==================== block 1
==> block_1/pins.png <==
Pins as bars across the die edge, other pins in gray.
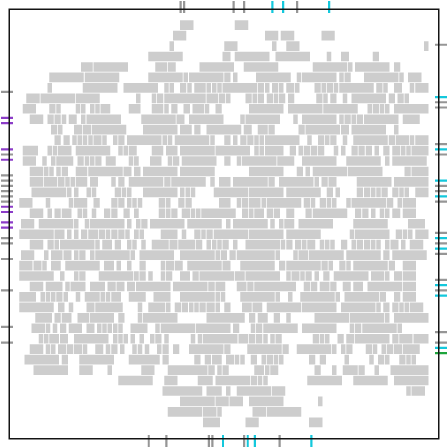

===== src/rtl/instr_prefetch_queue.sv =====
`default_nettype none
// instr_prefetch_queue: sequential instruction prefetch FIFO with req/ack memory port and redirect flush.
// Define PFQ_HALT_STOP_EN to stop fetching after a HALT word (bits [15:11] == 5'b00001) is enqueued.
module instr_prefetch_queue #(
  parameter int DEPTH  = 4,
  parameter int ADDR_W = 8,
  parameter int DATA_W = 16
) (
  input  logic              clock,
  input  logic              reset,
  input  logic              enable,
  input  logic              flush,
  input  logic [ADDR_W-1:0] flush_pc,
  input  logic              deq_ready,
  output logic              deq_valid,
  output logic [DATA_W-1:0] deq_data,
  output logic [ADDR_W-1:0] deq_pc,
  output logic              mem_req,
  output logic [ADDR_W-1:0] mem_addr,
  input  logic              mem_ack,
  input  logic [DATA_W-1:0] mem_rdata,
  output logic              fetch_stopped
);
  localparam int PTR_W = $clog2(DEPTH);
  localparam int CNT_W = $clog2(DEPTH + 1);

`ifdef PFQ_HALT_STOP_EN
  typedef enum logic [1:0] {IDLE = 2'd0, WAIT = 2'd1, DISCARD = 2'd2, STOP = 2'd3} state_t;
`else
  typedef enum logic [1:0] {IDLE = 2'd0, WAIT = 2'd1, DISCARD = 2'd2} state_t;
`endif

  state_t              state;
  logic [ADDR_W-1:0]   fetch_pc;
  logic [PTR_W-1:0]    rd_ptr;
  logic [PTR_W-1:0]    wr_ptr;
  logic [CNT_W-1:0]    count;
  logic [ADDR_W-1:0]   pc_mem   [DEPTH];
  logic [DATA_W-1:0]   data_mem [DEPTH];

  logic                do_enq;
  logic                do_deq;
  logic [CNT_W-1:0]    next_count;
  logic                has_space;

  assign deq_valid  = (count != '0);
  assign deq_data   = data_mem[rd_ptr];
  assign deq_pc     = pc_mem[rd_ptr];

  // Flush wins over both a same-cycle dequeue and a same-cycle return.
  assign do_deq     = deq_valid & deq_ready & ~flush;
  assign do_enq     = (state == WAIT) & mem_ack & ~flush;
  assign next_count = count + CNT_W'(do_enq) - CNT_W'(do_deq);
  assign has_space  = (next_count < CNT_W'(DEPTH));

`ifdef PFQ_HALT_STOP_EN
  logic is_halt;
  assign is_halt = (mem_rdata[15:11] == 5'b00001);
`else
  assign fetch_stopped = 1'b0;
`endif

  always_ff @(posedge clock or negedge reset) begin
    if (!reset) begin
      rd_ptr <= '0;
      wr_ptr <= '0;
      count  <= '0;
      for (int i = 0; i < DEPTH; i++) begin
        pc_mem[i]   <= '0;
        data_mem[i] <= '0;
      end
    end else if (flush) begin
      rd_ptr <= '0;
      wr_ptr <= '0;
      count  <= '0;
    end else begin
      if (do_enq) begin
        pc_mem[wr_ptr]   <= mem_addr;
        data_mem[wr_ptr] <= mem_rdata;
        wr_ptr           <= wr_ptr + 1'b1;
      end
      if (do_deq) rd_ptr <= rd_ptr + 1'b1;
      count <= next_count;
    end
  end

  always_ff @(posedge clock or negedge reset) begin
    if (!reset) begin
      state    <= IDLE;
      mem_req  <= 1'b0;
      mem_addr <= '0;
      fetch_pc <= '0;
`ifdef PFQ_HALT_STOP_EN
      fetch_stopped <= 1'b0;
`endif
    end else if (flush) begin
      fetch_pc <= flush_pc;
`ifdef PFQ_HALT_STOP_EN
      fetch_stopped <= 1'b0;
`endif
      // An un-acked request must stay on the bus; its data is dropped later.
      if ((state == WAIT || state == DISCARD) && !mem_ack) begin
        state <= DISCARD;
      end else if (enable) begin
        state    <= WAIT;
        mem_req  <= 1'b1;
        mem_addr <= flush_pc;
      end else begin
        state   <= IDLE;
        mem_req <= 1'b0;
      end
    end else begin
      case (state)
        IDLE: begin
          if (enable && has_space) begin
            state    <= WAIT;
            mem_req  <= 1'b1;
            mem_addr <= fetch_pc;
          end
        end
        WAIT: begin
          if (mem_ack) begin
            fetch_pc <= mem_addr + 1'b1;
`ifdef PFQ_HALT_STOP_EN
            if (is_halt) begin
              state         <= STOP;
              mem_req       <= 1'b0;
              fetch_stopped <= 1'b1;
            end else
`endif
            if (enable && has_space) begin
              mem_addr <= mem_addr + 1'b1;
            end else begin
              state   <= IDLE;
              mem_req <= 1'b0;
            end
          end
        end
        DISCARD: begin
          if (mem_ack) begin
            if (enable) begin
              state    <= WAIT;
              mem_addr <= fetch_pc;
            end else begin
              state   <= IDLE;
              mem_req <= 1'b0;
            end
          end
        end
`ifdef PFQ_HALT_STOP_EN
        STOP: begin
          state <= STOP;
        end
`endif
        default: begin
          state   <= IDLE;
          mem_req <= 1'b0;
        end
      endcase
    end
  end

endmodule
`default_nettype wire


===== config.mk =====
export PLATFORM = sky130hd
export DESIGN_NAME = instr_prefetch_queue
export DESIGN_NICKNAME = d
export VERILOG_FILES = /design/src/rtl/instr_prefetch_queue.sv
export SDC_FILE = /design/constraint.sdc
export NUM_CORES = 1
export LEC_CHECK = 0
export ABC_AREA = 1
export CAP_MARGIN = 20
export CORE_MARGIN = 2
export CORE_UTILIZATION = 51
export DETAILED_ROUTE_END_ITERATION = 6
export GPL_TIMING_DRIVEN = 0
export MAX_ROUTING_LAYER = met4
export PLACE_DENSITY = 0.82
export REMOVE_ABC_BUFFERS = 1
export SYNTH_ARGS = -nofsm -noshare
export SYNTH_HDL_FRONTEND = slang
export SYNTH_SLANG_ARGS = --single-unit

===== constraint.sdc =====
create_clock -name clock -period 2.8 [get_ports clock]
set_clock_uncertainty 0.05 [all_clocks]
set_input_delay 0.56 -clock clock [delete_from_list [all_inputs] [get_ports clock]]
set_output_delay 0.56 -clock clock [all_outputs]
set_load 0.01 [all_outputs]

==================== block 2
## config.mk

```make
export PLATFORM = sky130hd
export DESIGN_NAME = diff_commit_stage_flat
export DESIGN_NICKNAME = d
export VERILOG_FILES = /design/src/rtl/diff_commit_stage_if.sv /design/src/rtl/diff_commit_stage.sv /design/src/flat_wrapper.sv
export SDC_FILE = /design/constraint.sdc
export NUM_CORES = 1
export LEC_CHECK = 0
export CAP_MARGIN = 15
export CORE_AREA = 4 4 671 673
export DETAILED_ROUTE_END_ITERATION = 8
export DIE_AREA = 0 0 675 677
export GPL_TIMING_DRIVEN = 1
export PLACE_DENSITY = 0.33
export SLEW_MARGIN = 20
export SYNTH_ARGS = -nofsm -noshare
export SYNTH_HDL_FRONTEND = slang
export SYNTH_SLANG_ARGS = --single-unit
```

## constraint.sdc

```tcl
create_clock -name clock -period 2.8 [get_ports clock]
set_clock_uncertainty 0.05 [all_clocks]
set_input_delay 0.56 -clock clock [delete_from_list [all_inputs] [get_ports clock]]
set_output_delay 0.56 -clock clock [all_outputs]
set_load 0.05 [all_outputs]
```

## src/rtl/diff_commit_stage_if.sv

```systemverilog
// Commit-side bundle between the core's commit stage and the difftest collection stage.
// The master side drives retiring-instruction/exception/load/store events; the slave side returns bridge-width records.
interface diff_commit_stage_if;
   logic        c0_valid,       c1_valid;
   logic [31:0] c0_pc,          c1_pc;
   logic [31:0] c0_instr,       c1_instr;
   logic        c0_wen,         c1_wen;
   logic [4:0]  c0_wdest,       c1_wdest;
   logic [31:0] c0_wdata,       c1_wdata;
   logic        c0_mem_en,      c1_mem_en;
   logic [31:0] c0_mem_paddr,   c1_mem_paddr;
   logic        c0_is_cnt,      c1_is_cnt;
   logic        c0_csr_rstat,   c1_csr_rstat;
   logic [31:0] c0_csr_data,    c1_csr_data;
   logic        c0_is_tlbfill,  c1_is_tlbfill;
   logic [4:0]  c0_tlbfill_idx, c1_tlbfill_idx;
   logic [63:0] stable_cnt;
   logic        ex_valid, ex_eret;
   logic [10:0] ex_intrno;
   logic [5:0]  ex_ecode;
   logic [31:0] ex_pc, ex_inst;
   logic [7:0]  st_valid, ld_valid;
   logic [31:0] st_paddr, st_vaddr, st_data, ld_paddr, ld_vaddr;

   logic        o0_valid,       o1_valid;
   logic [63:0] o0_pc,          o1_pc;
   logic [31:0] o0_instr,       o1_instr;
   logic        o0_skip,        o1_skip;
   logic        o0_is_tlbfill,  o1_is_tlbfill;
   logic [4:0]  o0_tlbfill_idx, o1_tlbfill_idx;
   logic        o0_is_cnt,      o1_is_cnt;
   logic [63:0] o0_timer,       o1_timer;
   logic        o0_wen,         o1_wen;
   logic [7:0]  o0_wdest,       o1_wdest;
   logic [63:0] o0_wdata,       o1_wdata;
   logic        o0_csr_rstat,   o1_csr_rstat;
   logic [31:0] o0_csr_data,    o1_csr_data;
   logic        oex_excp_valid, oex_eret;
   logic [10:0] oex_intrNo;
   logic [5:0]  oex_cause;
   logic [31:0] oex_exceptionPC, oex_exceptionInst;
   logic [7:0]  ost_valid, old_valid;
   logic [63:0] ost_paddr, ost_vaddr, ost_data, old_paddr, old_vaddr;
   logic [63:0] commit_cnt;
   logic        timeout;

   modport master (
      output c0_valid, c0_pc, c0_instr, c0_wen, c0_wdest, c0_wdata, c0_mem_en, c0_mem_paddr,
             c0_is_cnt, c0_csr_rstat, c0_csr_data, c0_is_tlbfill, c0_tlbfill_idx,
             c1_valid, c1_pc, c1_instr, c1_wen, c1_wdest, c1_wdata, c1_mem_en, c1_mem_paddr,
             c1_is_cnt, c1_csr_rstat, c1_csr_data, c1_is_tlbfill, c1_tlbfill_idx,
             stable_cnt, ex_valid, ex_eret, ex_intrno, ex_ecode, ex_pc, ex_inst,
             st_valid, st_paddr, st_vaddr, st_data, ld_valid, ld_paddr, ld_vaddr,
      input  o0_valid, o0_pc, o0_instr, o0_skip, o0_is_tlbfill, o0_tlbfill_idx, o0_is_cnt,
             o0_timer, o0_wen, o0_wdest, o0_wdata, o0_csr_rstat, o0_csr_data,
             o1_valid, o1_pc, o1_instr, o1_skip, o1_is_tlbfill, o1_tlbfill_idx, o1_is_cnt,
             o1_timer, o1_wen, o1_wdest, o1_wdata, o1_csr_rstat, o1_csr_data,
             oex_excp_valid, oex_eret, oex_intrNo, oex_cause, oex_exceptionPC, oex_exceptionInst,
             ost_valid, ost_paddr, ost_vaddr, ost_data, old_valid, old_paddr, old_vaddr,
             commit_cnt, timeout
   );

   modport slave (
      input  c0_valid, c0_pc, c0_instr, c0_wen, c0_wdest, c0_wdata, c0_mem_en, c0_mem_paddr,
             c0_is_cnt, c0_csr_rstat, c0_csr_data, c0_is_tlbfill, c0_tlbfill_idx,
             c1_valid, c1_pc, c1_instr, c1_wen, c1_wdest, c1_wdata, c1_mem_en, c1_mem_paddr,
             c1_is_cnt, c1_csr_rstat, c1_csr_data, c1_is_tlbfill, c1_tlbfill_idx,
             stable_cnt, ex_valid, ex_eret, ex_intrno, ex_ecode, ex_pc, ex_inst,
             st_valid, st_paddr, st_vaddr, st_data, ld_valid, ld_paddr, ld_vaddr,
      output o0_valid, o0_pc, o0_instr, o0_skip, o0_is_tlbfill, o0_tlbfill_idx, o0_is_cnt,
             o0_timer, o0_wen, o0_wdest, o0_wdata, o0_csr_rstat, o0_csr_data,
             o1_valid, o1_pc, o1_instr, o1_skip, o1_is_tlbfill, o1_tlbfill_idx, o1_is_cnt,
             o1_timer, o1_wen, o1_wdest, o1_wdata, o1_csr_rstat, o1_csr_data,
             oex_excp_valid, oex_eret, oex_intrNo, oex_cause, oex_exceptionPC, oex_exceptionInst,
             ost_valid, ost_paddr, ost_vaddr, ost_data, old_valid, old_paddr, old_vaddr,
             commit_cnt, timeout
   );
endinterface

```

## src/rtl/diff_commit_stage.sv

```systemverilog
// Registered collection stage feeding the difftest bridge: compacts two commit lanes,
// widens fields to bridge widths, and tracks committed-instruction count plus a no-commit watchdog.
module diff_commit_stage #(
   parameter int unsigned TIMEOUT_CYCLES = 5000,
   parameter logic [31:0] MMIO_BASE      = 32'hBF00_0000,
   parameter logic [31:0] MMIO_MASK      = 32'hFF00_0000
) (
   input logic                clock,
   input logic                resetn,
   diff_commit_stage_if.slave bus
);

   typedef struct packed {
      logic        valid;
      logic [31:0] pc;
      logic [31:0] instr;
      logic        wen;
      logic [4:0]  wdest;
      logic [31:0] wdata;
      logic        mem_en;
      logic [31:0] mem_paddr;
      logic        is_cnt;
      logic        csr_rstat;
      logic [31:0] csr_data;
      logic        is_tlbfill;
      logic [4:0]  tlbfill_idx;
   } lane_t;

   typedef struct packed {
      logic        valid;
      logic [63:0] pc;
      logic [31:0] instr;
      logic        skip;
      logic        is_tlbfill;
      logic [4:0]  tlbfill_idx;
      logic        is_cnt;
      logic [63:0] timer;
      logic        wen;
      logic [7:0]  wdest;
      logic [63:0] wdata;
      logic        csr_rstat;
      logic [31:0] csr_data;
   } slot_t;

   typedef struct packed {
      logic        excp_valid;
      logic        eret;
      logic [10:0] intrno;
      logic [5:0]  cause;
      logic [31:0] pc;
      logic [31:0] inst;
   } ex_t;

   typedef struct packed {
      logic [7:0]  valid;
      logic [63:0] paddr;
      logic [63:0] vaddr;
      logic [63:0] data;
   } mem_t;

   localparam int unsigned       IDLE_W     = $clog2(TIMEOUT_CYCLES + 1);
   localparam logic [IDLE_W-1:0] IDLE_LIMIT = IDLE_W'(TIMEOUT_CYCLES);

   lane_t             lane [2];
   slot_t             slot_d [2];
   slot_t             slot_q [2];
   ex_t               ex_d, ex_q;
   mem_t              st_d, st_q, ld_d, ld_q;
   logic [63:0]       commit_cnt_q;
   logic [IDLE_W-1:0] idle_d, idle_q;
   logic              timeout_q;
   logic              activity;

   // A slot that carries no instruction is driven all-zero so the bridge never sees stale fields.
   function automatic slot_t widen(input lane_t l, input logic [63:0] stable);
      slot_t s;
      s = '0;
      if (l.valid) begin
         s.valid       = 1'b1;
         s.pc          = {32'b0, l.pc};
         s.instr       = l.instr;
         s.skip        = l.mem_en && ((l.mem_paddr & MMIO_MASK) == MMIO_BASE);
         s.is_tlbfill  = l.is_tlbfill;
         s.tlbfill_idx = l.tlbfill_idx;
         s.is_cnt      = l.is_cnt;
         s.timer       = l.is_cnt ? stable : 64'b0;
         s.wen         = l.wen && (l.wdest != 5'd0);
         s.wdest       = {3'b0, l.wdest};
         s.wdata       = {32'b0, l.wdata};
         s.csr_rstat   = l.csr_rstat;
         s.csr_data    = l.csr_data;
      end
      return s;
   endfunction

   always_comb begin
      lane[0] = '{valid: bus.c0_valid, pc: bus.c0_pc, instr: bus.c0_instr, wen: bus.c0_wen,
                  wdest: bus.c0_wdest, wdata: bus.c0_wdata, mem_en: bus.c0_mem_en,
                  mem_paddr: bus.c0_mem_paddr, is_cnt: bus.c0_is_cnt, csr_rstat: bus.c0_csr_rstat,
                  csr_data: bus.c0_csr_data, is_tlbfill: bus.c0_is_tlbfill,
                  tlbfill_idx: bus.c0_tlbfill_idx};
      lane[1] = '{valid: bus.c1_valid, pc: bus.c1_pc, instr: bus.c1_instr, wen: bus.c1_wen,
                  wdest: bus.c1_wdest, wdata: bus.c1_wdata, mem_en: bus.c1_mem_en,
                  mem_paddr: bus.c1_mem_paddr, is_cnt: bus.c1_is_cnt, csr_rstat: bus.c1_csr_rstat,
                  csr_data: bus.c1_csr_data, is_tlbfill: bus.c1_is_tlbfill,
                  tlbfill_idx: bus.c1_tlbfill_idx};
   end

   always_comb begin
      // NOTE: defaults first so every path assigns every bit; otherwise a latch is inferred.
      slot_d[0] = '0;
      slot_d[1] = '0;
      if (lane[0].valid) begin
         slot_d[0] = widen(lane[0], bus.stable_cnt);
         slot_d[1] = widen(lane[1], bus.stable_cnt);
      end else begin
         slot_d[0] = widen(lane[1], bus.stable_cnt);
      end
   end

   always_comb begin
      ex_d            = '0;
      ex_d.excp_valid = bus.ex_valid;
      ex_d.eret       = bus.ex_eret;
      if (bus.ex_valid || bus.ex_eret) begin
         ex_d.intrno = bus.ex_intrno;
         ex_d.cause  = bus.ex_ecode;
         ex_d.pc     = bus.ex_pc;
         ex_d.inst   = bus.ex_inst;
      end
   end

   always_comb begin
      st_d       = '0;
      ld_d       = '0;
      st_d.valid = bus.st_valid;
      ld_d.valid = bus.ld_valid;
      if (bus.st_valid != 8'd0) begin
         st_d.paddr = {32'b0, bus.st_paddr};
         st_d.vaddr = {32'b0, bus.st_vaddr};
         st_d.data  = {32'b0, bus.st_data};
      end
      if (bus.ld_valid != 8'd0) begin
         ld_d.paddr = {32'b0, bus.ld_paddr};
         ld_d.vaddr = {32'b0, bus.ld_vaddr};
      end
   end

   // Exceptions count as forward progress for the watchdog; the counter saturates at the limit.
   assign activity = bus.c0_valid | bus.c1_valid | bus.ex_valid | bus.ex_eret;

   always_comb begin
      idle_d = idle_q;
      if (activity)                idle_d = '0;
      else if (idle_q != IDLE_LIMIT) idle_d = idle_q + IDLE_W'(1);
   end

   // NOTE: state registers use non-blocking assignment so all of them sample pre-edge values.
   always_ff @(posedge clock or negedge resetn) begin
      if (!resetn) begin
         slot_q[0]    <= '0;
         slot_q[1]    <= '0;
         ex_q         <= '0;
         st_q         <= '0;
         ld_q         <= '0;
         commit_cnt_q <= '0;
         idle_q       <= '0;
         timeout_q    <= 1'b0;
      end else begin
         slot_q[0]    <= slot_d[0];
         slot_q[1]    <= slot_d[1];
         ex_q         <= ex_d;
         st_q         <= st_d;
         ld_q         <= ld_d;
         commit_cnt_q <= commit_cnt_q + 64'(bus.c0_valid) + 64'(bus.c1_valid);
         idle_q       <= idle_d;
         timeout_q    <= timeout_q | (idle_d == IDLE_LIMIT);
      end
   end

   assign bus.o0_valid       = slot_q[0].valid;
   assign bus.o0_pc          = slot_q[0].pc;
   assign bus.o0_instr       = slot_q[0].instr;
   assign bus.o0_skip        = slot_q[0].skip;
   assign bus.o0_is_tlbfill  = slot_q[0].is_tlbfill;
   assign bus.o0_tlbfill_idx = slot_q[0].tlbfill_idx;
   assign bus.o0_is_cnt      = slot_q[0].is_cnt;
   assign bus.o0_timer       = slot_q[0].timer;
   assign bus.o0_wen         = slot_q[0].wen;
   assign bus.o0_wdest       = slot_q[0].wdest;
   assign bus.o0_wdata       = slot_q[0].wdata;
   assign bus.o0_csr_rstat   = slot_q[0].csr_rstat;
   assign bus.o0_csr_data    = slot_q[0].csr_data;

   assign bus.o1_valid       = slot_q[1].valid;
   assign bus.o1_pc          = slot_q[1].pc;
   assign bus.o1_instr       = slot_q[1].instr;
   assign bus.o1_skip        = slot_q[1].skip;
   assign bus.o1_is_tlbfill  = slot_q[1].is_tlbfill;
   assign bus.o1_tlbfill_idx = slot_q[1].tlbfill_idx;
   assign bus.o1_is_cnt      = slot_q[1].is_cnt;
   assign bus.o1_timer       = slot_q[1].timer;
   assign bus.o1_wen         = slot_q[1].wen;
   assign bus.o1_wdest       = slot_q[1].wdest;
   assign bus.o1_wdata       = slot_q[1].wdata;
   assign bus.o1_csr_rstat   = slot_q[1].csr_rstat;
   assign bus.o1_csr_data    = slot_q[1].csr_data;

   assign bus.oex_excp_valid    = ex_q.excp_valid;
   assign bus.oex_eret          = ex_q.eret;
   assign bus.oex_intrNo        = ex_q.intrno;
   assign bus.oex_cause         = ex_q.cause;
   assign bus.oex_exceptionPC   = ex_q.pc;
   assign bus.oex_exceptionInst = ex_q.inst;

   assign bus.ost_valid  = st_q.valid;
   assign bus.ost_paddr  = st_q.paddr;
   assign bus.ost_vaddr  = st_q.vaddr;
   assign bus.ost_data   = st_q.data;
   assign bus.old_valid  = ld_q.valid;
   assign bus.old_paddr  = ld_q.paddr;
   assign bus.old_vaddr  = ld_q.vaddr;
   assign bus.commit_cnt = commit_cnt_q;
   assign bus.timeout    = timeout_q;

endmodule

```

## src/flat_wrapper.sv

```systemverilog
// flat-port wrapper written by rule: the top's interface ports become plain ports
module diff_commit_stage_flat 
#(
   parameter int unsigned TIMEOUT_CYCLES = 5000,
   parameter logic [31:0] MMIO_BASE      = 32'hBF00_0000,
   parameter logic [31:0] MMIO_MASK      = 32'hFF00_0000
)
  (clock, resetn, bus_c0_valid, bus_c0_pc, bus_c0_instr, bus_c0_wen, bus_c0_wdest, bus_c0_wdata, bus_c0_mem_en, bus_c0_mem_paddr, bus_c0_is_cnt, bus_c0_csr_rstat, bus_c0_csr_data, bus_c0_is_tlbfill, bus_c0_tlbfill_idx, bus_c1_valid, bus_c1_pc, bus_c1_instr, bus_c1_wen, bus_c1_wdest, bus_c1_wdata, bus_c1_mem_en, bus_c1_mem_paddr, bus_c1_is_cnt, bus_c1_csr_rstat, bus_c1_csr_data, bus_c1_is_tlbfill, bus_c1_tlbfill_idx, bus_stable_cnt, bus_ex_valid, bus_ex_eret, bus_ex_intrno, bus_ex_ecode, bus_ex_pc, bus_ex_inst, bus_st_valid, bus_st_paddr, bus_st_vaddr, bus_st_data, bus_ld_valid, bus_ld_paddr, bus_ld_vaddr, bus_o0_valid, bus_o0_pc, bus_o0_instr, bus_o0_skip, bus_o0_is_tlbfill, bus_o0_tlbfill_idx, bus_o0_is_cnt, bus_o0_timer, bus_o0_wen, bus_o0_wdest, bus_o0_wdata, bus_o0_csr_rstat, bus_o0_csr_data, bus_o1_valid, bus_o1_pc, bus_o1_instr, bus_o1_skip, bus_o1_is_tlbfill, bus_o1_tlbfill_idx, bus_o1_is_cnt, bus_o1_timer, bus_o1_wen, bus_o1_wdest, bus_o1_wdata, bus_o1_csr_rstat, bus_o1_csr_data, bus_oex_excp_valid, bus_oex_eret, bus_oex_intrNo, bus_oex_cause, bus_oex_exceptionPC, bus_oex_exceptionInst, bus_ost_valid, bus_ost_paddr, bus_ost_vaddr, bus_ost_data, bus_old_valid, bus_old_paddr, bus_old_vaddr, bus_commit_cnt, bus_timeout);
  diff_commit_stage_if bus_i ();
  input logic clock;
  input logic resetn;
  input wire logic [$bits(bus_i.c0_valid)-1:0] bus_c0_valid;
  input wire logic [$bits(bus_i.c0_pc)-1:0] bus_c0_pc;
  input wire logic [$bits(bus_i.c0_instr)-1:0] bus_c0_instr;
  input wire logic [$bits(bus_i.c0_wen)-1:0] bus_c0_wen;
  input wire logic [$bits(bus_i.c0_wdest)-1:0] bus_c0_wdest;
  input wire logic [$bits(bus_i.c0_wdata)-1:0] bus_c0_wdata;
  input wire logic [$bits(bus_i.c0_mem_en)-1:0] bus_c0_mem_en;
  input wire logic [$bits(bus_i.c0_mem_paddr)-1:0] bus_c0_mem_paddr;
  input wire logic [$bits(bus_i.c0_is_cnt)-1:0] bus_c0_is_cnt;
  input wire logic [$bits(bus_i.c0_csr_rstat)-1:0] bus_c0_csr_rstat;
  input wire logic [$bits(bus_i.c0_csr_data)-1:0] bus_c0_csr_data;
  input wire logic [$bits(bus_i.c0_is_tlbfill)-1:0] bus_c0_is_tlbfill;
  input wire logic [$bits(bus_i.c0_tlbfill_idx)-1:0] bus_c0_tlbfill_idx;
  input wire logic [$bits(bus_i.c1_valid)-1:0] bus_c1_valid;
  input wire logic [$bits(bus_i.c1_pc)-1:0] bus_c1_pc;
  input wire logic [$bits(bus_i.c1_instr)-1:0] bus_c1_instr;
  input wire logic [$bits(bus_i.c1_wen)-1:0] bus_c1_wen;
  input wire logic [$bits(bus_i.c1_wdest)-1:0] bus_c1_wdest;
  input wire logic [$bits(bus_i.c1_wdata)-1:0] bus_c1_wdata;
  input wire logic [$bits(bus_i.c1_mem_en)-1:0] bus_c1_mem_en;
  input wire logic [$bits(bus_i.c1_mem_paddr)-1:0] bus_c1_mem_paddr;
  input wire logic [$bits(bus_i.c1_is_cnt)-1:0] bus_c1_is_cnt;
  input wire logic [$bits(bus_i.c1_csr_rstat)-1:0] bus_c1_csr_rstat;
  input wire logic [$bits(bus_i.c1_csr_data)-1:0] bus_c1_csr_data;
  input wire logic [$bits(bus_i.c1_is_tlbfill)-1:0] bus_c1_is_tlbfill;
  input wire logic [$bits(bus_i.c1_tlbfill_idx)-1:0] bus_c1_tlbfill_idx;
  input wire logic [$bits(bus_i.stable_cnt)-1:0] bus_stable_cnt;
  input wire logic [$bits(bus_i.ex_valid)-1:0] bus_ex_valid;
  input wire logic [$bits(bus_i.ex_eret)-1:0] bus_ex_eret;
  input wire logic [$bits(bus_i.ex_intrno)-1:0] bus_ex_intrno;
  input wire logic [$bits(bus_i.ex_ecode)-1:0] bus_ex_ecode;
  input wire logic [$bits(bus_i.ex_pc)-1:0] bus_ex_pc;
  input wire logic [$bits(bus_i.ex_inst)-1:0] bus_ex_inst;
  input wire logic [$bits(bus_i.st_valid)-1:0] bus_st_valid;
  input wire logic [$bits(bus_i.st_paddr)-1:0] bus_st_paddr;
  input wire logic [$bits(bus_i.st_vaddr)-1:0] bus_st_vaddr;
  input wire logic [$bits(bus_i.st_data)-1:0] bus_st_data;
  input wire logic [$bits(bus_i.ld_valid)-1:0] bus_ld_valid;
  input wire logic [$bits(bus_i.ld_paddr)-1:0] bus_ld_paddr;
  input wire logic [$bits(bus_i.ld_vaddr)-1:0] bus_ld_vaddr;
  output wire logic [$bits(bus_i.o0_valid)-1:0] bus_o0_valid;
  output wire logic [$bits(bus_i.o0_pc)-1:0] bus_o0_pc;
  output wire logic [$bits(bus_i.o0_instr)-1:0] bus_o0_instr;
  output wire logic [$bits(bus_i.o0_skip)-1:0] bus_o0_skip;
  output wire logic [$bits(bus_i.o0_is_tlbfill)-1:0] bus_o0_is_tlbfill;
  output wire logic [$bits(bus_i.o0_tlbfill_idx)-1:0] bus_o0_tlbfill_idx;
  output wire logic [$bits(bus_i.o0_is_cnt)-1:0] bus_o0_is_cnt;
  output wire logic [$bits(bus_i.o0_timer)-1:0] bus_o0_timer;
  output wire logic [$bits(bus_i.o0_wen)-1:0] bus_o0_wen;
  output wire logic [$bits(bus_i.o0_wdest)-1:0] bus_o0_wdest;
  output wire logic [$bits(bus_i.o0_wdata)-1:0] bus_o0_wdata;
  output wire logic [$bits(bus_i.o0_csr_rstat)-1:0] bus_o0_csr_rstat;
  output wire logic [$bits(bus_i.o0_csr_data)-1:0] bus_o0_csr_data;
  output wire logic [$bits(bus_i.o1_valid)-1:0] bus_o1_valid;
  output wire logic [$bits(bus_i.o1_pc)-1:0] bus_o1_pc;
  output wire logic [$bits(bus_i.o1_instr)-1:0] bus_o1_instr;
  output wire logic [$bits(bus_i.o1_skip)-1:0] bus_o1_skip;
  output wire logic [$bits(bus_i.o1_is_tlbfill)-1:0] bus_o1_is_tlbfill;
  output wire logic [$bits(bus_i.o1_tlbfill_idx)-1:0] bus_o1_tlbfill_idx;
  output wire logic [$bits(bus_i.o1_is_cnt)-1:0] bus_o1_is_cnt;
  output wire logic [$bits(bus_i.o1_timer)-1:0] bus_o1_timer;
  output wire logic [$bits(bus_i.o1_wen)-1:0] bus_o1_wen;
  output wire logic [$bits(bus_i.o1_wdest)-1:0] bus_o1_wdest;
  output wire logic [$bits(bus_i.o1_wdata)-1:0] bus_o1_wdata;
  output wire logic [$bits(bus_i.o1_csr_rstat)-1:0] bus_o1_csr_rstat;
  output wire logic [$bits(bus_i.o1_csr_data)-1:0] bus_o1_csr_data;
  output wire logic [$bits(bus_i.oex_excp_valid)-1:0] bus_oex_excp_valid;
  output wire logic [$bits(bus_i.oex_eret)-1:0] bus_oex_eret;
  output wire logic [$bits(bus_i.oex_intrNo)-1:0] bus_oex_intrNo;
  output wire logic [$bits(bus_i.oex_cause)-1:0] bus_oex_cause;
  output wire logic [$bits(bus_i.oex_exceptionPC)-1:0] bus_oex_exceptionPC;
  output wire logic [$bits(bus_i.oex_exceptionInst)-1:0] bus_oex_exceptionInst;
  output wire logic [$bits(bus_i.ost_valid)-1:0] bus_ost_valid;
  output wire logic [$bits(bus_i.ost_paddr)-1:0] bus_ost_paddr;
  output wire logic [$bits(bus_i.ost_vaddr)-1:0] bus_ost_vaddr;
  output wire logic [$bits(bus_i.ost_data)-1:0] bus_ost_data;
  output wire logic [$bits(bus_i.old_valid)-1:0] bus_old_valid;
  output wire logic [$bits(bus_i.old_paddr)-1:0] bus_old_paddr;
  output wire logic [$bits(bus_i.old_vaddr)-1:0] bus_old_vaddr;
  output wire logic [$bits(bus_i.commit_cnt)-1:0] bus_commit_cnt;
  output wire logic [$bits(bus_i.timeout)-1:0] bus_timeout;
  assign bus_i.c0_valid = bus_c0_valid;
  assign bus_i.c0_pc = bus_c0_pc;
  assign bus_i.c0_instr = bus_c0_instr;
  assign bus_i.c0_wen = bus_c0_wen;
  assign bus_i.c0_wdest = bus_c0_wdest;
  assign bus_i.c0_wdata = bus_c0_wdata;
  assign bus_i.c0_mem_en = bus_c0_mem_en;
  assign bus_i.c0_mem_paddr = bus_c0_mem_paddr;
  assign bus_i.c0_is_cnt = bus_c0_is_cnt;
  assign bus_i.c0_csr_rstat = bus_c0_csr_rstat;
  assign bus_i.c0_csr_data = bus_c0_csr_data;
  assign bus_i.c0_is_tlbfill = bus_c0_is_tlbfill;
  assign bus_i.c0_tlbfill_idx = bus_c0_tlbfill_idx;
  assign bus_i.c1_valid = bus_c1_valid;
  assign bus_i.c1_pc = bus_c1_pc;
  assign bus_i.c1_instr = bus_c1_instr;
  assign bus_i.c1_wen = bus_c1_wen;
  assign bus_i.c1_wdest = bus_c1_wdest;
  assign bus_i.c1_wdata = bus_c1_wdata;
  assign bus_i.c1_mem_en = bus_c1_mem_en;
  assign bus_i.c1_mem_paddr = bus_c1_mem_paddr;
  assign bus_i.c1_is_cnt = bus_c1_is_cnt;
  assign bus_i.c1_csr_rstat = bus_c1_csr_rstat;
  assign bus_i.c1_csr_data = bus_c1_csr_data;
  assign bus_i.c1_is_tlbfill = bus_c1_is_tlbfill;
  assign bus_i.c1_tlbfill_idx = bus_c1_tlbfill_idx;
  assign bus_i.stable_cnt = bus_stable_cnt;
  assign bus_i.ex_valid = bus_ex_valid;
  assign bus_i.ex_eret = bus_ex_eret;
  assign bus_i.ex_intrno = bus_ex_intrno;
  assign bus_i.ex_ecode = bus_ex_ecode;
  assign bus_i.ex_pc = bus_ex_pc;
  assign bus_i.ex_inst = bus_ex_inst;
  assign bus_i.st_valid = bus_st_valid;
  assign bus_i.st_paddr = bus_st_paddr;
  assign bus_i.st_vaddr = bus_st_vaddr;
  assign bus_i.st_data = bus_st_data;
  assign bus_i.ld_valid = bus_ld_valid;
  assign bus_i.ld_paddr = bus_ld_paddr;
  assign bus_i.ld_vaddr = bus_ld_vaddr;
  assign bus_o0_valid = bus_i.o0_valid;
  assign bus_o0_pc = bus_i.o0_pc;
  assign bus_o0_instr = bus_i.o0_instr;
  assign bus_o0_skip = bus_i.o0_skip;
  assign bus_o0_is_tlbfill = bus_i.o0_is_tlbfill;
  assign bus_o0_tlbfill_idx = bus_i.o0_tlbfill_idx;
  assign bus_o0_is_cnt = bus_i.o0_is_cnt;
  assign bus_o0_timer = bus_i.o0_timer;
  assign bus_o0_wen = bus_i.o0_wen;
  assign bus_o0_wdest = bus_i.o0_wdest;
  assign bus_o0_wdata = bus_i.o0_wdata;
  assign bus_o0_csr_rstat = bus_i.o0_csr_rstat;
  assign bus_o0_csr_data = bus_i.o0_csr_data;
  assign bus_o1_valid = bus_i.o1_valid;
  assign bus_o1_pc = bus_i.o1_pc;
  assign bus_o1_instr = bus_i.o1_instr;
  assign bus_o1_skip = bus_i.o1_skip;
  assign bus_o1_is_tlbfill = bus_i.o1_is_tlbfill;
  assign bus_o1_tlbfill_idx = bus_i.o1_tlbfill_idx;
  assign bus_o1_is_cnt = bus_i.o1_is_cnt;
  assign bus_o1_timer = bus_i.o1_timer;
  assign bus_o1_wen = bus_i.o1_wen;
  assign bus_o1_wdest = bus_i.o1_wdest;
  assign bus_o1_wdata = bus_i.o1_wdata;
  assign bus_o1_csr_rstat = bus_i.o1_csr_rstat;
  assign bus_o1_csr_data = bus_i.o1_csr_data;
  assign bus_oex_excp_valid = bus_i.oex_excp_valid;
  assign bus_oex_eret = bus_i.oex_eret;
  assign bus_oex_intrNo = bus_i.oex_intrNo;
  assign bus_oex_cause = bus_i.oex_cause;
  assign bus_oex_exceptionPC = bus_i.oex_exceptionPC;
  assign bus_oex_exceptionInst = bus_i.oex_exceptionInst;
  assign bus_ost_valid = bus_i.ost_valid;
  assign bus_ost_paddr = bus_i.ost_paddr;
  assign bus_ost_vaddr = bus_i.ost_vaddr;
  assign bus_ost_data = bus_i.ost_data;
  assign bus_old_valid = bus_i.old_valid;
  assign bus_old_paddr = bus_i.old_paddr;
  assign bus_old_vaddr = bus_i.old_vaddr;
  assign bus_commit_cnt = bus_i.commit_cnt;
  assign bus_timeout = bus_i.timeout;
  diff_commit_stage #(.TIMEOUT_CYCLES(TIMEOUT_CYCLES), .MMIO_BASE(MMIO_BASE), .MMIO_MASK(MMIO_MASK)) u_core (.clock(clock), .resetn(resetn), .bus(bus_i));
endmodule
```


## Gallery

Routing congestion.
image #1
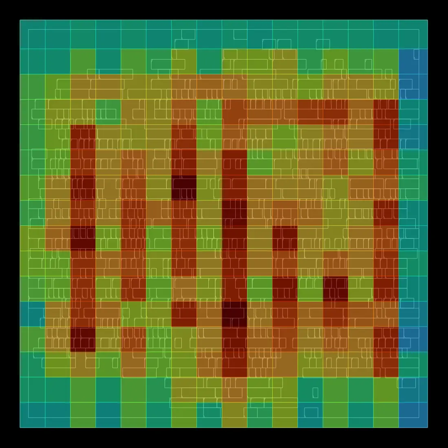
image #2
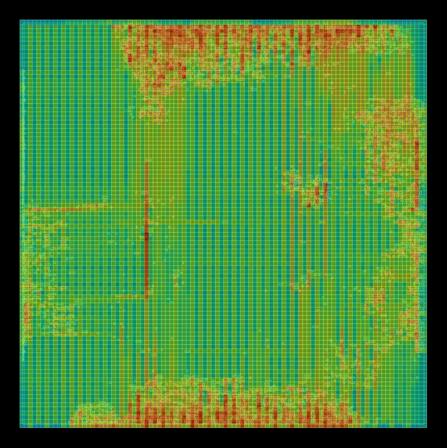
- most wire per cell: image #2
- highest utilization: image #1
block 2: image #2
block 1: image #1

==> block_2/metal_stack.png <==
Bar = 200 µm.
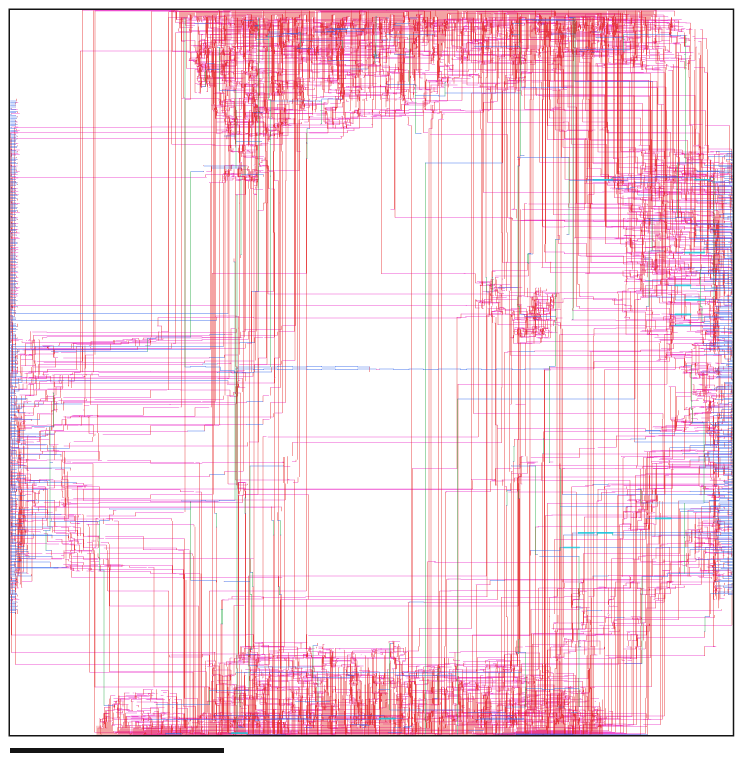
color	layer	wire length
green	met4	6050 µm
magenta	met1	89.9 mm
cyan	met5	190 µm
red	met2	129 mm
blue	met3	13800 µm
final WL: 239 mm
Total Routing Usage GR: 10.1%
drt wl/cell: 24.8 µm
via count: 22000

==> results.py, block 2 <==
# Auto-generated metrics
metrics = {
    "run_status": {
        "outcome": "complete, no violations",
    },
    "yosys": {
        "avgSynthCellArea_um2": 13.1,
        "netlist_area_um2": 27800,
        "synthTopLogicFamily": "simple AND/OR/NAND/NOR gates",
        "ys_warn_count": 0,
        "yosys_cells": 2120,
    },
    "grt": {
        "grt_pass1_vias": 23800,
        "grtUsageMet3_pct": 2.10,
    },
    "worst_setup_path": {
        "critPathCapture": "bus_commit_cnt[61]",
        "worst_ep_required_time_ns": 2.19,
        "cp.depth": 1,
        "r2r_end": "u_core.bus.commit_cnt[60]$_DFF_PN0_",
        "critical_path.max_stage_delay_ns": 0.87,
        "worstPathMaxFanout": 3,
    },
    "final_layout": {
        "n_all_buffers": 1478,
        "lay_top_cells": "985 x clkdlybuf4s50_1, 753 x dfrtp_1, 294 x conb_1",
        "final_cells": 9649,
    },
    "power_and_ir_drop": {
        "maxPowerGroup": "the clock network",
        "powerDensity_nw_per_um2": 655,
        "seq_power_w": 0.0118,
    },
    "floorplan": {
        "fp-utilization_pct": 6.26,
        "core_area_um2": 444000,
    },
    "clock_network": {
        "htree_levels": 3,
    },
    "drt": {
        "routed.top_layer": "met5",
    },
    "final_timing": {
        "hold_violations": 0,
    },
}
==> block_1/met4.png <==
Cells faint in the background.
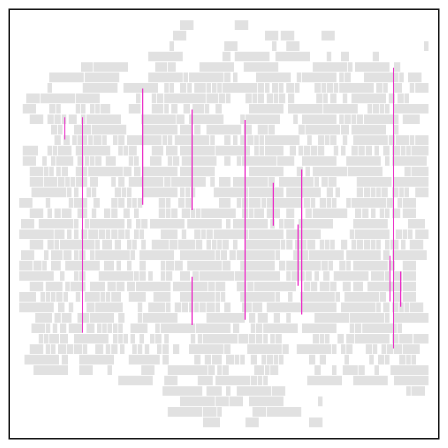
share of all routed wire	2.2%
wire length on this layer	338 µm
main direction	vertical
nets with wire on the layer	10
final WL: 15.3 mm
via count: 5288

About block_1/pins.png:
color	port	pins	direction	edge
green	reset	1	input	right
purple	mem_addr	8	output	left
cyan	mem_rdata	16	input	9 right, 4 bottom, 3 top
Die Ht: 111 µm
Die Wd: 111 µm

==> results.py, block 1 <==
# Auto-generated metrics
metrics = {
    "final_layout": {
        "reg_top3": "data_mem (64), pc_mem (32)",
        "sh_comb_area_pct": 33.4,
        "lay_top_cells": "170 x nand2_1, 120 x dfrtp_1, 76 x o21ai_0",
        "largest_class": "flip-flops and latches",
        "clk_share_pct": 7.97,
        "comb_area_um2": 2460,
        "nNonClkInverters": 51,
        "largest_register_ffs": 64,
        "n_all_buffers": 81,
        "final_cells": 920,
        "final_layout_top_logic_cell": "nand2_1",
    },
    "worst_setup_path": {
        "regToRegStartpoint": "state[1]$_DFFE_PN0P_",
        "critPathCapture": "deq_pc[6]",
        "r2r_end": "mem_addr[2]$_DFFE_PN0P_",
        "worstPathMaxFanout": 15,
        "cp_slowest_cell": "dfrtp_4",
        "path_buffers": 2,
        "worstSetupPathType": "reg -> out",
        "cp-startpoint": "rd_ptr[1]$_DFFE_PN0P_",
    },
    "yosys": {
        "netlist_instances": 700,
        "yosys.area.top_type": "dfrtp_1",
        "fa_ha_area_share_pct": 2.47,
        "avgSynthCellArea_um2": 8.40,
        "ys_warn_count": 0,
        "synth-async-reset-ratio_pct": 100,
        "most_common_cell": "nand2_1",
    },
    "power_and_ir_drop": {
        "p_total_w": 0.00802,
        "p_comb_w": 0.00322,
        "peakVddDrop_mv": 0.600,
        "seq_power_w": 0.00264,
        "switching_share_pct": 37.0,
        "p_leak_nw": 3.58,
        "clock_net_power_w": 0.00215,
        "power.switching_w": 0.00296,
    },
    "drt": {
        "vias_per_cell": 5.75,
        "wl_met1_mm": 6.39,
    },
    "flow_run": {
        "max-cap-violations": 0,
    },
    "floorplan": {
        "ios": 65,
    },
    "final_timing": {
        "setup_viol": 0,
        "rsz0062_at_grt": "yes",
        "holdWs_ns": 0.0133,
        "min_period_ns": 2.80,
        "totalNegativeSetupSlack_ns": 0,
    },
    "place": {
        "dp.cells": 869,
    },
    "clock_network": {
        "clk_path_buf_depth": 2,
        "path_clk_slew_ns": 0.06,
        "cts_hold_buf": 0,
        "post_cts_buffers": 12,
        "clkLatencyLatePin_ns": 0.42,
    },
    "grt": {
        "grt-busiest-layer": "met2",
    },
    "run_status": {
        "outcome": "complete, no violations",
    },
}

==================== block 3
==> block_3/registers.png <==
Other sequential cells in the stronger gray, the rest of the logic in the fainter gray.
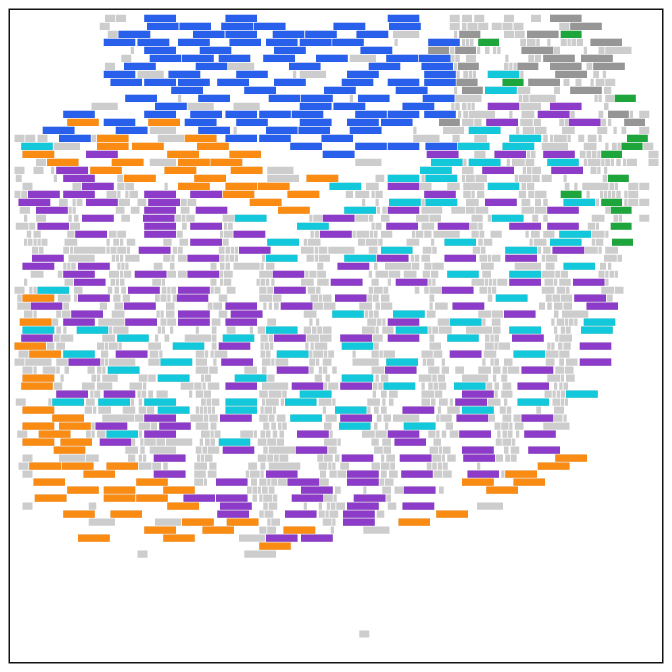

--- src/rtl/sqrt_pkg.sv ---
// rtl/sqrt_pkg.sv - sizing helpers and rounding encodings for sqrt_stream
package sqrt_pkg;

   localparam int ROUND_TRUNC   = 0;
   localparam int ROUND_NEAREST = 1;

   // Integer bits of the root: half the radicand width, rounded up
   function automatic int out_int_w(input int in_w);
      return (in_w + 1) / 2;
   endfunction

   // Pipeline depth: resolved bits (result plus optional guard) spread over UNROLL-wide stages
   function automatic int num_stages(input int out_w, input int unroll, input int rnd);
      if (unroll < 1) begin
         return 1;
      end
      return (out_w + rnd + unroll - 1) / unroll;
   endfunction

endpackage

--- src/rtl/sqrt_step.sv ---
// rtl/sqrt_step.sv - one combinational restoring square-root step
module sqrt_step
   import sqrt_pkg::*;
#(
   parameter int Q_W  = 13,
   parameter int STEP = 0
) (
   input  logic [2*Q_W-1:0] rad,
   input  logic [Q_W+1:0]   rem_in,
   input  logic [Q_W-1:0]   q_in,
   output logic [Q_W+1:0]   rem_out,
   output logic [Q_W-1:0]   q_out
);

   // Step STEP consumes radicand bit pair STEP counted from the top
   localparam int PAIR_LSB = 2 * (Q_W - 1 - STEP);

   logic [Q_W+3:0] window;
   logic [Q_W+3:0] trial;
   logic           take;
   logic           unused_bits;

   // Two spare bits above the window make a negative trial show up as a set top bit
   assign window      = {rem_in, rad[PAIR_LSB +: 2]};
   assign trial       = window - {2'b00, q_in, 2'b01};
   assign take        = ~trial[Q_W+3];
   assign rem_out     = take ? trial[Q_W+1:0] : window[Q_W+1:0];
   assign q_out       = {q_in[Q_W-2:0], take};

   // Remainder and root never reach these bits; only one radicand pair is needed here
   assign unused_bits = ^{trial[Q_W+2], window[Q_W+3:Q_W+2], rad};

endmodule

--- src/rtl/sqrt_stream.sv ---
// rtl/sqrt_stream.sv - pipelined streaming fixed-point square root with handshake
module sqrt_stream
   import sqrt_pkg::*;
#(
   parameter int IN_W   = 18,
   parameter int OUT_F  = 4,
   parameter int UNROLL = 1,
   parameter int ROUND  = ROUND_TRUNC,
   parameter int TAG_W  = 8
) (
   input  logic                                  clk,
   input  logic                                  rst,
   input  logic                                  in_valid,
   output logic                                  in_ready,
   input  logic [IN_W-1:0]                       in_data,
   input  logic [TAG_W-1:0]                      in_tag,
   output logic                                  out_valid,
   input  logic                                  out_ready,
   output logic [out_int_w(IN_W)+OUT_F-1:0]      out_data,
   output logic [TAG_W-1:0]                      out_tag,
   output logic                                  out_exact
);

   localparam int OUT_I = out_int_w(IN_W);
   localparam int OUT_W = OUT_I + OUT_F;
   localparam int RB    = OUT_W + ROUND;
   localparam int RAD_W = 2 * RB;
   localparam int NS    = num_stages(OUT_W, UNROLL, ROUND);
   localparam int NR    = (NS > 1) ? NS - 1 : 1;
   localparam int SHIFT = 2 * (OUT_W - OUT_I) + 2 * ROUND;

   if (UNROLL < 1 || UNROLL > RB || IN_W > 2 * OUT_W ||
       (ROUND != ROUND_TRUNC && ROUND != ROUND_NEAREST)) begin : g_bad_cfg
      $error("sqrt_stream: illegal UNROLL/ROUND/IN_W combination");
   end

   logic               adv;
   logic [RAD_W-1:0]   rad_in;

   logic               s_valid [NS];
   logic [RAD_W-1:0]   s_rad   [NS];
   logic [TAG_W-1:0]   s_tag   [NS];
   logic [RB+1:0]      c_rem   [NS][UNROLL+1];
   logic [RB-1:0]      c_q     [NS][UNROLL+1];

   logic               r_valid [NR];
   logic [RAD_W-1:0]   r_rad   [NR];
   logic [TAG_W-1:0]   r_tag   [NR];
   logic [RB+1:0]      r_rem   [NR];
   logic [RB-1:0]      r_q     [NR];

   logic [RB-1:0]      fin_q;
   logic [RB+1:0]      fin_rem;
   logic [OUT_W-1:0]   res_data;
   logic               res_exact;

   // The whole pipe moves as one; it only stalls when a held result is refused
   assign adv      = !out_valid || out_ready;
   assign in_ready = adv;
   assign rad_in   = RAD_W'(in_data) << SHIFT;

   for (genvar s = 0; s < NS; s++) begin : g_stage
      if (s == 0) begin : g_src
         assign s_valid[0]  = in_valid;
         assign s_rad[0]    = rad_in;
         assign s_tag[0]    = in_tag;
         assign c_rem[0][0] = '0;
         assign c_q[0][0]   = '0;
      end else begin : g_src
         assign s_valid[s]  = r_valid[s-1];
         assign s_rad[s]    = r_rad[s-1];
         assign s_tag[s]    = r_tag[s-1];
         assign c_rem[s][0] = r_rem[s-1];
         assign c_q[s][0]   = r_q[s-1];
      end
      for (genvar u = 0; u < UNROLL; u++) begin : g_step
         if (s * UNROLL + u < RB) begin : g_live
            sqrt_step #(
               .Q_W  (RB),
               .STEP (s * UNROLL + u)
            ) u_step (
               .rad     (s_rad[s]),
               .rem_in  (c_rem[s][u]),
               .q_in    (c_q[s][u]),
               .rem_out (c_rem[s][u+1]),
               .q_out   (c_q[s][u+1])
            );
         end else begin : g_pass
            assign c_rem[s][u+1] = c_rem[s][u];
            assign c_q[s][u+1]   = c_q[s][u];
         end
      end
   end

   assign fin_q   = c_q[NS-1][UNROLL];
   assign fin_rem = c_rem[NS-1][UNROLL];

   if (ROUND == ROUND_NEAREST) begin : g_round
      logic [OUT_W:0] sum;
      // Guard bit rounds ties up; a carry out of the top clamps to full scale
      assign sum       = {1'b0, fin_q[RB-1:1]} + {{OUT_W{1'b0}}, fin_q[0]};
      assign res_data  = sum[OUT_W] ? {OUT_W{1'b1}} : sum[OUT_W-1:0];
      assign res_exact = !fin_q[0] && (fin_rem == '0);
   end else begin : g_trunc
      assign res_data  = fin_q;
      assign res_exact = (fin_rem == '0);
   end

   // Stage registers plus the output register; reset clears valids and visible outputs only
   always_ff @(posedge clk) begin
      if (rst) begin
         for (int i = 0; i < NR; i++) begin
            r_valid[i] <= 1'b0;
         end
         out_valid <= 1'b0;
         out_data  <= '0;
         out_tag   <= '0;
         out_exact <= 1'b0;
      end else if (adv) begin
         for (int i = 0; i < NS - 1; i++) begin
            r_valid[i] <= s_valid[i];
            r_rad[i]   <= s_rad[i];
            r_tag[i]   <= s_tag[i];
            r_rem[i]   <= c_rem[i][UNROLL];
            r_q[i]     <= c_q[i][UNROLL];
         end
         out_valid <= s_valid[NS-1];
         out_data  <= res_data;
         out_tag   <= s_tag[NS-1];
         out_exact <= res_exact;
      end
   end

endmodule

--- config.mk ---
export PLATFORM = sky130hd
export DESIGN_NAME = sqrt_stream
export DESIGN_NICKNAME = d
export VERILOG_FILES = /design/src/rtl/sqrt_pkg.sv /design/src/rtl/sqrt_step.sv /design/src/rtl/sqrt_stream.sv
export SDC_FILE = /design/constraint.sdc
export NUM_CORES = 1
export LEC_CHECK = 0
export CAP_MARGIN = 20
export CORE_UTILIZATION = 40
export DETAILED_ROUTE_END_ITERATION = 16
export PLACE_DENSITY = 0.67
export SYNTH_ARGS = -nofsm -noshare
export SYNTH_HDL_FRONTEND = slang
export SYNTH_SLANG_ARGS = --single-unit
--- constraint.sdc ---
create_clock -name clk -period 33.3 [get_ports clk]
set_input_delay 8.325 -clock clk [delete_from_list [all_inputs] [get_ports clk]]
set_output_delay 8.325 -clock clk [all_outputs]
set_load 0.02 [all_outputs]
==================== block 4
===== config.mk =====
export PLATFORM = sky130hd
export DESIGN_NAME = onewire_rom_reader_flat
export DESIGN_NICKNAME = d
export VERILOG_FILES = /design/src/rtl/onewire_rom_reader_if.sv /design/src/rtl/onewire_rom_reader.sv /design/src/flat_wrapper.sv
export SDC_FILE = /design/constraint.sdc
export NUM_CORES = 1
export LEC_CHECK = 0
export ABC_AREA = 0
export CAP_MARGIN = 20
export CORE_UTILIZATION = 50
export DETAILED_ROUTE_END_ITERATION = 10
export GPL_TIMING_DRIVEN = 0
export PLACE_DENSITY = 0.75
export SYNTH_ARGS = -nofsm -noshare
export SYNTH_HDL_FRONTEND = slang
export SYNTH_SLANG_ARGS = --single-unit
export TNS_END_PERCENT = 5

===== constraint.sdc =====
create_clock -name clk -period 1.9 [get_ports clk]
set_clock_uncertainty 0.2 [all_clocks]
set_input_delay 0.38 -clock clk [delete_from_list [all_inputs] [get_ports clk]]
set_output_delay 0.38 -clock clk [all_outputs]
set_load 0.01 [all_outputs]

===== src/rtl/onewire_rom_reader_if.sv =====
// Request/result bundle between a 1-Wire ROM reader and its user.
// master: user side, drives go. slave: reader side, returns busy/done/error/err_code/result.
interface onewire_rom_reader_if;
    logic        go;
    logic        busy;
    logic        done;
    logic        error;
    logic [1:0]  err_code;
    logic [63:0] result;

    modport master (
        output go,
        input  busy, done, error, err_code, result
    );

    modport slave (
        input  go,
        output busy, done, error, err_code, result
    );
endinterface


===== src/rtl/onewire_rom_reader.sv =====
// 1-Wire master that reads a 64-bit ROM ID with READ ROM (0x33), with retry,
// bus-stuck detection and optional CRC8 check (enable with ONEWIRE_CRC_CHECK_EN).
// Ports: clk, reset (sync, active-high), dq_in (async pad level), dq_oe (1 = pull low),
//        bus (slave modport: go in; busy/done/error/err_code/result out).
module onewire_rom_reader #(
    parameter int CLK_MHZ     = 100,
    parameter int T_RSTL_US   = 480,
    parameter int T_RSTH_US   = 480,
    parameter int T_PDMAX_US  = 240,
    parameter int T_SLOT_US   = 70,
    parameter int T_LOW0_US   = 60,
    parameter int T_LOW1_US   = 6,
    parameter int T_RDSAMP_US = 12,
    parameter int T_REC_US    = 10,
    parameter int N_RETRY     = 2
) (
    input  logic clk,
    input  logic reset,
    input  logic dq_in,
    output logic dq_oe,
    onewire_rom_reader_if.slave bus
);

    function automatic int max2(input int a, input int b);
        return (a > b) ? a : b;
    endfunction

    localparam int SLOT_LEN = T_SLOT_US + T_REC_US;
    localparam int MAXP = max2(max2(max2(T_RSTL_US, T_RSTH_US),
                                    max2(T_PDMAX_US, SLOT_LEN)),
                               max2(max2(T_LOW0_US, T_LOW1_US), T_RDSAMP_US));
    localparam int US_W = $clog2(MAXP + 1);
    localparam int PW   = (CLK_MHZ > 1) ? $clog2(CLK_MHZ) : 1;
    localparam int AW   = (N_RETRY > 0) ? $clog2(N_RETRY + 1) : 1;

    localparam logic [7:0]      ROM_CMD = 8'h33;
    localparam logic [US_W-1:0] PD_MIN  = US_W'(15);

    typedef enum logic [2:0] {
        S_IDLE,
        S_RST_LOW,
        S_RST_HIGH,
        S_CMD,
        S_READ,
        S_CHECK,
        S_FAIL
    } state_t;

    state_t          state;
    logic [PW-1:0]   pre;
    logic            tick;
    logic            timed;
    logic [US_W-1:0] us_cnt;
    logic [US_W-1:0] us_nxt;
    logic [US_W-1:0] slot_low;
    logic            slot_end;
    logic [5:0]      bit_cnt;
    logic [AW-1:0]   attempt;
    logic            presence;
    logic [1:0]      fail_code;
    logic [63:0]     shreg;
    logic            dq_m;
    logic            dq_s;
    logic            dq_oe_r;
    logic            busy_r;
    logic            done_r;
    logic            error_r;
    logic [1:0]      err_code_r;
    logic [63:0]     result_r;

`ifdef ONEWIRE_CRC_CHECK_EN
    logic [7:0]      crc;
    logic            crc_fb;
    logic [7:0]      crc_nxt;

    // Dallas/Maxim CRC8, reflected form of x^8+x^5+x^4+1
    assign crc_fb  = crc[0] ^ dq_s;
    assign crc_nxt = {1'b0, crc[7:1]} ^ (crc_fb ? 8'h8C : 8'h00);
`endif

    assign timed = (state == S_RST_LOW) || (state == S_RST_HIGH) ||
                   (state == S_CMD) || (state == S_READ);

    assign tick     = (pre == PW'(CLK_MHZ - 1));
    assign us_nxt   = us_cnt + 1'b1;
    assign slot_end = (us_cnt == US_W'(SLOT_LEN - 1));

    // Read slots and write-1 slots share the short low time
    assign slot_low = (state == S_READ || ROM_CMD[bit_cnt[2:0]]) ?
                      US_W'(T_LOW1_US) : US_W'(T_LOW0_US);

    assign dq_oe        = dq_oe_r;
    assign bus.busy     = busy_r;
    assign bus.done     = done_r;
    assign bus.error    = error_r;
    assign bus.err_code = err_code_r;
    assign bus.result   = result_r;

    // Prescaler held at zero outside timed states so every phase
    // starts on a whole-microsecond boundary.
    always_ff @(posedge clk) begin
        if (reset || !timed || tick) begin
            pre <= '0;
        end else begin
            pre <= pre + 1'b1;
        end
    end

    always_ff @(posedge clk) begin
        if (reset) begin
            dq_m <= 1'b1;
            dq_s <= 1'b1;
        end else begin
            dq_m <= dq_in;
            dq_s <= dq_m;
        end
    end

    always_ff @(posedge clk) begin
        if (reset) begin
            state      <= S_IDLE;
            us_cnt     <= '0;
            bit_cnt    <= '0;
            attempt    <= '0;
            presence   <= 1'b0;
            fail_code  <= 2'b00;
            shreg      <= '0;
            dq_oe_r    <= 1'b0;
            busy_r     <= 1'b0;
            done_r     <= 1'b0;
            error_r    <= 1'b0;
            err_code_r <= 2'b00;
            result_r   <= '0;
`ifdef ONEWIRE_CRC_CHECK_EN
            crc        <= '0;
`endif
        end else begin
            done_r  <= 1'b0;
            error_r <= 1'b0;
            unique case (state)
                S_IDLE: begin
                    dq_oe_r <= 1'b0;
                    // busy is still high on the done/error cycle, so a go
                    // arriving then is dropped here
                    if (busy_r) begin
                        busy_r <= 1'b0;
                    end else if (bus.go) begin
                        err_code_r <= 2'b00;
                        if (!dq_s) begin
                            error_r    <= 1'b1;
                            err_code_r <= 2'b11;
                        end else begin
                            busy_r  <= 1'b1;
                            attempt <= '0;
                            us_cnt  <= '0;
                            dq_oe_r <= 1'b1;
                            state   <= S_RST_LOW;
                        end
                    end
                end

                S_RST_LOW: begin
                    if (tick) begin
                        if (us_cnt == US_W'(T_RSTL_US - 1)) begin
                            us_cnt   <= '0;
                            dq_oe_r  <= 1'b0;
                            presence <= 1'b0;
                            state    <= S_RST_HIGH;
                        end else begin
                            us_cnt <= us_nxt;
                        end
                    end
                end

                S_RST_HIGH: begin
                    if (us_cnt >= PD_MIN &&
                        us_cnt <= US_W'(T_PDMAX_US) && !dq_s) begin
                        presence <= 1'b1;
                    end
                    if (tick) begin
                        if (us_cnt == US_W'(T_RSTH_US - 1)) begin
                            us_cnt <= '0;
                            if (presence) begin
                                bit_cnt <= '0;
                                dq_oe_r <= 1'b1;
                                state   <= S_CMD;
                            end else begin
                                fail_code <= 2'b01;
                                state     <= S_FAIL;
                            end
                        end else begin
                            us_cnt <= us_nxt;
                        end
                    end
                end

                S_CMD, S_READ: begin
                    if (tick) begin
                        if (state == S_READ &&
                            us_cnt == US_W'(T_RDSAMP_US - 1)) begin
                            shreg <= {dq_s, shreg[63:1]};
`ifdef ONEWIRE_CRC_CHECK_EN
                            crc   <= crc_nxt;
`endif
                        end
                        if (slot_end) begin
                            us_cnt  <= '0;
                            bit_cnt <= bit_cnt + 1'b1;
                            dq_oe_r <= 1'b1;
                            if (state == S_CMD && bit_cnt == 6'd7) begin
                                bit_cnt <= '0;
                                state   <= S_READ;
`ifdef ONEWIRE_CRC_CHECK_EN
                                crc     <= '0;
`endif
                            end else if (state == S_READ &&
                                         bit_cnt == 6'd63) begin
                                dq_oe_r <= 1'b0;
                                state   <= S_CHECK;
                            end
                        end else begin
                            us_cnt  <= us_nxt;
                            dq_oe_r <= (us_nxt < slot_low);
                        end
                    end
                end

                S_CHECK: begin
                    dq_oe_r <= 1'b0;
`ifdef ONEWIRE_CRC_CHECK_EN
                    if (crc == 8'h00) begin
                        result_r <= shreg;
                        done_r   <= 1'b1;
                        state    <= S_IDLE;
                    end else begin
                        fail_code <= 2'b10;
                        state     <= S_FAIL;
                    end
`else
                    result_r <= shreg;
                    done_r   <= 1'b1;
                    state    <= S_IDLE;
`endif
                end

                S_FAIL: begin
                    if (attempt < AW'(N_RETRY)) begin
                        attempt <= attempt + 1'b1;
                        us_cnt  <= '0;
                        dq_oe_r <= 1'b1;
                        state   <= S_RST_LOW;
                    end else begin
                        error_r    <= 1'b1;
                        err_code_r <= fail_code;
                        state      <= S_IDLE;
                    end
                end

                default: begin
                    dq_oe_r <= 1'b0;
                    state   <= S_IDLE;
                end
            endcase
        end
    end

endmodule

===== src/flat_wrapper.sv =====
// flat-port wrapper written by rule: the top's interface ports become plain ports
module onewire_rom_reader_flat 
#(
    parameter int CLK_MHZ     = 100,
    parameter int T_RSTL_US   = 480,
    parameter int T_RSTH_US   = 480,
    parameter int T_PDMAX_US  = 240,
    parameter int T_SLOT_US   = 70,
    parameter int T_LOW0_US   = 60,
    parameter int T_LOW1_US   = 6,
    parameter int T_RDSAMP_US = 12,
    parameter int T_REC_US    = 10,
    parameter int N_RETRY     = 2
)
  (clk, reset, dq_in, dq_oe, bus_go, bus_busy, bus_done, bus_error, bus_err_code, bus_result);
  onewire_rom_reader_if bus_i ();
  input  logic clk;
  input  logic reset;
  input  logic dq_in;
  output logic dq_oe;
  input wire logic [$bits(bus_i.go)-1:0] bus_go;
  output wire logic [$bits(bus_i.busy)-1:0] bus_busy;
  output wire logic [$bits(bus_i.done)-1:0] bus_done;
  output wire logic [$bits(bus_i.error)-1:0] bus_error;
  output wire logic [$bits(bus_i.err_code)-1:0] bus_err_code;
  output wire logic [$bits(bus_i.result)-1:0] bus_result;
  assign bus_i.go = bus_go;
  assign bus_busy = bus_i.busy;
  assign bus_done = bus_i.done;
  assign bus_error = bus_i.error;
  assign bus_err_code = bus_i.err_code;
  assign bus_result = bus_i.result;
  onewire_rom_reader #(.CLK_MHZ(CLK_MHZ), .T_RSTL_US(T_RSTL_US), .T_RSTH_US(T_RSTH_US), .T_PDMAX_US(T_PDMAX_US), .T_SLOT_US(T_SLOT_US), .T_LOW0_US(T_LOW0_US), .T_LOW1_US(T_LOW1_US), .T_RDSAMP_US(T_RDSAMP_US), .T_REC_US(T_REC_US), .N_RETRY(N_RETRY)) u_core (.clk(clk), .reset(reset), .dq_in(dq_in), .dq_oe(dq_oe), .bus(bus_i));
endmodule

==================== block 5
**config.mk**
```make
export PLATFORM = sky130hd
export DESIGN_NAME = adsr_envelope
export DESIGN_NICKNAME = d
export VERILOG_FILES = /design/src/rtl/adsr_pkg.sv /design/src/rtl/adsr_gain_scale.sv /design/src/rtl/adsr_envelope.sv
export SDC_FILE = /design/constraint.sdc
export NUM_CORES = 1
export LEC_CHECK = 0
export CELL_PAD_IN_SITES_DETAIL_PLACEMENT = 2
export CELL_PAD_IN_SITES_GLOBAL_PLACEMENT = 2
export CORE_UTILIZATION = 36
export DETAILED_ROUTE_END_ITERATION = 10
export PLACE_DENSITY_LB_ADDON = 0.1
export SETUP_SLACK_MARGIN = 0.05
export SLEW_MARGIN = 20
export SYNTH_ARGS = -nofsm -noshare
export SYNTH_HDL_FRONTEND = slang
export SYNTH_SLANG_ARGS = --single-unit
export TNS_END_PERCENT = 5
```
**constraint.sdc**
```tcl
create_clock -name i_clk -period 6.2 [get_ports i_clk]
set_input_delay 1.55 -clock i_clk [delete_from_list [all_inputs] [get_ports i_clk]]
set_output_delay 1.55 -clock i_clk [all_outputs]
set_load 0.02 [all_outputs]
```
**src/rtl/adsr_pkg.sv**
```systemverilog
// Shared constants for the ADSR envelope stage: state encoding, level ceiling
// and the unity gain value used by the compare scaler.
package adsr_pkg;

    localparam logic [2:0] ST_IDLE    = 3'd0;
    localparam logic [2:0] ST_ATTACK  = 3'd1;
    localparam logic [2:0] ST_DECAY   = 3'd2;
    localparam logic [2:0] ST_SUSTAIN = 3'd3;
    localparam logic [2:0] ST_RELEASE = 3'd4;

    localparam logic [15:0] LEVEL_MAX = 16'hFFFF;
    localparam logic [8:0]  GAIN_ONE  = 9'd256;

endpackage

```
**src/rtl/adsr_gain_scale.sv**
```systemverilog
// Combinational amplitude scaler: compare * gain / 256, where the gain is the
// upper byte of the envelope level with 8'hFF promoted to exact unity so that
// a full-scale envelope passes the compare value through untouched.
module adsr_gain_scale
    import adsr_pkg::*;
(
    input  logic [8:0] compare,
    input  logic [7:0] level_hi,
    output logic [8:0] scaled
);

    logic [8:0]  gain;
    logic [17:0] product;
    logic        unused_product_bits;

    // Gain selection and fixed-point multiply; only bits [16:8] carry the result
    always_comb begin
        gain    = (level_hi == 8'hFF) ? GAIN_ONE : {1'b0, level_hi};
        product = {9'd0, compare} * {9'd0, gain};
        scaled  = product[16:8];
    end

    // Bit 17 is always zero (511 * 256 < 2^17) and the low byte is truncated
    assign unused_product_bits = ^{product[17], product[7:0]};

endmodule

```
**src/rtl/adsr_envelope.sv**
```systemverilog
// ADSR amplitude envelope between the waveform compare source and the PWM.
// The level steps once per i_tick; the compare value is scaled by the level
// and re-presented one clock later.
//
// state    | meaning
// ---------+----------------------------------------------------------
// IDLE     | silent, level 0, waiting for a gate rise
// ATTACK   | level climbs by ATTACK_STEP per tick up to LEVEL_MAX
// DECAY    | level falls by DECAY_STEP per tick down to SUSTAIN_LEVEL
// SUSTAIN  | level held while the gate stays high
// RELEASE  | level falls by RELEASE_STEP per tick down to 0, then IDLE
module adsr_envelope
    import adsr_pkg::*;
#(
    parameter logic [15:0] ATTACK_STEP   = 16'd256,
    parameter logic [15:0] DECAY_STEP    = 16'd64,
    parameter logic [15:0] SUSTAIN_LEVEL = 16'hC000,
    parameter logic [15:0] RELEASE_STEP  = 16'd128
)
(
    input  logic        i_clk,
    input  logic        i_rst_n,
    input  logic        i_gate,
    input  logic        i_tick,
    input  logic [8:0]  i_compare,
    input  logic        i_compare_valid,
    output logic [8:0]  o_compare,
    output logic        o_compare_valid,
    output logic [15:0] o_level,
    output logic        o_busy
);

    logic [2:0]  r_state;
    logic [2:0]  nxt_state;
    logic [15:0] r_level;
    logic [15:0] nxt_level;
    logic        r_gate_d;
    logic        w_rise;
    logic        w_fall;
    logic [16:0] w_attack_sum;
    logic [16:0] w_decay_diff;
    logic [16:0] w_release_diff;
    logic [8:0]  w_scaled;

    assign w_rise = i_gate & ~r_gate_d;
    assign w_fall = ~i_gate & r_gate_d;

    // 17-bit step arithmetic so overflow and underflow are visible in bit 16
    assign w_attack_sum   = {1'b0, r_level} + {1'b0, ATTACK_STEP};
    assign w_decay_diff   = {1'b0, r_level} - {1'b0, DECAY_STEP};
    assign w_release_diff = {1'b0, r_level} - {1'b0, RELEASE_STEP};

    // Next state and level: gate edges win over ticks and freeze the level
    always_comb begin
        nxt_state = r_state;
        nxt_level = r_level;
        if (w_rise) begin
            // Retrigger keeps the current level so there is no click
            nxt_state = ST_ATTACK;
        end else if (w_fall && (r_state != ST_IDLE)) begin
            nxt_state = ST_RELEASE;
        end else if (i_tick) begin
            case (r_state)
                ST_IDLE: begin
                    nxt_state = ST_IDLE;
                end
                ST_ATTACK: begin
                    if (w_attack_sum >= {1'b0, LEVEL_MAX}) begin
                        nxt_level = LEVEL_MAX;
                        nxt_state = ST_DECAY;
                    end else begin
                        nxt_level = w_attack_sum[15:0];
                    end
                end
                ST_DECAY: begin
                    if (w_decay_diff[16] || (w_decay_diff[15:0] <= SUSTAIN_LEVEL)) begin
                        nxt_level = SUSTAIN_LEVEL;
                        nxt_state = ST_SUSTAIN;
                    end else begin
                        nxt_level = w_decay_diff[15:0];
                    end
                end
                ST_SUSTAIN: begin
                    nxt_state = ST_SUSTAIN;
                end
                ST_RELEASE: begin
                    if (w_release_diff[16] || (w_release_diff[15:0] == 16'd0)) begin
                        nxt_level = 16'd0;
                        nxt_state = ST_IDLE;
                    end else begin
                        nxt_level = w_release_diff[15:0];
                    end
                end
                default: begin
                    nxt_level = 16'd0;
                    nxt_state = ST_IDLE;
                end
            endcase
        end
    end

    // Envelope state, level and gate history registers
    always_ff @(posedge i_clk or negedge i_rst_n) begin
        if (!i_rst_n) begin
            r_state  <= ST_IDLE;
            r_level  <= 16'd0;
            r_gate_d <= 1'b0;
        end else begin
            r_state  <= nxt_state;
            r_level  <= nxt_level;
            r_gate_d <= i_gate;
        end
    end

    adsr_gain_scale u_gain_scale (
        .compare  (i_compare),
        .level_hi (r_level[15:8]),
        .scaled   (w_scaled)
    );

    // Output stage: capture the scaled value on valid, otherwise hold it
    always_ff @(posedge i_clk or negedge i_rst_n) begin
        if (!i_rst_n) begin
            o_compare       <= 9'd0;
            o_compare_valid <= 1'b0;
        end else if (i_compare_valid) begin
            o_compare       <= w_scaled;
            o_compare_valid <= 1'b1;
        end else begin
            o_compare_valid <= 1'b0;
        end
    end

    assign o_level = r_level;
    assign o_busy  = (r_state != ST_IDLE);

endmodule

```
==================== block 6
File: config.mk
export PLATFORM = sky130hd
export DESIGN_NAME = bcd_count_ctrl
export DESIGN_NICKNAME = d
export VERILOG_FILES = /design/src/rtl/bcd_count_ctrl.sv
export SDC_FILE = /design/constraint.sdc
export NUM_CORES = 1
export LEC_CHECK = 0
export CORE_ASPECT_RATIO = 1.2
export CORE_MARGIN = 3
export CORE_UTILIZATION = 40
export CTS_BUF_LIST = sky130_fd_sc_hd__clkbuf_2
export DETAILED_ROUTE_END_ITERATION = 12
export SYNTH_ARGS = -nofsm -noshare
export SYNTH_HDL_FRONTEND = slang
export SYNTH_SLANG_ARGS = --single-unit
File: constraint.sdc
create_clock -name clkFPGA -period 2.35 [get_ports clkFPGA]
set_clock_uncertainty 0.1 [all_clocks]
set_input_delay 0.47 -clock clkFPGA [delete_from_list [all_inputs] [get_ports clkFPGA]]
set_output_delay 0.47 -clock clkFPGA [all_outputs]
set_load 0.01 [all_outputs]
File: src/rtl/bcd_count_ctrl.sv
// -----------------------------------------------------------------------------
// bcd_count_ctrl
//
// Run/pause/clear controller and display scheduler for a 4-digit BCD counter.
// A single-cycle count-enable pulse is made from clkFPGA by a prescaler, so
// the whole design stays in one clock domain. The count steps up or down
// through 0000..9999. The digits are time-multiplexed onto one BCD output,
// with an active-low one-hot digit enable.
//
// Parameters
//   TICK_DIV  clock cycles per count step (>= 2)
//   SCAN_DIV  clock cycles per digit-scan slot (>= 2)
//
// Ports
//   clkFPGA       in   1   system clock, rising edge
//   rst_n         in   1   synchronous active-low reset
//   btnStartStop  in   1   start/pause/resume pulse (synchronised, debounced)
//   btnClear      in   1   clear pulse (synchronised, debounced); wins over all
//   up            in   1   count direction, 1 = up, 0 = down
//   digits        out  16  registered BCD count {d3,d2,d1,d0}
//   running       out  1   high while the controller is in RUN
//   tick          out  1   one-cycle pulse with the first cycle of a new count
//   carry         out  1   one-cycle pulse on wrap, coincident with tick
//   an            out  4   active-low one-hot digit enable
//   bcdOut        out  4   BCD value of the digit selected by an
// -----------------------------------------------------------------------------
module bcd_count_ctrl #(
    parameter int TICK_DIV = 5000000,
    parameter int SCAN_DIV = 50000
) (
    input  logic        clkFPGA,
    input  logic        rst_n,
    input  logic        btnStartStop,
    input  logic        btnClear,
    input  logic        up,
    output logic [15:0] digits,
    output logic        running,
    output logic        tick,
    output logic        carry,
    output logic [3:0]  an,
    output logic [3:0]  bcdOut
);

    localparam int PW = $clog2(TICK_DIV);
    localparam int SW = $clog2(SCAN_DIV);
    localparam logic [PW-1:0] PRESC_LAST = PW'(TICK_DIV - 1);
    localparam logic [SW-1:0] SCAN_LAST  = SW'(SCAN_DIV - 1);

    typedef enum logic [1:0] {
        ST_IDLE  = 2'd0,
        ST_RUN   = 2'd1,
        ST_PAUSE = 2'd2
    } state_t;

    // -------------------------------------------------------------------------
    // BCD arithmetic helpers
    // -------------------------------------------------------------------------

    // One digit plus carry-in. Returns {carry_out, digit}. An out-of-range
    // digit is forced back to 0 so the count can never leave 0..9.
    function automatic logic [4:0] digit_inc(input logic [3:0] d, input logic cin);
        logic [4:0] res;
        if (d > 4'd9) begin
            res = {1'b0, 4'd0};
        end else if (!cin) begin
            res = {1'b0, d};
        end else if (d == 4'd9) begin
            res = {1'b1, 4'd0};
        end else begin
            res = {1'b0, d + 4'd1};
        end
        return res;
    endfunction

    // One digit minus borrow-in. Returns {borrow_out, digit}. An out-of-range
    // digit is forced to 9 so the count can never leave 0..9.
    function automatic logic [4:0] digit_dec(input logic [3:0] d, input logic bin);
        logic [4:0] res;
        if (d > 4'd9) begin
            res = {1'b0, 4'd9};
        end else if (!bin) begin
            res = {1'b0, d};
        end else if (d == 4'd0) begin
            res = {1'b1, 4'd9};
        end else begin
            res = {1'b0, d - 4'd1};
        end
        return res;
    endfunction

    // Full 4-digit step. Returns {wrap, new_count}; wrap is the carry/borrow
    // out of the most significant digit (9999->0000 or 0000->9999).
    function automatic logic [16:0] count_step(input logic [15:0] cnt, input logic up_dir);
        logic [15:0] nxt;
        logic        chain;
        logic [4:0]  dig;
        nxt   = 16'h0000;
        chain = 1'b1;
        for (int i = 0; i < 4; i++) begin
            if (up_dir) begin
                dig = digit_inc(cnt[4*i +: 4], chain);
            end else begin
                dig = digit_dec(cnt[4*i +: 4], chain);
            end
            nxt[4*i +: 4] = dig[3:0];
            chain         = dig[4];
        end
        return {chain, nxt};
    endfunction

    // -------------------------------------------------------------------------
    // Registers and wires
    // -------------------------------------------------------------------------
    state_t          r_state;
    state_t          w_state_nxt;
    logic [PW-1:0]   r_presc;
    logic [PW-1:0]   w_presc_nxt;
    logic [15:0]     r_digits;
    logic [15:0]     w_digits_nxt;
    logic            r_running;
    logic            r_tick;
    logic            r_carry;
    logic [SW-1:0]   r_scan_cnt;
    logic [1:0]      r_scan_idx;
    logic            w_terminal;
    logic            w_scan_last;
    logic [16:0]     w_step;
    logic [3:0]      w_bcd_sel;

    // A step is due on the last prescaler count in RUN; a same-cycle clear
    // suppresses it. btnStartStop does not, so a pause on the terminal cycle
    // still lands the step.
    assign w_terminal  = (r_state == ST_RUN) && (r_presc == PRESC_LAST) && !btnClear;
    assign w_step      = count_step(r_digits, up);
    assign w_scan_last = (r_scan_cnt == SCAN_LAST);

    // Next-state logic: clear dominates, otherwise start/stop toggles RUN.
    always_comb begin
        w_state_nxt = r_state;
        if (btnClear) begin
            w_state_nxt = ST_IDLE;
        end else if (btnStartStop) begin
            case (r_state)
                ST_IDLE:  w_state_nxt = ST_RUN;
                ST_RUN:   w_state_nxt = ST_PAUSE;
                ST_PAUSE: w_state_nxt = ST_RUN;
                default:  w_state_nxt = ST_IDLE;
            endcase
        end else begin
            w_state_nxt = r_state;
        end
    end

    // Prescaler next value: counts in RUN, frozen in PAUSE so a resume
    // continues the interval, held at zero in IDLE so a start begins afresh.
    always_comb begin
        w_presc_nxt = r_presc;
        if (btnClear) begin
            w_presc_nxt = '0;
        end else begin
            case (r_state)
                ST_RUN: begin
                    if (w_terminal) begin
                        w_presc_nxt = '0;
                    end else begin
                        w_presc_nxt = r_presc + PW'(1);
                    end
                end
                ST_PAUSE: w_presc_nxt = r_presc;
                ST_IDLE:  w_presc_nxt = '0;
                default:  w_presc_nxt = '0;
            endcase
        end
    end

    // Count next value: zero on clear or in IDLE, stepped on terminal.
    always_comb begin
        w_digits_nxt = r_digits;
        if (btnClear) begin
            w_digits_nxt = 16'h0000;
        end else if (w_terminal) begin
            w_digits_nxt = w_step[15:0];
        end else if (r_state == ST_IDLE) begin
            w_digits_nxt = 16'h0000;
        end else begin
            w_digits_nxt = r_digits;
        end
    end

    // Controller registers: state, prescaler, count and the status pulses.
    always_ff @(posedge clkFPGA) begin
        if (!rst_n) begin
            r_state   <= ST_IDLE;
            r_presc   <= '0;
            r_digits  <= 16'h0000;
            r_running <= 1'b0;
            r_tick    <= 1'b0;
            r_carry   <= 1'b0;
        end else begin
            r_state   <= w_state_nxt;
            r_presc   <= w_presc_nxt;
            r_digits  <= w_digits_nxt;
            r_running <= (w_state_nxt == ST_RUN);
            r_tick    <= w_terminal;
            r_carry   <= w_terminal && w_step[16];
        end
    end

    // Scan scheduler: free-running in every state, unaffected by clear.
    always_ff @(posedge clkFPGA) begin
        if (!rst_n) begin
            r_scan_cnt <= '0;
            r_scan_idx <= 2'd0;
        end else if (w_scan_last) begin
            r_scan_cnt <= '0;
            r_scan_idx <= r_scan_idx + 2'd1;
        end else begin
            r_scan_cnt <= r_scan_cnt + SW'(1);
            r_scan_idx <= r_scan_idx;
        end
    end

    // Digit multiplexer: follows the registered count in the same cycle.
    always_comb begin
        w_bcd_sel = 4'd0;
        case (r_scan_idx)
            2'd0:    w_bcd_sel = r_digits[3:0];
            2'd1:    w_bcd_sel = r_digits[7:4];
            2'd2:    w_bcd_sel = r_digits[11:8];
            2'd3:    w_bcd_sel = r_digits[15:12];
            default: w_bcd_sel = 4'd0;
        endcase
    end

    assign digits  = r_digits;
    assign running = r_running;
    assign tick    = r_tick;
    assign carry   = r_carry;
    assign an      = ~(4'b0001 << r_scan_idx);
    assign bcdOut  = w_bcd_sel;

endmodule

==> block_5/clock_map.png <==
Bar = 20 µm.
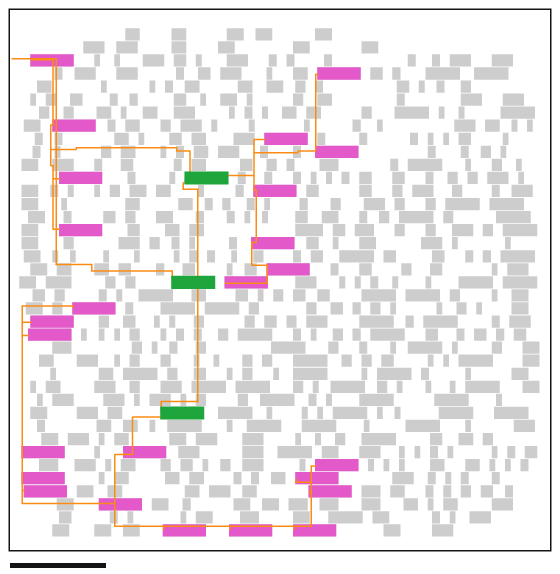
[magenta] flip-flops | count: 25
[orange] clock wires | length: 483 µm
[green] cells driving clock nets | count: 3
routed clock nets	4
worst clock skew: 0.00232 ns
Latency at later pin: 0.27 ns
share of power burned in the clock network: 6.4%
Clk power: 0.000155 W

==> results.py, block 5 <==
# Auto-generated metrics
metrics = {
    "final_layout": {
        "nNonClkInverters": 71,
        "ff_count": 25,
        "final_layout_top_logic_cell": "inv_1",
        "drive_above_1_share_pct": 9.91,
        "lay_top_cells": "71 x inv_1, 48 x fa_1, 42 x ha_1",
        "fin_util_pct": 44.0,
    },
    "clock_network": {
        "ctsResizeCount": 0,
        "clock_sinks": 25,
        "cts_root_buf": "clkbuf_16",
        "clk_path_buf_depth": 2,
    },
    "worst_setup_path": {
        "cp.depth": 17,
        "r2r_slack_ns": 0.39,
        "critPathArrivalTime_ns": 6.07,
        "worstPathMaxFanout": 7,
    },
    "floorplan": {
        "fp-utilization_pct": 37.7,
        "chipArea_um2": 12700,
        "die_w_um": 113,
        "ios": 41,
    },
    "grt": {
        "grtUsageMet2_pct": 43.4,
        "grt_overflow": 0,
        "grtUsageMet3_pct": 0.972,
        "grt_pass1_vias": 4423,
        "antenna_found_initial": 0,
    },
    "min_path": {
        "min_path_type": "reg -> reg",
        "holdPathEnd": "o_compare[5]$_DFFE_PN0P_",
    },
    "yosys": {
        "synth-async-reset-ratio_pct": 100,
        "simple_gate_share_pct": 22.6,
        "yosys.area.top_type": "fa_1",
        "ys_warn_count": 0,
        "synth-edff-count": 0,
    },
    "final_timing": {
        "worst_pin_slew_ns": 0.848,
        "holdWs_ns": 0.514,
    },
    "place": {
        "dp_hpwl_mm": 11.3,
        "io_buffers": 40,
        "gp_congestion": 0.859,
        "dpl_cell_area_um2": 5030,
    },
    "run_status": {
        "outcome": "complete, no violations",
    },
    "drt": {
        "wl_met1_mm": 6.43,
        "vias_per_cell": 5.58,
        "avgRoutedWirePerCell_um": 20.2,
    },
    "power_and_ir_drop": {
        "seqPwrFrac_pct": 11.5,
        "p_total_w": 0.00241,
        "power.switching_w": 0.00126,
    },
    "flow_run": {
        "max-cap-violations": 0,
    },
}
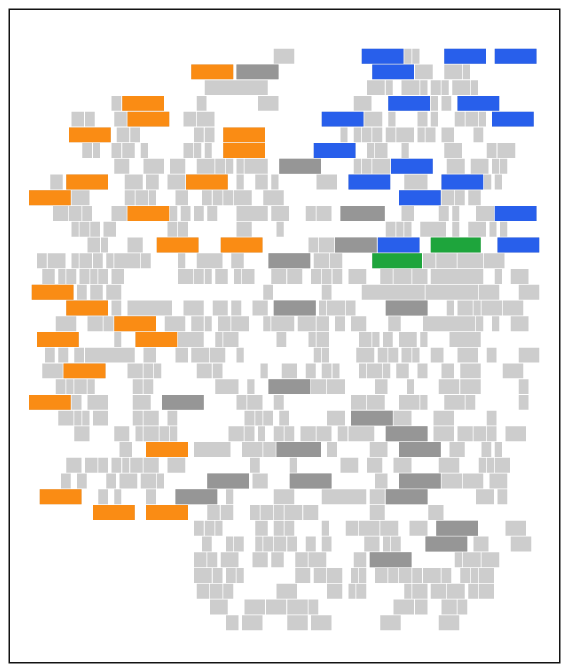
(block_6/registers.png)
Other sequential cells in the stronger gray, the rest of the logic in the fainter gray.
color	signal	placed flops
blue	r_scan_cnt	16
green	r_scan_idx	2
orange	r_presc	23
not colored	21

==> results.py, block 6 <==
# Auto-generated metrics
metrics = {
    "floorplan": {
        "taps": 120,
    },
    "power_and_ir_drop": {
        "peakVddDrop_mv": 0.242,
        "maxPowerGroup": "registers",
        "p_total_w": 0.00200,
        "seq_power_w": 0.00107,
        "p_comb_share_pct": 5.7,
        "clock_power_share_pct": 41.0,
    },
    "worst_setup_path": {
        "path_buffers": 1,
        "cp.depth": 4,
        "r2r_slack_ns": 0.19,
        "path_delay_family": "flip-flops",
    },
    "yosys": {
        "synth-edff-count": 0,
        "ys_sh_aoi_pct": 21.0,
        "ys_seq_share_pct": 32.7,
        "synthTopLogicFamily": "simple AND/OR/NAND/NOR gates",
    },
    "run_status": {
        "outcome": "complete, no violations",
    },
    "final_layout": {
        "n_all_buffers": 68,
        "lay_top_cells": "58 x dfxtp_1, 47 x nor2_1, 36 x buf_4",
        "comb_area_um2": 2370,
        "ff_count": 62,
    },
    "drt": {
        "wl_met2_mm": 4.49,
    },
    "final_timing": {
        "setup_viol": 0,
    },
    "clock_network": {
        "clk_path_buf_depth": 2,
    },
    "flow_run": {
        "max-cap-violations": 0,
    },
    "min_path": {
        "holdPathStages": 1,
    },
    "grt": {
        "grt_usage_pct": 18.1,
    },
}
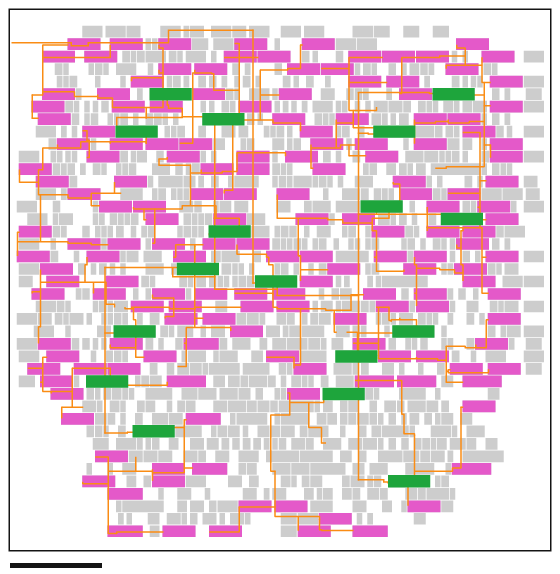
(block_4/clock_map.png)
Bar = 20 µm.
[green] cells driving clock nets | count: 17
[magenta] flip-flops | count: 166
[orange] clock wires | length: 1900 µm
routed clock nets	18
flops lie	widely spread
share of power burned in the clock network: 38.2%
Clk power: 0.00340 W
Latency at later pin: 0.43 ns

==> results.py, block 4 <==
# Auto-generated metrics
metrics = {
    "final_timing": {
        "rsz0062_at_grt": "yes",
        "totalNegativeSetupSlack_ns": -8.75,
        "setup_viol": 82,
        "setup_ws_ns": -0.145,
        "min_period_ns": 2.04,
    },
    "worst_setup_path": {
        "crit_path_start_kind": "flip-flop",
        "worst_ep_required_time_ns": 2.00,
        "r2r_end": "u_core.shreg[37]$_SDFFE_PP0P_",
    },
    "final_layout": {
        "final_layout_top_logic_cell": "nand2_1",
        "final_cells": 1143,
        "largest_class": "flip-flops and latches",
        "nMultiInputCombCells": 617,
        "final_nets": 967,
        "signal_buffer_area_fraction_pct": 15.9,
    },
    "floorplan": {
        "std_cell_rows": 41,
    },
    "grt": {
        "grt_overflow": 0,
        "grt_pass1_wl_mm": 27.3,
        "grt-busiest-layer": "met2",
    },
    "yosys": {
        "netlist_instances": 847,
        "top_area_share_pct": 49.7,
        "fp_nets": 856,
        "netlist_area_um2": 6680,
    },
    "run_status": {
        "outcome": "finished, violations left",
        "violations": "negative setup slack",
    },
    "power_and_ir_drop": {
        "p_comb_share_pct": 20.7,
        "p_int_w": 0.00620,
    },
    "drt": {
        "vias": 6167,
        "drt-initial-drc-count": 436,
        "ant_nets": 0,
        "wl_met2_mm": 7.68,
    },
    "min_path": {
        "min_path_type": "reg -> reg",
    },
    "place": {
        "io_buffers": 73,
    },
}
==> block_3/final_congestion.png <==
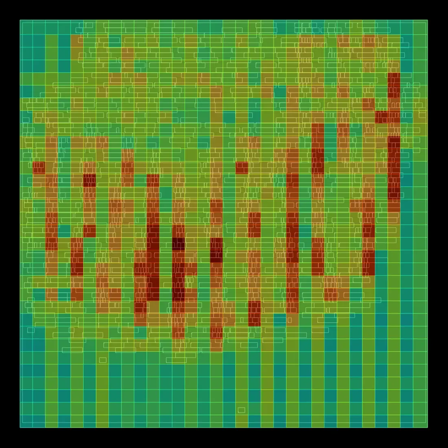
GR Util met2: 23.0%
GR Util met1: 12.6%
fin util: 46.3%
busiest grt layer: met2

## Picture notes: block_3/registers.png
color	signal	placed flops
orange	r_rad	72
purple	r_rem	156
green	out_data	13
cyan	r_q	78
blue	r_tag	96
not colored	22
sequential share of cell area: 58.3%
Reg area: 12900 µm²
seq pwr: 0.000707 W

==> results.py, block 3 <==
# Auto-generated metrics
metrics = {
    "worst_setup_path": {
        "crit_path_start_kind": "primary input",
        "critPathCapture": "in_ready",
        "cpMostUsedCell": "clkdlybuf4s50_1",
        "regToRegStartpoint": "r_rem[2][15]$_SDFFCE_PP0P_",
        "path_delay_family": "buffers and inverters",
        "cp.depth": 4,
        "r2r_end": "r_rem[2][35]$_DFFE_PP_",
    },
    "clock_network": {
        "numCtsBuffers": 45,
        "clock_sinks": 437,
        "path_clk_slew_ns": 0.06,
        "cts_hold_buf": 0,
        "ctsResizeCount": 0,
    },
    "floorplan": {
        "std_cell_rows": 80,
        "die_h_um": 222,
    },
    "drt": {
        "wl_met3_mm": 1.11,
        "avgRoutedWirePerCell_um": 13.9,
        "wl_met1_mm": 11.2,
    },
    "power_and_ir_drop": {
        "p_leak_nw": 8.32,
        "peakVddDrop_mv": 0.0521,
        "p_int_w": 0.00108,
        "powerDensity_nw_per_um2": 64.5,
    },
    "yosys": {
        "netlist_area_um2": 19300,
        "synth-async-reset-ratio_pct": 0,
        "ys_sh_aoi_pct": 7.57,
        "muxShareOfSynthArea_pct": 3.23,
        "xor_share_pct": 5.21,
        "most_common_cell": "edfxtp_1",
        "synthTopLogicFamily": "simple AND/OR/NAND/NOR gates",
        "ys_warn_count": 0,
        "avgSynthCellArea_um2": 13.8,
    },
    "grt": {
        "grt_pass1_vias": 10900,
        "grtUsageMet3_pct": 2.45,
        "grt_usage_pct": 12.3,
    },
    "final_layout": {
        "final_area_um2": 22100,
        "largest_class": "flip-flops and latches",
        "antenna_cells": 0,
        "final_layout_top_logic_cell": "edfxtp_1",
        "signal_buffer_area_fraction_pct": 2.86,
        "final_nets": 1606,
        "largest_register_ffs": 156,
        "syn2layout_area_growth_pct": 14.4,
        "reg_top3": "r_rem (156), r_tag (96), r_q (78)",
    },
    "flow_run": {
        "max-cap-violations": 0,
        "warnings": 28,
    },
    "place": {
        "gp_congestion": 0.821,
        "io_buffers": 53,
    },
    "final_timing": {
        "totalNegativeSetupSlack_ns": 0,
        "fmax_mhz": 51.9,
    },
    "run_status": {
        "outcome": "complete, no violations",
    },
    "min_path": {
        "holdPathEnd": "r_tag[6][6]$_DFFE_PP_",
        "holdPathStages": 0,
    },
}

==================== block 7
==> block_7/registers.png <==
Other cells in gray.
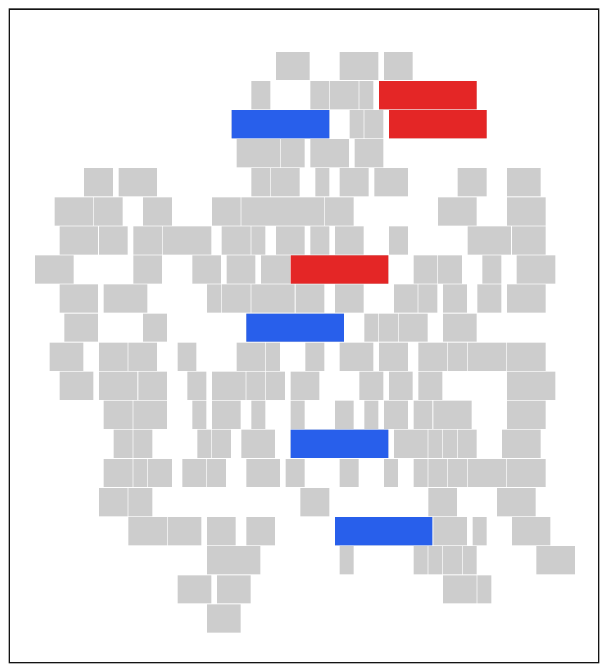

===== src/rtl/mips_defs.sv =====
// Shared MIPS-subset definitions: opcodes, funct codes, FSM states, decoded
// instruction classes, datapath select codes and the control-word payload.
package mips_defs;

    localparam int unsigned OP_W  = 6;
    localparam int unsigned ST_W  = 3;
    localparam int unsigned ALU_W = 3;

    localparam logic [OP_W-1:0] OP_RTYPE = 6'b000000;
    localparam logic [OP_W-1:0] OP_J     = 6'b000010;
    localparam logic [OP_W-1:0] OP_JAL   = 6'b000011;
    localparam logic [OP_W-1:0] OP_BEQ   = 6'b000100;
    localparam logic [OP_W-1:0] OP_ORI   = 6'b001101;
    localparam logic [OP_W-1:0] OP_LUI   = 6'b001111;
    localparam logic [OP_W-1:0] OP_LW    = 6'b100011;
    localparam logic [OP_W-1:0] OP_SW    = 6'b101011;

    localparam logic [OP_W-1:0] FN_ADDU  = 6'b100001;
    localparam logic [OP_W-1:0] FN_SUBU  = 6'b100011;
    localparam logic [OP_W-1:0] FN_JR    = 6'b001000;

    localparam logic [1:0] NPC_PC4  = 2'b00;
    localparam logic [1:0] NPC_BR   = 2'b01;
    localparam logic [1:0] NPC_JMP  = 2'b10;
    localparam logic [1:0] NPC_REG  = 2'b11;

    localparam logic [1:0] EXT_ZERO = 2'b00;
    localparam logic [1:0] EXT_SIGN = 2'b01;
    localparam logic [1:0] EXT_LUI  = 2'b10;

    localparam logic [ALU_W-1:0] ALU_NOP = 3'b000;
    localparam logic [ALU_W-1:0] ALU_ADD = 3'b001;
    localparam logic [ALU_W-1:0] ALU_SUB = 3'b010;
    localparam logic [ALU_W-1:0] ALU_OR  = 3'b011;
    localparam logic [ALU_W-1:0] ALU_LUI = 3'b100;

    localparam logic [1:0] RDST_RT  = 2'b00;
    localparam logic [1:0] RDST_RD  = 2'b01;
    localparam logic [1:0] RDST_R31 = 2'b10;

    localparam logic [1:0] M2R_ALU  = 2'b00;
    localparam logic [1:0] M2R_MEM  = 2'b01;
    localparam logic [1:0] M2R_PC4  = 2'b10;

    typedef enum logic [ST_W-1:0] {
        S_IF  = 3'd0,
        S_DCD = 3'd1,
        S_EXE = 3'd2,
        S_MEM = 3'd3,
        S_WB  = 3'd4
    } state_t;

    typedef enum logic [3:0] {
        CL_ILL, CL_ADDU, CL_SUBU, CL_ORI, CL_LUI,
        CL_LW, CL_SW, CL_BEQ, CL_J, CL_JAL, CL_JR
    } cls_t;

    typedef struct packed {
        logic             pc_wr;
        logic             ir_wr;
        logic [1:0]       npc_op;
        logic [1:0]       ext_op;
        logic             alu_src;
        logic [ALU_W-1:0] alu_op;
        logic [1:0]       reg_dst;
        logic [1:0]       mem_to_reg;
        logic             reg_wr;
        logic             dm_wr;
    } ctrl_t;

    // Operand/ALU fields for a class; held constant from EXE through WB.
    function automatic ctrl_t exe_fields(input cls_t cls);
        ctrl_t c;
        c = '0;
        case (cls)
            CL_ADDU: c.alu_op = ALU_ADD;
            CL_SUBU: c.alu_op = ALU_SUB;
            CL_ORI:  begin c.alu_op = ALU_OR;  c.alu_src = 1'b1; c.ext_op = EXT_ZERO; end
            CL_LUI:  begin c.alu_op = ALU_LUI; c.alu_src = 1'b1; c.ext_op = EXT_LUI;  end
            CL_LW,
            CL_SW:   begin c.alu_op = ALU_ADD; c.alu_src = 1'b1; c.ext_op = EXT_SIGN; end
            CL_BEQ:  begin c.alu_op = ALU_SUB; c.ext_op = EXT_SIGN; end
            default: c = '0;
        endcase
        return c;
    endfunction

endpackage


===== src/rtl/ctrl_decode.sv =====
// Combinational op/funct to instruction-class decoder.
//   i_op    : opcode field of IR
//   i_funct : funct field of IR (R-type only)
//   o_cls_c : decoded class, CL_ILL for anything unsupported
module ctrl_decode
    import mips_defs::*;
(
    input  logic [5:0] i_op,
    input  logic [5:0] i_funct,
    output cls_t       o_cls_c
);

    always_comb begin
        o_cls_c = CL_ILL;
        case (i_op)
            OP_RTYPE: begin
                case (i_funct)
                    FN_ADDU: o_cls_c = CL_ADDU;
                    FN_SUBU: o_cls_c = CL_SUBU;
                    FN_JR:   o_cls_c = CL_JR;
                    default: o_cls_c = CL_ILL;
                endcase
            end
            OP_J:    o_cls_c = CL_J;
            OP_JAL:  o_cls_c = CL_JAL;
            OP_BEQ:  o_cls_c = CL_BEQ;
            OP_ORI:  o_cls_c = CL_ORI;
            OP_LUI:  o_cls_c = CL_LUI;
            OP_LW:   o_cls_c = CL_LW;
            OP_SW:   o_cls_c = CL_SW;
            default: o_cls_c = CL_ILL;
        endcase
    end

endmodule


===== src/rtl/mcyc_ctrl.sv =====
// Multi-cycle MIPS control FSM (IF, DCD, EXE, MEM, WB).
//   clk, rst_n          : clock, async active-low reset
//   op, funct, zero     : IR fields and ALU equality flag
//   dm_rdy              : data-memory ready, looked at only in MEM
//   pc_wr..dm_wr        : datapath controls
//   state_o             : current state
// Outputs decode the state register (plus the class latched in DCD) and are
// forced low while rst_n is low, so a reset mid-access kills any write at once
// and the first edge after release performs a fetch.
module mcyc_ctrl
    import mips_defs::*;
#(
    parameter bit MEM_WAIT_EN = 1'b1
) (
    input  logic       clk,
    input  logic       rst_n,
    input  logic [5:0] op,
    input  logic [5:0] funct,
    input  logic       zero,
    input  logic       dm_rdy,
    output logic       pc_wr,
    output logic       ir_wr,
    output logic [1:0] npc_op,
    output logic [1:0] ext_op,
    output logic       alu_src,
    output logic [2:0] alu_op,
    output logic [1:0] reg_dst,
    output logic [1:0] mem_to_reg,
    output logic       reg_wr,
    output logic       dm_wr,
    output logic [2:0] state_o
);

    state_t r_state;
    state_t w_state_nxt;
    cls_t   r_cls;
    cls_t   w_cls;
    ctrl_t  w_ctrl;
    ctrl_t  w_out;

    ctrl_decode u_decode (
        .i_op    (op),
        .i_funct (funct),
        .o_cls_c (w_cls)
    );

    // State register; class captured at the end of DCD for EXE/MEM/WB.
    always_ff @(posedge clk or negedge rst_n) begin
        if (!rst_n) begin
            r_state <= S_IF;
            r_cls   <= CL_ILL;
        end else begin
            r_state <= w_state_nxt;
            if (r_state == S_DCD) begin
                r_cls <= w_cls;
            end
        end
    end

    // Next-state and control-word decode.
    always_comb begin
        w_state_nxt = r_state;
        w_ctrl      = '0;
        case (r_state)
            S_IF: begin
                w_ctrl.ir_wr  = 1'b1;
                w_ctrl.pc_wr  = 1'b1;
                w_ctrl.npc_op = NPC_PC4;
                w_state_nxt   = S_DCD;
            end
            S_DCD: begin
                // Jumps retire here using the live decode of the fresh IR.
                case (w_cls)
                    CL_J: begin
                        w_ctrl.pc_wr  = 1'b1;
                        w_ctrl.npc_op = NPC_JMP;
                        w_state_nxt   = S_IF;
                    end
                    CL_JAL: begin
                        w_ctrl.pc_wr      = 1'b1;
                        w_ctrl.npc_op     = NPC_JMP;
                        w_ctrl.reg_wr     = 1'b1;
                        w_ctrl.reg_dst    = RDST_R31;
                        w_ctrl.mem_to_reg = M2R_PC4;
                        w_state_nxt       = S_IF;
                    end
                    CL_JR: begin
                        w_ctrl.pc_wr  = 1'b1;
                        w_ctrl.npc_op = NPC_REG;
                        w_state_nxt   = S_IF;
                    end
                    CL_ILL:  w_state_nxt = S_IF;
                    default: w_state_nxt = S_EXE;
                endcase
            end
            S_EXE: begin
                w_ctrl = exe_fields(r_cls);
                case (r_cls)
                    CL_BEQ: begin
                        w_ctrl.pc_wr  = zero;
                        w_ctrl.npc_op = NPC_BR;
                        w_state_nxt   = S_IF;
                    end
                    CL_LW, CL_SW:                      w_state_nxt = S_MEM;
                    CL_ADDU, CL_SUBU, CL_ORI, CL_LUI:  w_state_nxt = S_WB;
                    default:                           w_state_nxt = S_IF;
                endcase
            end
            S_MEM: begin
                w_ctrl       = exe_fields(r_cls);
                w_ctrl.dm_wr = (r_cls == CL_SW);
                if (!MEM_WAIT_EN || dm_rdy) begin
                    w_state_nxt = (r_cls == CL_LW) ? S_WB : S_IF;
                end
            end
            S_WB: begin
                w_ctrl            = exe_fields(r_cls);
                w_ctrl.reg_wr     = 1'b1;
                w_ctrl.reg_dst    = (r_cls == CL_ADDU || r_cls == CL_SUBU) ? RDST_RD : RDST_RT;
                w_ctrl.mem_to_reg = (r_cls == CL_LW) ? M2R_MEM : M2R_ALU;
                w_state_nxt       = S_IF;
            end
            default: w_state_nxt = S_IF;
        endcase
    end

    assign w_out      = rst_n ? w_ctrl : '0;
    assign pc_wr      = w_out.pc_wr;
    assign ir_wr      = w_out.ir_wr;
    assign npc_op     = w_out.npc_op;
    assign ext_op     = w_out.ext_op;
    assign alu_src    = w_out.alu_src;
    assign alu_op     = w_out.alu_op;
    assign reg_dst    = w_out.reg_dst;
    assign mem_to_reg = w_out.mem_to_reg;
    assign reg_wr     = w_out.reg_wr;
    assign dm_wr      = w_out.dm_wr;
    assign state_o    = r_state;

endmodule


===== config.mk =====
export PLATFORM = sky130hd
export DESIGN_NAME = mcyc_ctrl
export DESIGN_NICKNAME = d
export VERILOG_FILES = /design/src/rtl/mips_defs.sv /design/src/rtl/ctrl_decode.sv /design/src/rtl/mcyc_ctrl.sv
export SDC_FILE = /design/constraint.sdc
export NUM_CORES = 1
export LEC_CHECK = 0
export ABC_AREA = 0
export CORE_AREA = 2 2 53 59
export DETAILED_ROUTE_END_ITERATION = 8
export DIE_AREA = 0 0 55 61
export SLEW_MARGIN = 25
export SYNTH_ARGS = -nofsm -noshare
export SYNTH_HDL_FRONTEND = slang
export SYNTH_SLANG_ARGS = --single-unit

===== constraint.sdc =====
create_clock -name clk -period 2.95 [get_ports clk]
set_input_delay 0.59 -clock clk [delete_from_list [all_inputs] [get_ports clk]]
set_output_delay 0.59 -clock clk [all_outputs]
set_load 0.005 [all_outputs]

==================== block 8
**src/rtl/lane_pkg.sv**
```systemverilog
// Shared types and helpers for the lane unpacker.
package lane_pkg;

  localparam int unsigned LANE_W     = 8;
  localparam int unsigned LANE_SUM_W = LANE_W + 2;
  localparam int unsigned LANES      = 4;

  typedef logic [LANE_W-1:0] lane_t;

  // Collection state equals the number of beats already held for the current word.
  typedef enum logic [1:0] {
    StCollect0 = 2'd0,
    StCollect1 = 2'd1,
    StCollect2 = 2'd2,
    StCollect3 = 2'd3
  } col_state_e;

  // Widen a lane to the sum width, sign- or zero-extending by the lane's attribute.
  function automatic logic [LANE_SUM_W-1:0] ext_lane(lane_t v, bit is_signed);
    return {{(LANE_SUM_W - LANE_W){is_signed & v[LANE_W-1]}}, v};
  endfunction

endpackage

```
**src/rtl/lane_sum.sv**
```systemverilog
// Combinational adder tree over four lanes, each widened per its signedness bit.
module lane_sum
  import lane_pkg::*;
#(
  parameter int unsigned WIDTH       = LANE_W,
  parameter int unsigned SUM_W       = WIDTH + 2,
  parameter logic [3:0]  SIGNED_MASK = 4'b1110
) (
  input  logic [WIDTH-1:0]        lane_a,
  input  logic [WIDTH-1:0]        lane_b,
  input  logic [WIDTH-1:0]        lane_c,
  input  logic [WIDTH-1:0]        lane_d,
  output logic signed [SUM_W-1:0] sum
);

  logic [WIDTH-1:0] lanes [LANES];
  logic [SUM_W-1:0] ext   [LANES];

  assign lanes[0] = lane_a;
  assign lanes[1] = lane_b;
  assign lanes[2] = lane_c;
  assign lanes[3] = lane_d;

  // Extend every lane to SUM_W, then add as a balanced tree (wraps modulo 2^SUM_W).
  always_comb begin
    for (int i = 0; i < LANES; i++) begin
      ext[i] = {{(SUM_W - WIDTH){SIGNED_MASK[i] & lanes[i][WIDTH-1]}}, lanes[i]};
    end
    sum = (ext[0] + ext[1]) + (ext[2] + ext[3]);
  end

endmodule

```
**src/rtl/lane_unpacker.sv**
```systemverilog
// Collects four byte beats into lanes a..d and presents them, with their
// signedness-aware sum, behind a valid/ready output register.
module lane_unpacker
  import lane_pkg::*;
#(
  parameter int unsigned WIDTH       = LANE_W,
  parameter logic [3:0]  SIGNED_MASK = 4'b1110,
  parameter int unsigned SUM_W       = WIDTH + 2
) (
  input  logic                    clk,
  input  logic                    rst,
  input  logic [WIDTH-1:0]        in_data,
  input  logic                    in_valid,
  output logic                    in_ready,
  input  logic                    in_abort,
  output logic [WIDTH-1:0]        out_a,
  output logic signed [WIDTH-1:0] out_b,
  output logic signed [WIDTH-1:0] out_c,
  output logic signed [WIDTH-1:0] out_d,
  output logic signed [SUM_W-1:0] out_sum,
  output logic                    out_valid,
  input  logic                    out_ready
);

  col_state_e       state_q, state_d;
  logic [WIDTH-1:0] hold_a_q, hold_a_d;
  logic [WIDTH-1:0] hold_b_q, hold_b_d;
  logic [WIDTH-1:0] hold_c_q, hold_c_d;
  logic             valid_d;
  logic             accept;
  logic             load_word;
  logic [SUM_W-1:0] sum_next;

  // Backpressure only when a word is waiting and the consumer is not taking it.
  assign in_ready = !out_valid || out_ready;
  assign accept   = in_valid && in_ready;

  lane_sum #(
    .WIDTH       (WIDTH),
    .SUM_W       (SUM_W),
    .SIGNED_MASK (SIGNED_MASK)
  ) u_lane_sum (
    .lane_a (hold_a_q),
    .lane_b (hold_b_q),
    .lane_c (hold_c_q),
    .lane_d (in_data),
    .sum    (sum_next)
  );

  // Next-state for the collection FSM and holding lanes; abort wins over a beat.
  always_comb begin
    state_d   = state_q;
    hold_a_d  = hold_a_q;
    hold_b_d  = hold_b_q;
    hold_c_d  = hold_c_q;
    load_word = 1'b0;
    if (in_abort) begin
      state_d  = StCollect0;
      hold_a_d = '0;
      hold_b_d = '0;
      hold_c_d = '0;
    end else if (accept) begin
      unique case (state_q)
        StCollect0: begin
          hold_a_d = in_data;
          state_d  = StCollect1;
        end
        StCollect1: begin
          hold_b_d = in_data;
          state_d  = StCollect2;
        end
        StCollect2: begin
          hold_c_d = in_data;
          state_d  = StCollect3;
        end
        StCollect3: begin
          load_word = 1'b1;
          state_d   = StCollect0;
        end
        default: state_d = StCollect0;
      endcase
    end
  end

  // A completing beat refills the output even while the old word is taken.
  always_comb begin
    valid_d = out_valid;
    if (load_word) begin
      valid_d = 1'b1;
    end else if (out_valid && out_ready) begin
      valid_d = 1'b0;
    end
  end

  // Collection state and holding lanes.
  always_ff @(posedge clk or posedge rst) begin
    if (rst) begin
      state_q  <= StCollect0;
      hold_a_q <= '0;
      hold_b_q <= '0;
      hold_c_q <= '0;
    end else begin
      state_q  <= state_d;
      hold_a_q <= hold_a_d;
      hold_b_q <= hold_b_d;
      hold_c_q <= hold_c_d;
    end
  end

  // Output word register; data only changes when a new word completes.
  always_ff @(posedge clk or posedge rst) begin
    if (rst) begin
      out_a     <= '0;
      out_b     <= '0;
      out_c     <= '0;
      out_d     <= '0;
      out_sum   <= '0;
      out_valid <= 1'b0;
    end else begin
      out_valid <= valid_d;
      if (load_word) begin
        out_a   <= hold_a_q;
        out_b   <= hold_b_q;
        out_c   <= hold_c_q;
        out_d   <= in_data;
        out_sum <= sum_next;
      end
    end
  end

endmodule

```
**config.mk**
```make
export PLATFORM = sky130hd
export DESIGN_NAME = lane_unpacker
export DESIGN_NICKNAME = d
export VERILOG_FILES = /design/src/rtl/lane_pkg.sv /design/src/rtl/lane_sum.sv /design/src/rtl/lane_unpacker.sv
export SDC_FILE = /design/constraint.sdc
export NUM_CORES = 1
export LEC_CHECK = 0
export CORE_MARGIN = 2
export CORE_UTILIZATION = 55
export CTS_BUF_LIST = sky130_fd_sc_hd__clkbuf_4
export CTS_CLUSTER_SIZE = 24
export DETAILED_ROUTE_END_ITERATION = 10
export PLACE_DENSITY = 0.92
export SLEW_MARGIN = 20
export SYNTH_ARGS = -nofsm -noshare
export SYNTH_HDL_FRONTEND = slang
export SYNTH_SLANG_ARGS = --single-unit
```
**constraint.sdc**
```tcl
create_clock -name clk -period 4 [get_ports clk]
set_input_delay 0.8 -clock clk [delete_from_list [all_inputs] [get_ports clk]]
set_output_delay 0.8 -clock clk [all_outputs]
set_load 0.1 [all_outputs]
```
==================== block 9
--- src/rtl/uart_pkg.sv ---
// Shared definitions for the UART transmit path: scheduler FSM encoding,
// control-word bit layout seen by the SOC IO read mux, and the default line setup.
package uart_pkg;

    typedef enum logic [1:0] {
        ST_IDLE   = 2'd0,
        ST_ISSUE  = 2'd1,
        ST_SETTLE = 2'd2,
        ST_DRAIN  = 2'd3
    } tx_state_t;

    localparam int CTRL_BUSY_BIT  = 9;
    localparam int CTRL_FULL_BIT  = 10;
    localparam int CTRL_EMPTY_BIT = 11;
    localparam int CTRL_OVF_BIT   = 12;
    localparam int CTRL_CNT_LSB   = 16;
    localparam int CTRL_CNT_MSB   = 20;

    // 115200 baud, 8N1
    localparam logic [23:0] UART_SETUP = 24'h000364;

    function automatic logic [31:0] ctrl_word(input logic       busy,
                                              input logic       full,
                                              input logic       empty,
                                              input logic       ovf,
                                              input logic [4:0] cnt);
        logic [31:0] w;
        w                             = '0;
        w[CTRL_BUSY_BIT]              = busy;
        w[CTRL_FULL_BIT]              = full;
        w[CTRL_EMPTY_BIT]             = empty;
        w[CTRL_OVF_BIT]               = ovf;
        w[CTRL_CNT_MSB:CTRL_CNT_LSB]  = cnt;
        return w;
    endfunction

endpackage

--- src/rtl/sync_fifo.sv ---
// Single-clock FIFO with registered occupancy; full/empty come from the count,
// so naturally wrapping pointers never need comparing.
module sync_fifo #(
    parameter int DEPTH_LOG2 = 4,
    parameter int DATA_W     = 8
) (
    input  logic                  clk,
    input  logic                  reset,
    input  logic                  push,
    input  logic                  pop,
    input  logic                  flush,
    input  logic [DATA_W-1:0]     wr_data,
    output logic [DATA_W-1:0]     rd_data,
    output logic                  full,
    output logic                  empty,
    output logic [DEPTH_LOG2:0]   count
);
    localparam int                    DEPTH     = 1 << DEPTH_LOG2;
    localparam logic [DEPTH_LOG2:0]   CNT_FULL  = (DEPTH_LOG2+1)'(DEPTH);
    localparam logic [DEPTH_LOG2:0]   CNT_ONE   = (DEPTH_LOG2+1)'(1);
    localparam logic [DEPTH_LOG2-1:0] PTR_ONE   = DEPTH_LOG2'(1);

    logic [DATA_W-1:0]     mem [DEPTH];
    logic [DEPTH_LOG2-1:0] wr_ptr;
    logic [DEPTH_LOG2-1:0] rd_ptr;
    logic [DEPTH_LOG2:0]   count_nxt;
    logic                  do_push;
    logic                  do_pop;

    // flush overrides both ports so a same-cycle write is discarded
    assign do_push = push & ~full & ~flush;
    assign do_pop  = pop & ~empty & ~flush;
    assign rd_data = mem[rd_ptr];

    always_comb begin
        count_nxt = count;
        if (flush)
            count_nxt = '0;
        else if (do_push && !do_pop)
            count_nxt = count + CNT_ONE;
        else if (do_pop && !do_push)
            count_nxt = count - CNT_ONE;
    end

    always_ff @(posedge clk or posedge reset) begin
        if (reset) begin
            wr_ptr <= '0;
            rd_ptr <= '0;
            count  <= '0;
            full   <= 1'b0;
            empty  <= 1'b1;
        end else begin
            if (flush) begin
                wr_ptr <= '0;
                rd_ptr <= '0;
            end else begin
                if (do_push) wr_ptr <= wr_ptr + PTR_ONE;
                if (do_pop)  rd_ptr <= rd_ptr + PTR_ONE;
            end
            count <= count_nxt;
            full  <= (count_nxt == CNT_FULL);
            empty <= (count_nxt == '0);
        end
    end

    always_ff @(posedge clk) begin
        if (do_push) mem[wr_ptr] <= wr_data;
    end

endmodule

--- src/rtl/uart_tx_sched.sv ---
// Transmit scheduler: queues CPU bytes and hands them to txuart one at a time,
// pacing each issue on the serialiser's busy flag.
module uart_tx_sched
    import uart_pkg::*;
#(
    parameter int DEPTH_LOG2 = 4,
    parameter int DATA_W     = 8
) (
    input  logic                clk,
    input  logic                reset,
    input  logic                wr_valid,
    input  logic [DATA_W-1:0]   wr_data,
    input  logic                flush,
    input  logic                clr_ovf,
    input  logic                tx_busy,
    output logic                tx_wr,
    output logic [DATA_W-1:0]   tx_data,
    output logic                full,
    output logic                empty,
    output logic [DEPTH_LOG2:0] count,
    output logic                overflow,
    output logic                tx_idle
);
    tx_state_t         state;
    tx_state_t         state_nxt;
    logic              pop;
    logic [DATA_W-1:0] fifo_rd_data;

    sync_fifo #(
        .DEPTH_LOG2 (DEPTH_LOG2),
        .DATA_W     (DATA_W)
    ) u_fifo (
        .clk     (clk),
        .reset   (reset),
        .push    (wr_valid),
        .pop     (pop),
        .flush   (flush),
        .wr_data (wr_data),
        .rd_data (fifo_rd_data),
        .full    (full),
        .empty   (empty),
        .count   (count)
    );

    always_ff @(posedge clk or posedge reset) begin
        if (reset) state <= ST_IDLE;
        else       state <= state_nxt;
    end

    // SETTLE ignores tx_busy: txuart needs a cycle to raise it after i_wr
    always_comb begin
        state_nxt = state;
        case (state)
            ST_IDLE:   if (!empty && !tx_busy && !flush) state_nxt = ST_ISSUE;
            ST_ISSUE:  state_nxt = ST_SETTLE;
            ST_SETTLE: state_nxt = ST_DRAIN;
            ST_DRAIN:  if (!tx_busy) state_nxt = ST_IDLE;
            default:   state_nxt = ST_IDLE;
        endcase
    end

    always_comb begin
        tx_wr   = (state == ST_ISSUE);
        pop     = (state == ST_IDLE) && !empty && !tx_busy && !flush;
        tx_idle = empty && (state == ST_IDLE) && !tx_busy;
    end

    always_ff @(posedge clk or posedge reset) begin
        if (reset)    tx_data <= '0;
        else if (pop) tx_data <= fifo_rd_data;
    end

    // a dropped write outranks a same-cycle clear
    always_ff @(posedge clk or posedge reset) begin
        if (reset)
            overflow <= 1'b0;
        else if (wr_valid && full && !flush)
            overflow <= 1'b1;
        else if (clr_ovf)
            overflow <= 1'b0;
    end

endmodule

--- config.mk ---
export PLATFORM = sky130hd
export DESIGN_NAME = uart_tx_sched
export DESIGN_NICKNAME = d
export VERILOG_FILES = /design/src/rtl/uart_pkg.sv /design/src/rtl/sync_fifo.sv /design/src/rtl/uart_tx_sched.sv
export SDC_FILE = /design/constraint.sdc
export NUM_CORES = 1
export LEC_CHECK = 0
export ABC_AREA = 1
export CORE_MARGIN = 2
export CORE_UTILIZATION = 53
export DETAILED_ROUTE_END_ITERATION = 10
export GPL_TIMING_DRIVEN = 1
export MAX_ROUTING_LAYER = met4
export PLACE_DENSITY = 0.78
export SETUP_SLACK_MARGIN = 0.1
export SLEW_MARGIN = 20
export SYNTH_ARGS = -nofsm -noshare
export SYNTH_HDL_FRONTEND = slang
export SYNTH_SLANG_ARGS = --single-unit
--- constraint.sdc ---
create_clock -name clk -period 2.72 [get_ports clk]
set_input_delay 0.544 -clock clk [delete_from_list [all_inputs] [get_ports clk]]
set_output_delay 0.544 -clock clk [all_outputs]
set_load 0.01 [all_outputs]

==> notes/layouts.md <==
Pictures saved along the way, in no particular order.

Clock wires, drivers and flops.
Bar = 20 µm.
picture 1
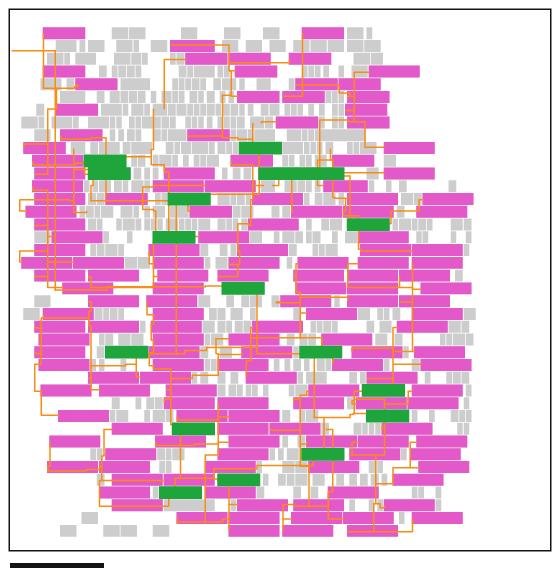
picture 2
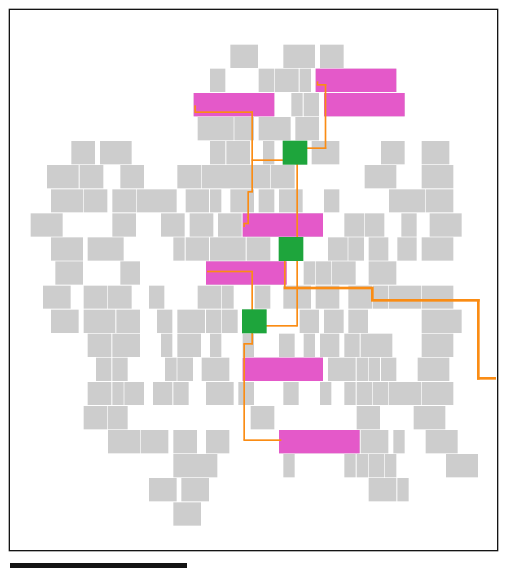
picture 3
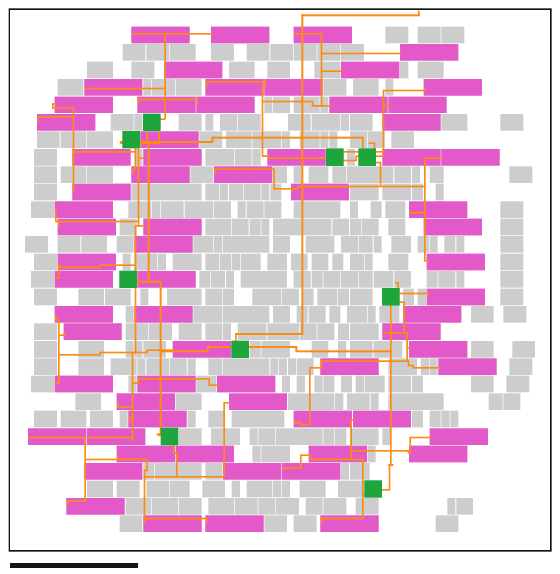
Of these, fewest sequential cells: picture 2
Of these, smallest die: picture 2
picture 1: block 9
picture 2: block 7
picture 3: block 8

==> block_7/final_congestion.png <==
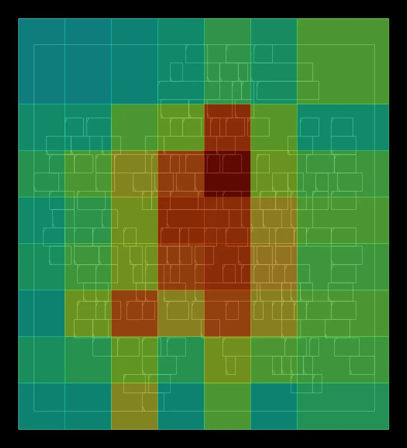
fin util: 48.3%
Total Routing Usage GR: 16.9%
drt wl/cell: 13.5 µm
GR Util met2: 33.0%
GR Util met1: 16.3%

==> block_7/pins.png <==
Pins as bars across the die edge, other pins in gray.
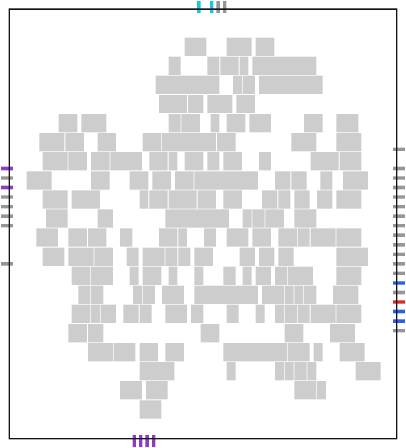
color	port	pins	direction	edge
blue	alu_op	3	output	right
purple	funct	6	input	4 bottom, 2 left
cyan	npc_op	2	output	top
red	clk	1	input	right
Die Wd: 55 µm
PortBufs: 34
Die Ht: 61 µm

## Picture notes: block_7/registers.png
color	signal	placed flops
red	state_o	3
blue	r_cls	4

==> results.py, block 7 <==
# Auto-generated metrics
metrics = {
    "run_status": {
        "outcome": "complete, no violations",
    },
    "grt": {
        "antenna_found_initial": 0,
    },
    "worst_setup_path": {
        "worstPathMaxFanout": 2,
        "cpMostUsedCell": "buf_4",
        "critPathArrivalTime_ns": 2.28,
    },
    "yosys": {
        "ys_top_cells_by_count": "12 x nor2_1, 9 x nor3_1, 7 x dfrtp_1",
        "yosysUniqueCellTypes": 41,
        "yosys_register_bits": 7,
        "netlist_instances": 111,
        "ys_area_um2": 793,
    },
    "drt": {
        "vias": 1037,
        "wl_met2_mm": 1.37,
        "drt-initial-drc-count": 25,
        "wl_met3_um": 199,
    },
    "min_path": {
        "min_path_type": "reg -> reg",
    },
    "final_layout": {
        "ff_count": 7,
        "final_layout_top_logic_cell": "clkdlybuf4s50_1",
        "largest_class": "multi-input combinational cells",
        "nNonClkInverters": 6,
        "sh_comb_area_pct": 44.8,
        "flop_area_um2": 175,
    },
    "final_timing": {
        "min_period_ns": 2.87,
        "holdWs_ns": 0.597,
    },
    "power_and_ir_drop": {
        "switching_share_pct": 44.1,
        "seqPwrFrac_pct": 29.3,
        "p_leak_nw": 0.569,
    },
    "clock_network": {
        "clk_path_buf_depth": 2,
    },
}
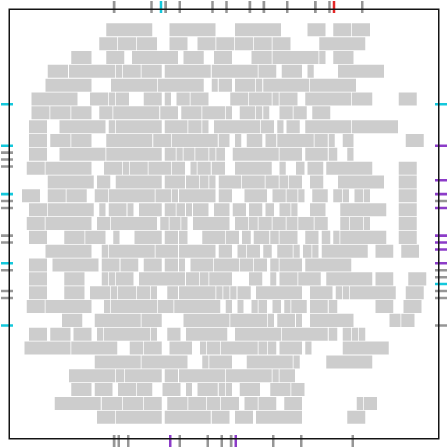
(block_8/pins.png)
Pins as bars across the die edge, other pins in gray.
color	port	pins	direction	edge
purple	out_sum	10	output	8 right, 2 bottom
cyan	out_c	8	output	5 left, 2 right, 1 top
red	clk	1	input	top

==> results.py, block 8 <==
# Auto-generated metrics
metrics = {
    "final_timing": {
        "rsz0062_at_grt": "no",
        "setup_ws_ns": 0.157,
        "hold_violations": 0,
        "worst_pin_slew_ns": 1.00,
    },
    "place": {
        "io_buffers": 56,
        "dpl_cell_area_um2": 4360,
    },
    "run_status": {
        "outcome": "complete, no violations",
    },
    "power_and_ir_drop": {
        "p_total_w": 0.00203,
        "clock_net_power_w": 0.000445,
    },
    "grt": {
        "grt_pass1_vias": 2646,
        "grt_overflow": 0,
        "grtUsageMet2_pct": 36.4,
        "grtUsageMet3_pct": 4.82,
        "grt-busiest-layer": "met2",
    },
    "yosys": {
        "yosys.area.top_type": "dfrtp_1",
        "most_common_cell": "dfrtp_1",
        "ys_sh_aoi_pct": 7.16,
        "fa_ha_area_share_pct": 13.1,
        "top_area_share_pct": 48.9,
        "ys_seq_share_pct": 48.9,
        "yosys_register_bits": 69,
        "netlist_area_um2": 3530,
        "synthTopLogicFamily": "multiplexers",
        "yosysUniqueCellTypes": 37,
        "muxShareOfSynthArea_pct": 15.8,
        "netlist_instances": 299,
    },
    "floorplan": {
        "core_area_um2": 6280,
        "ios": 57,
        "chipArea_um2": 7080,
        "die_h_um": 84.1,
    },
    "worst_setup_path": {
        "worstPathMaxFanout": 3,
        "cp.depth": 14,
    },
    "drt": {
        "wl_mm": 7.35,
        "routed.top_layer": "met4",
    },
    "clock_network": {
        "ctsResizeCount": 5,
        "clkLatencyLatePin_ns": 0.43,
        "numCtsBuffers": 9,
    },
    "final_layout": {
        "regMostFlops": "out_sum",
        "num-fill-cells": 425,
        "seq_share_pct": 38.3,
        "sh_comb_area_pct": 38.2,
    },
}
==> block_9/final_congestion.png <==
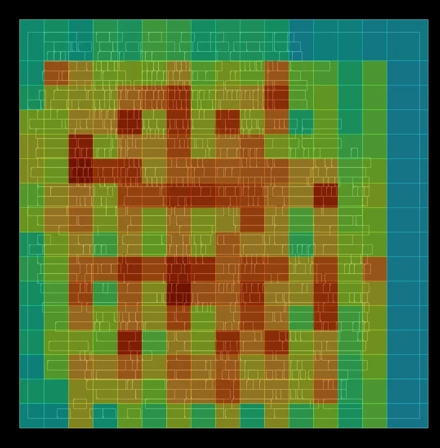
GR Util met1: 31.0%
drt wl/cell: 18.5 µm
Total Routing Usage GR: 23.6%

==> results.py, block 9 <==
# Auto-generated metrics
metrics = {
    "worst_setup_path": {
        "path_buffers": 3,
        "r2r_slack_ns": 0.81,
        "crit_path_end_kind": "output port",
        "worst_ep_required_time_ns": 2.18,
        "reg2reg_depth": 7,
        "critPathCapture": "tx_idle",
        "crit_path_start_kind": "flip-flop",
        "critical_path.max_stage_delay_ns": 0.56,
        "r2r_end": "tx_data[1]$_DFFE_PP0N_",
        "worstPathMaxFanout": 4,
        "critPathArrivalTime_ns": 1.95,
    },
    "clock_network": {
        "clkLatencyLatePin_ns": 0.41,
        "cts_hold_buf": 0,
        "cts_tree": "done",
        "htree_levels": 4,
        "post_cts_buffers": 0,
    },
    "place": {
        "gp_congestion": 0.863,
        "pre_cts_slack_ns": 0.327,
    },
    "flow_run": {
        "warnings": 34,
    },
    "final_layout": {
        "fin_util_pct": 63.6,
        "lay_top_cells": "128 x edfxtp_1, 119 x nor2_1, 72 x o21ai_0",
        "regMostFlops": "u_fifo.mem",
        "flop_area_um2": 4500,
        "largest_class": "flip-flops and latches",
        "drive_above_1_share_pct": 9.52,
        "syn2layout_area_growth_pct": 16.7,
        "nNonClkInverters": 29,
        "reg_top3": "u_fifo.mem (128), tx_data (8), u_fifo.count (5)",
    },
    "final_timing": {
        "min_period_over_period_pct": 91.5,
        "totalNegativeSetupSlack_ns": 0,
        "holdWs_ns": 0.487,
        "skew_ns": 0.00419,
        "max_slew_margin_pct": 52.8,
    },
    "power_and_ir_drop": {
        "switching_share_pct": 26.3,
        "p_int_w": 0.00439,
        "p_comb_share_pct": 16.3,
    },
    "drt": {
        "wl_met3_um": 993,
        "routed.top_layer": "met4",
    },
    "yosys": {
        "fa_ha_area_share_pct": 2.30,
        "synthTopLogicFamily": "simple AND/OR/NAND/NOR gates",
        "yosys_register_bits": 154,
        "ys_top_cells_by_count": "128 x edfxtp_1, 119 x nor2_1, 72 x o21ai_0",
        "simple_gate_share_pct": 14.9,
    },
    "run_status": {
        "outcome": "complete, no violations",
    },
    "floorplan": {
        "core_area_um2": 12000,
        "std_cell_rows": 40,
        "die_h_um": 115,
        "taps": 147,
    },
    "min_path": {
        "min_path_type": "in -> async",
    },
}


## Gallery

Where the registers sit.
Other sequential cells in the stronger gray, the rest of the logic in the fainter gray.
shot_01.png
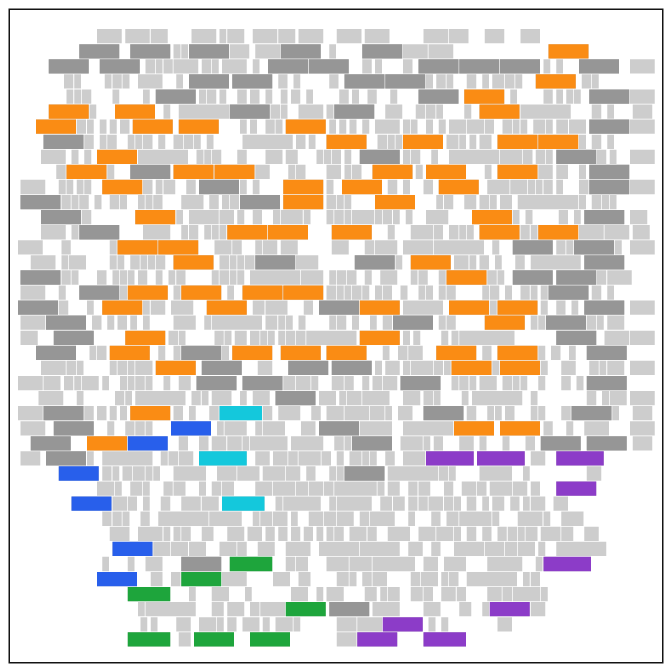
shot_02.png
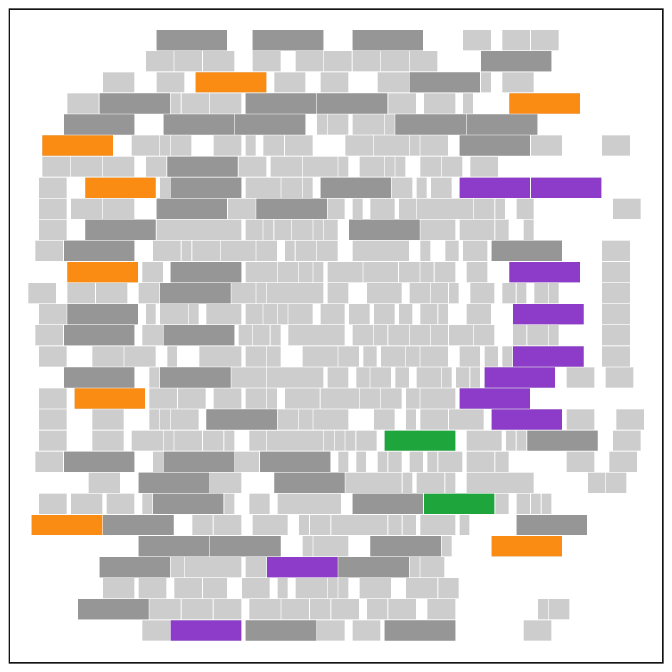
shot_03.png
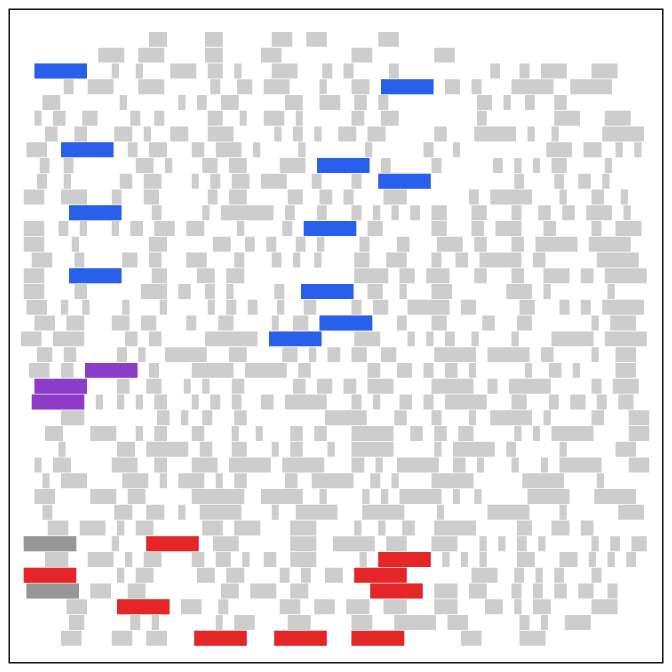
shot_04.png
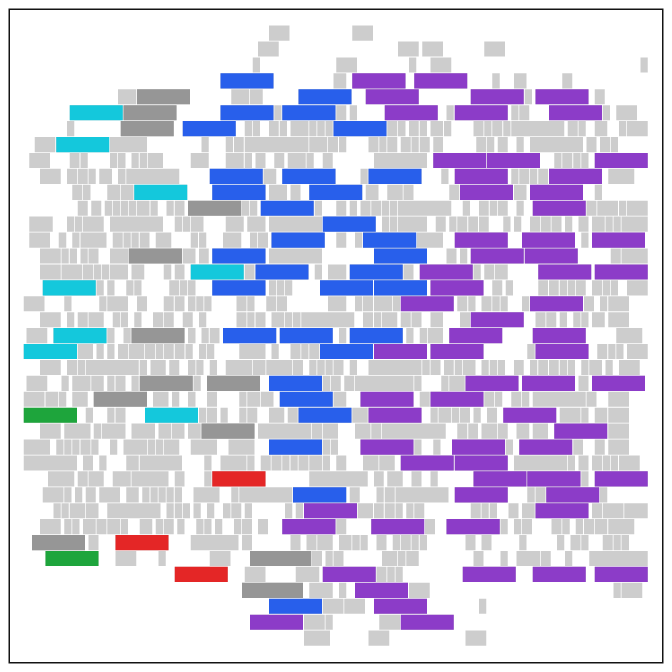
shot_05.png
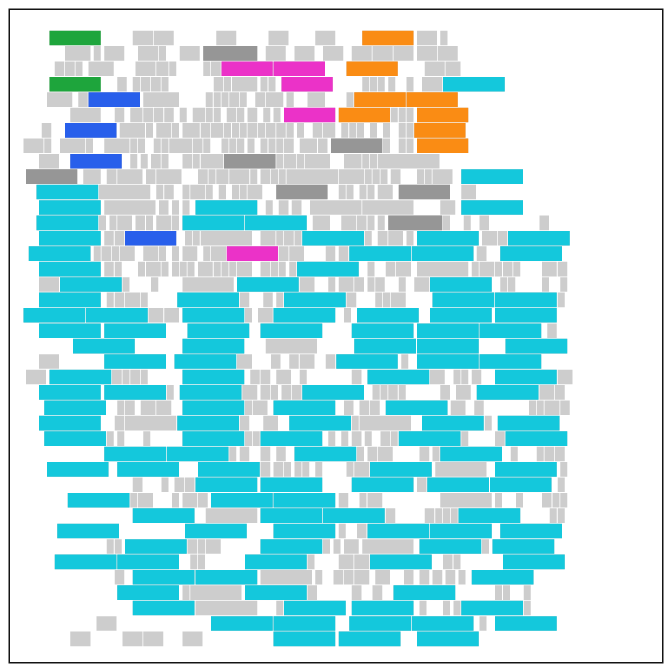
shot_05.png is block 9.
shot_02.png is block 8.
shot_01.png is block 4.
shot_04.png is block 1.
shot_03.png is block 5.
- most cells: shot_01.png
- fewest sequential cells: shot_03.png

Key to shot_02.png:
color	signal	placed flops
green	state_q	2
orange	out_c	8
purple	out_sum	10


==> layout pictures side by side <==
Clock wires, drivers and flops.
(a)
Bar = 20 µm.
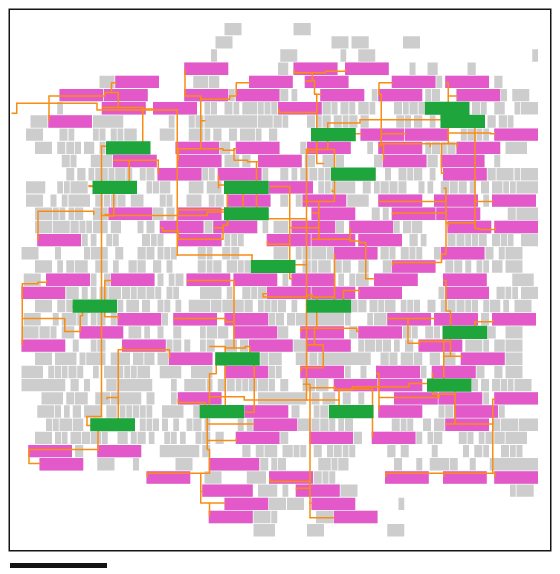
(b)
Bar = 200 µm.
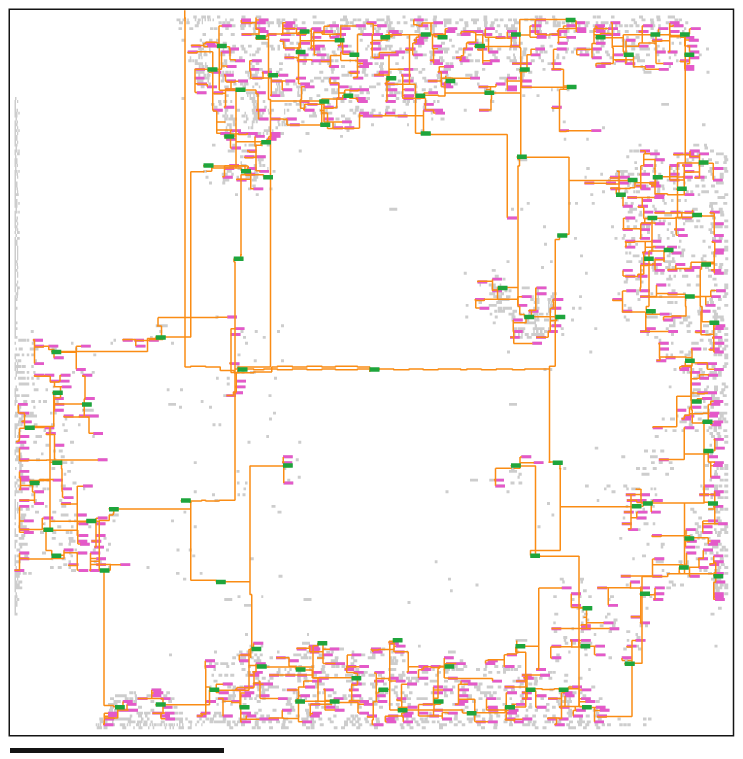
(c)
Bar = 50 µm.
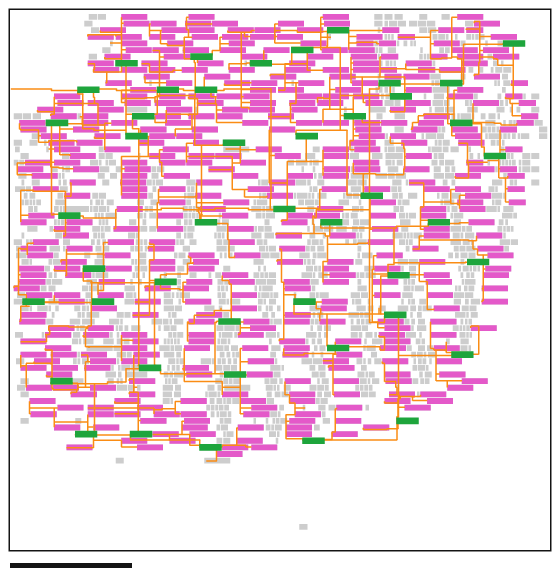
- largest die: (b)
- most sequential cells: (b)
- (a) = block 1
- (c) = block 3
- (b) = block 2

Power and IR drop assume default switching activity.
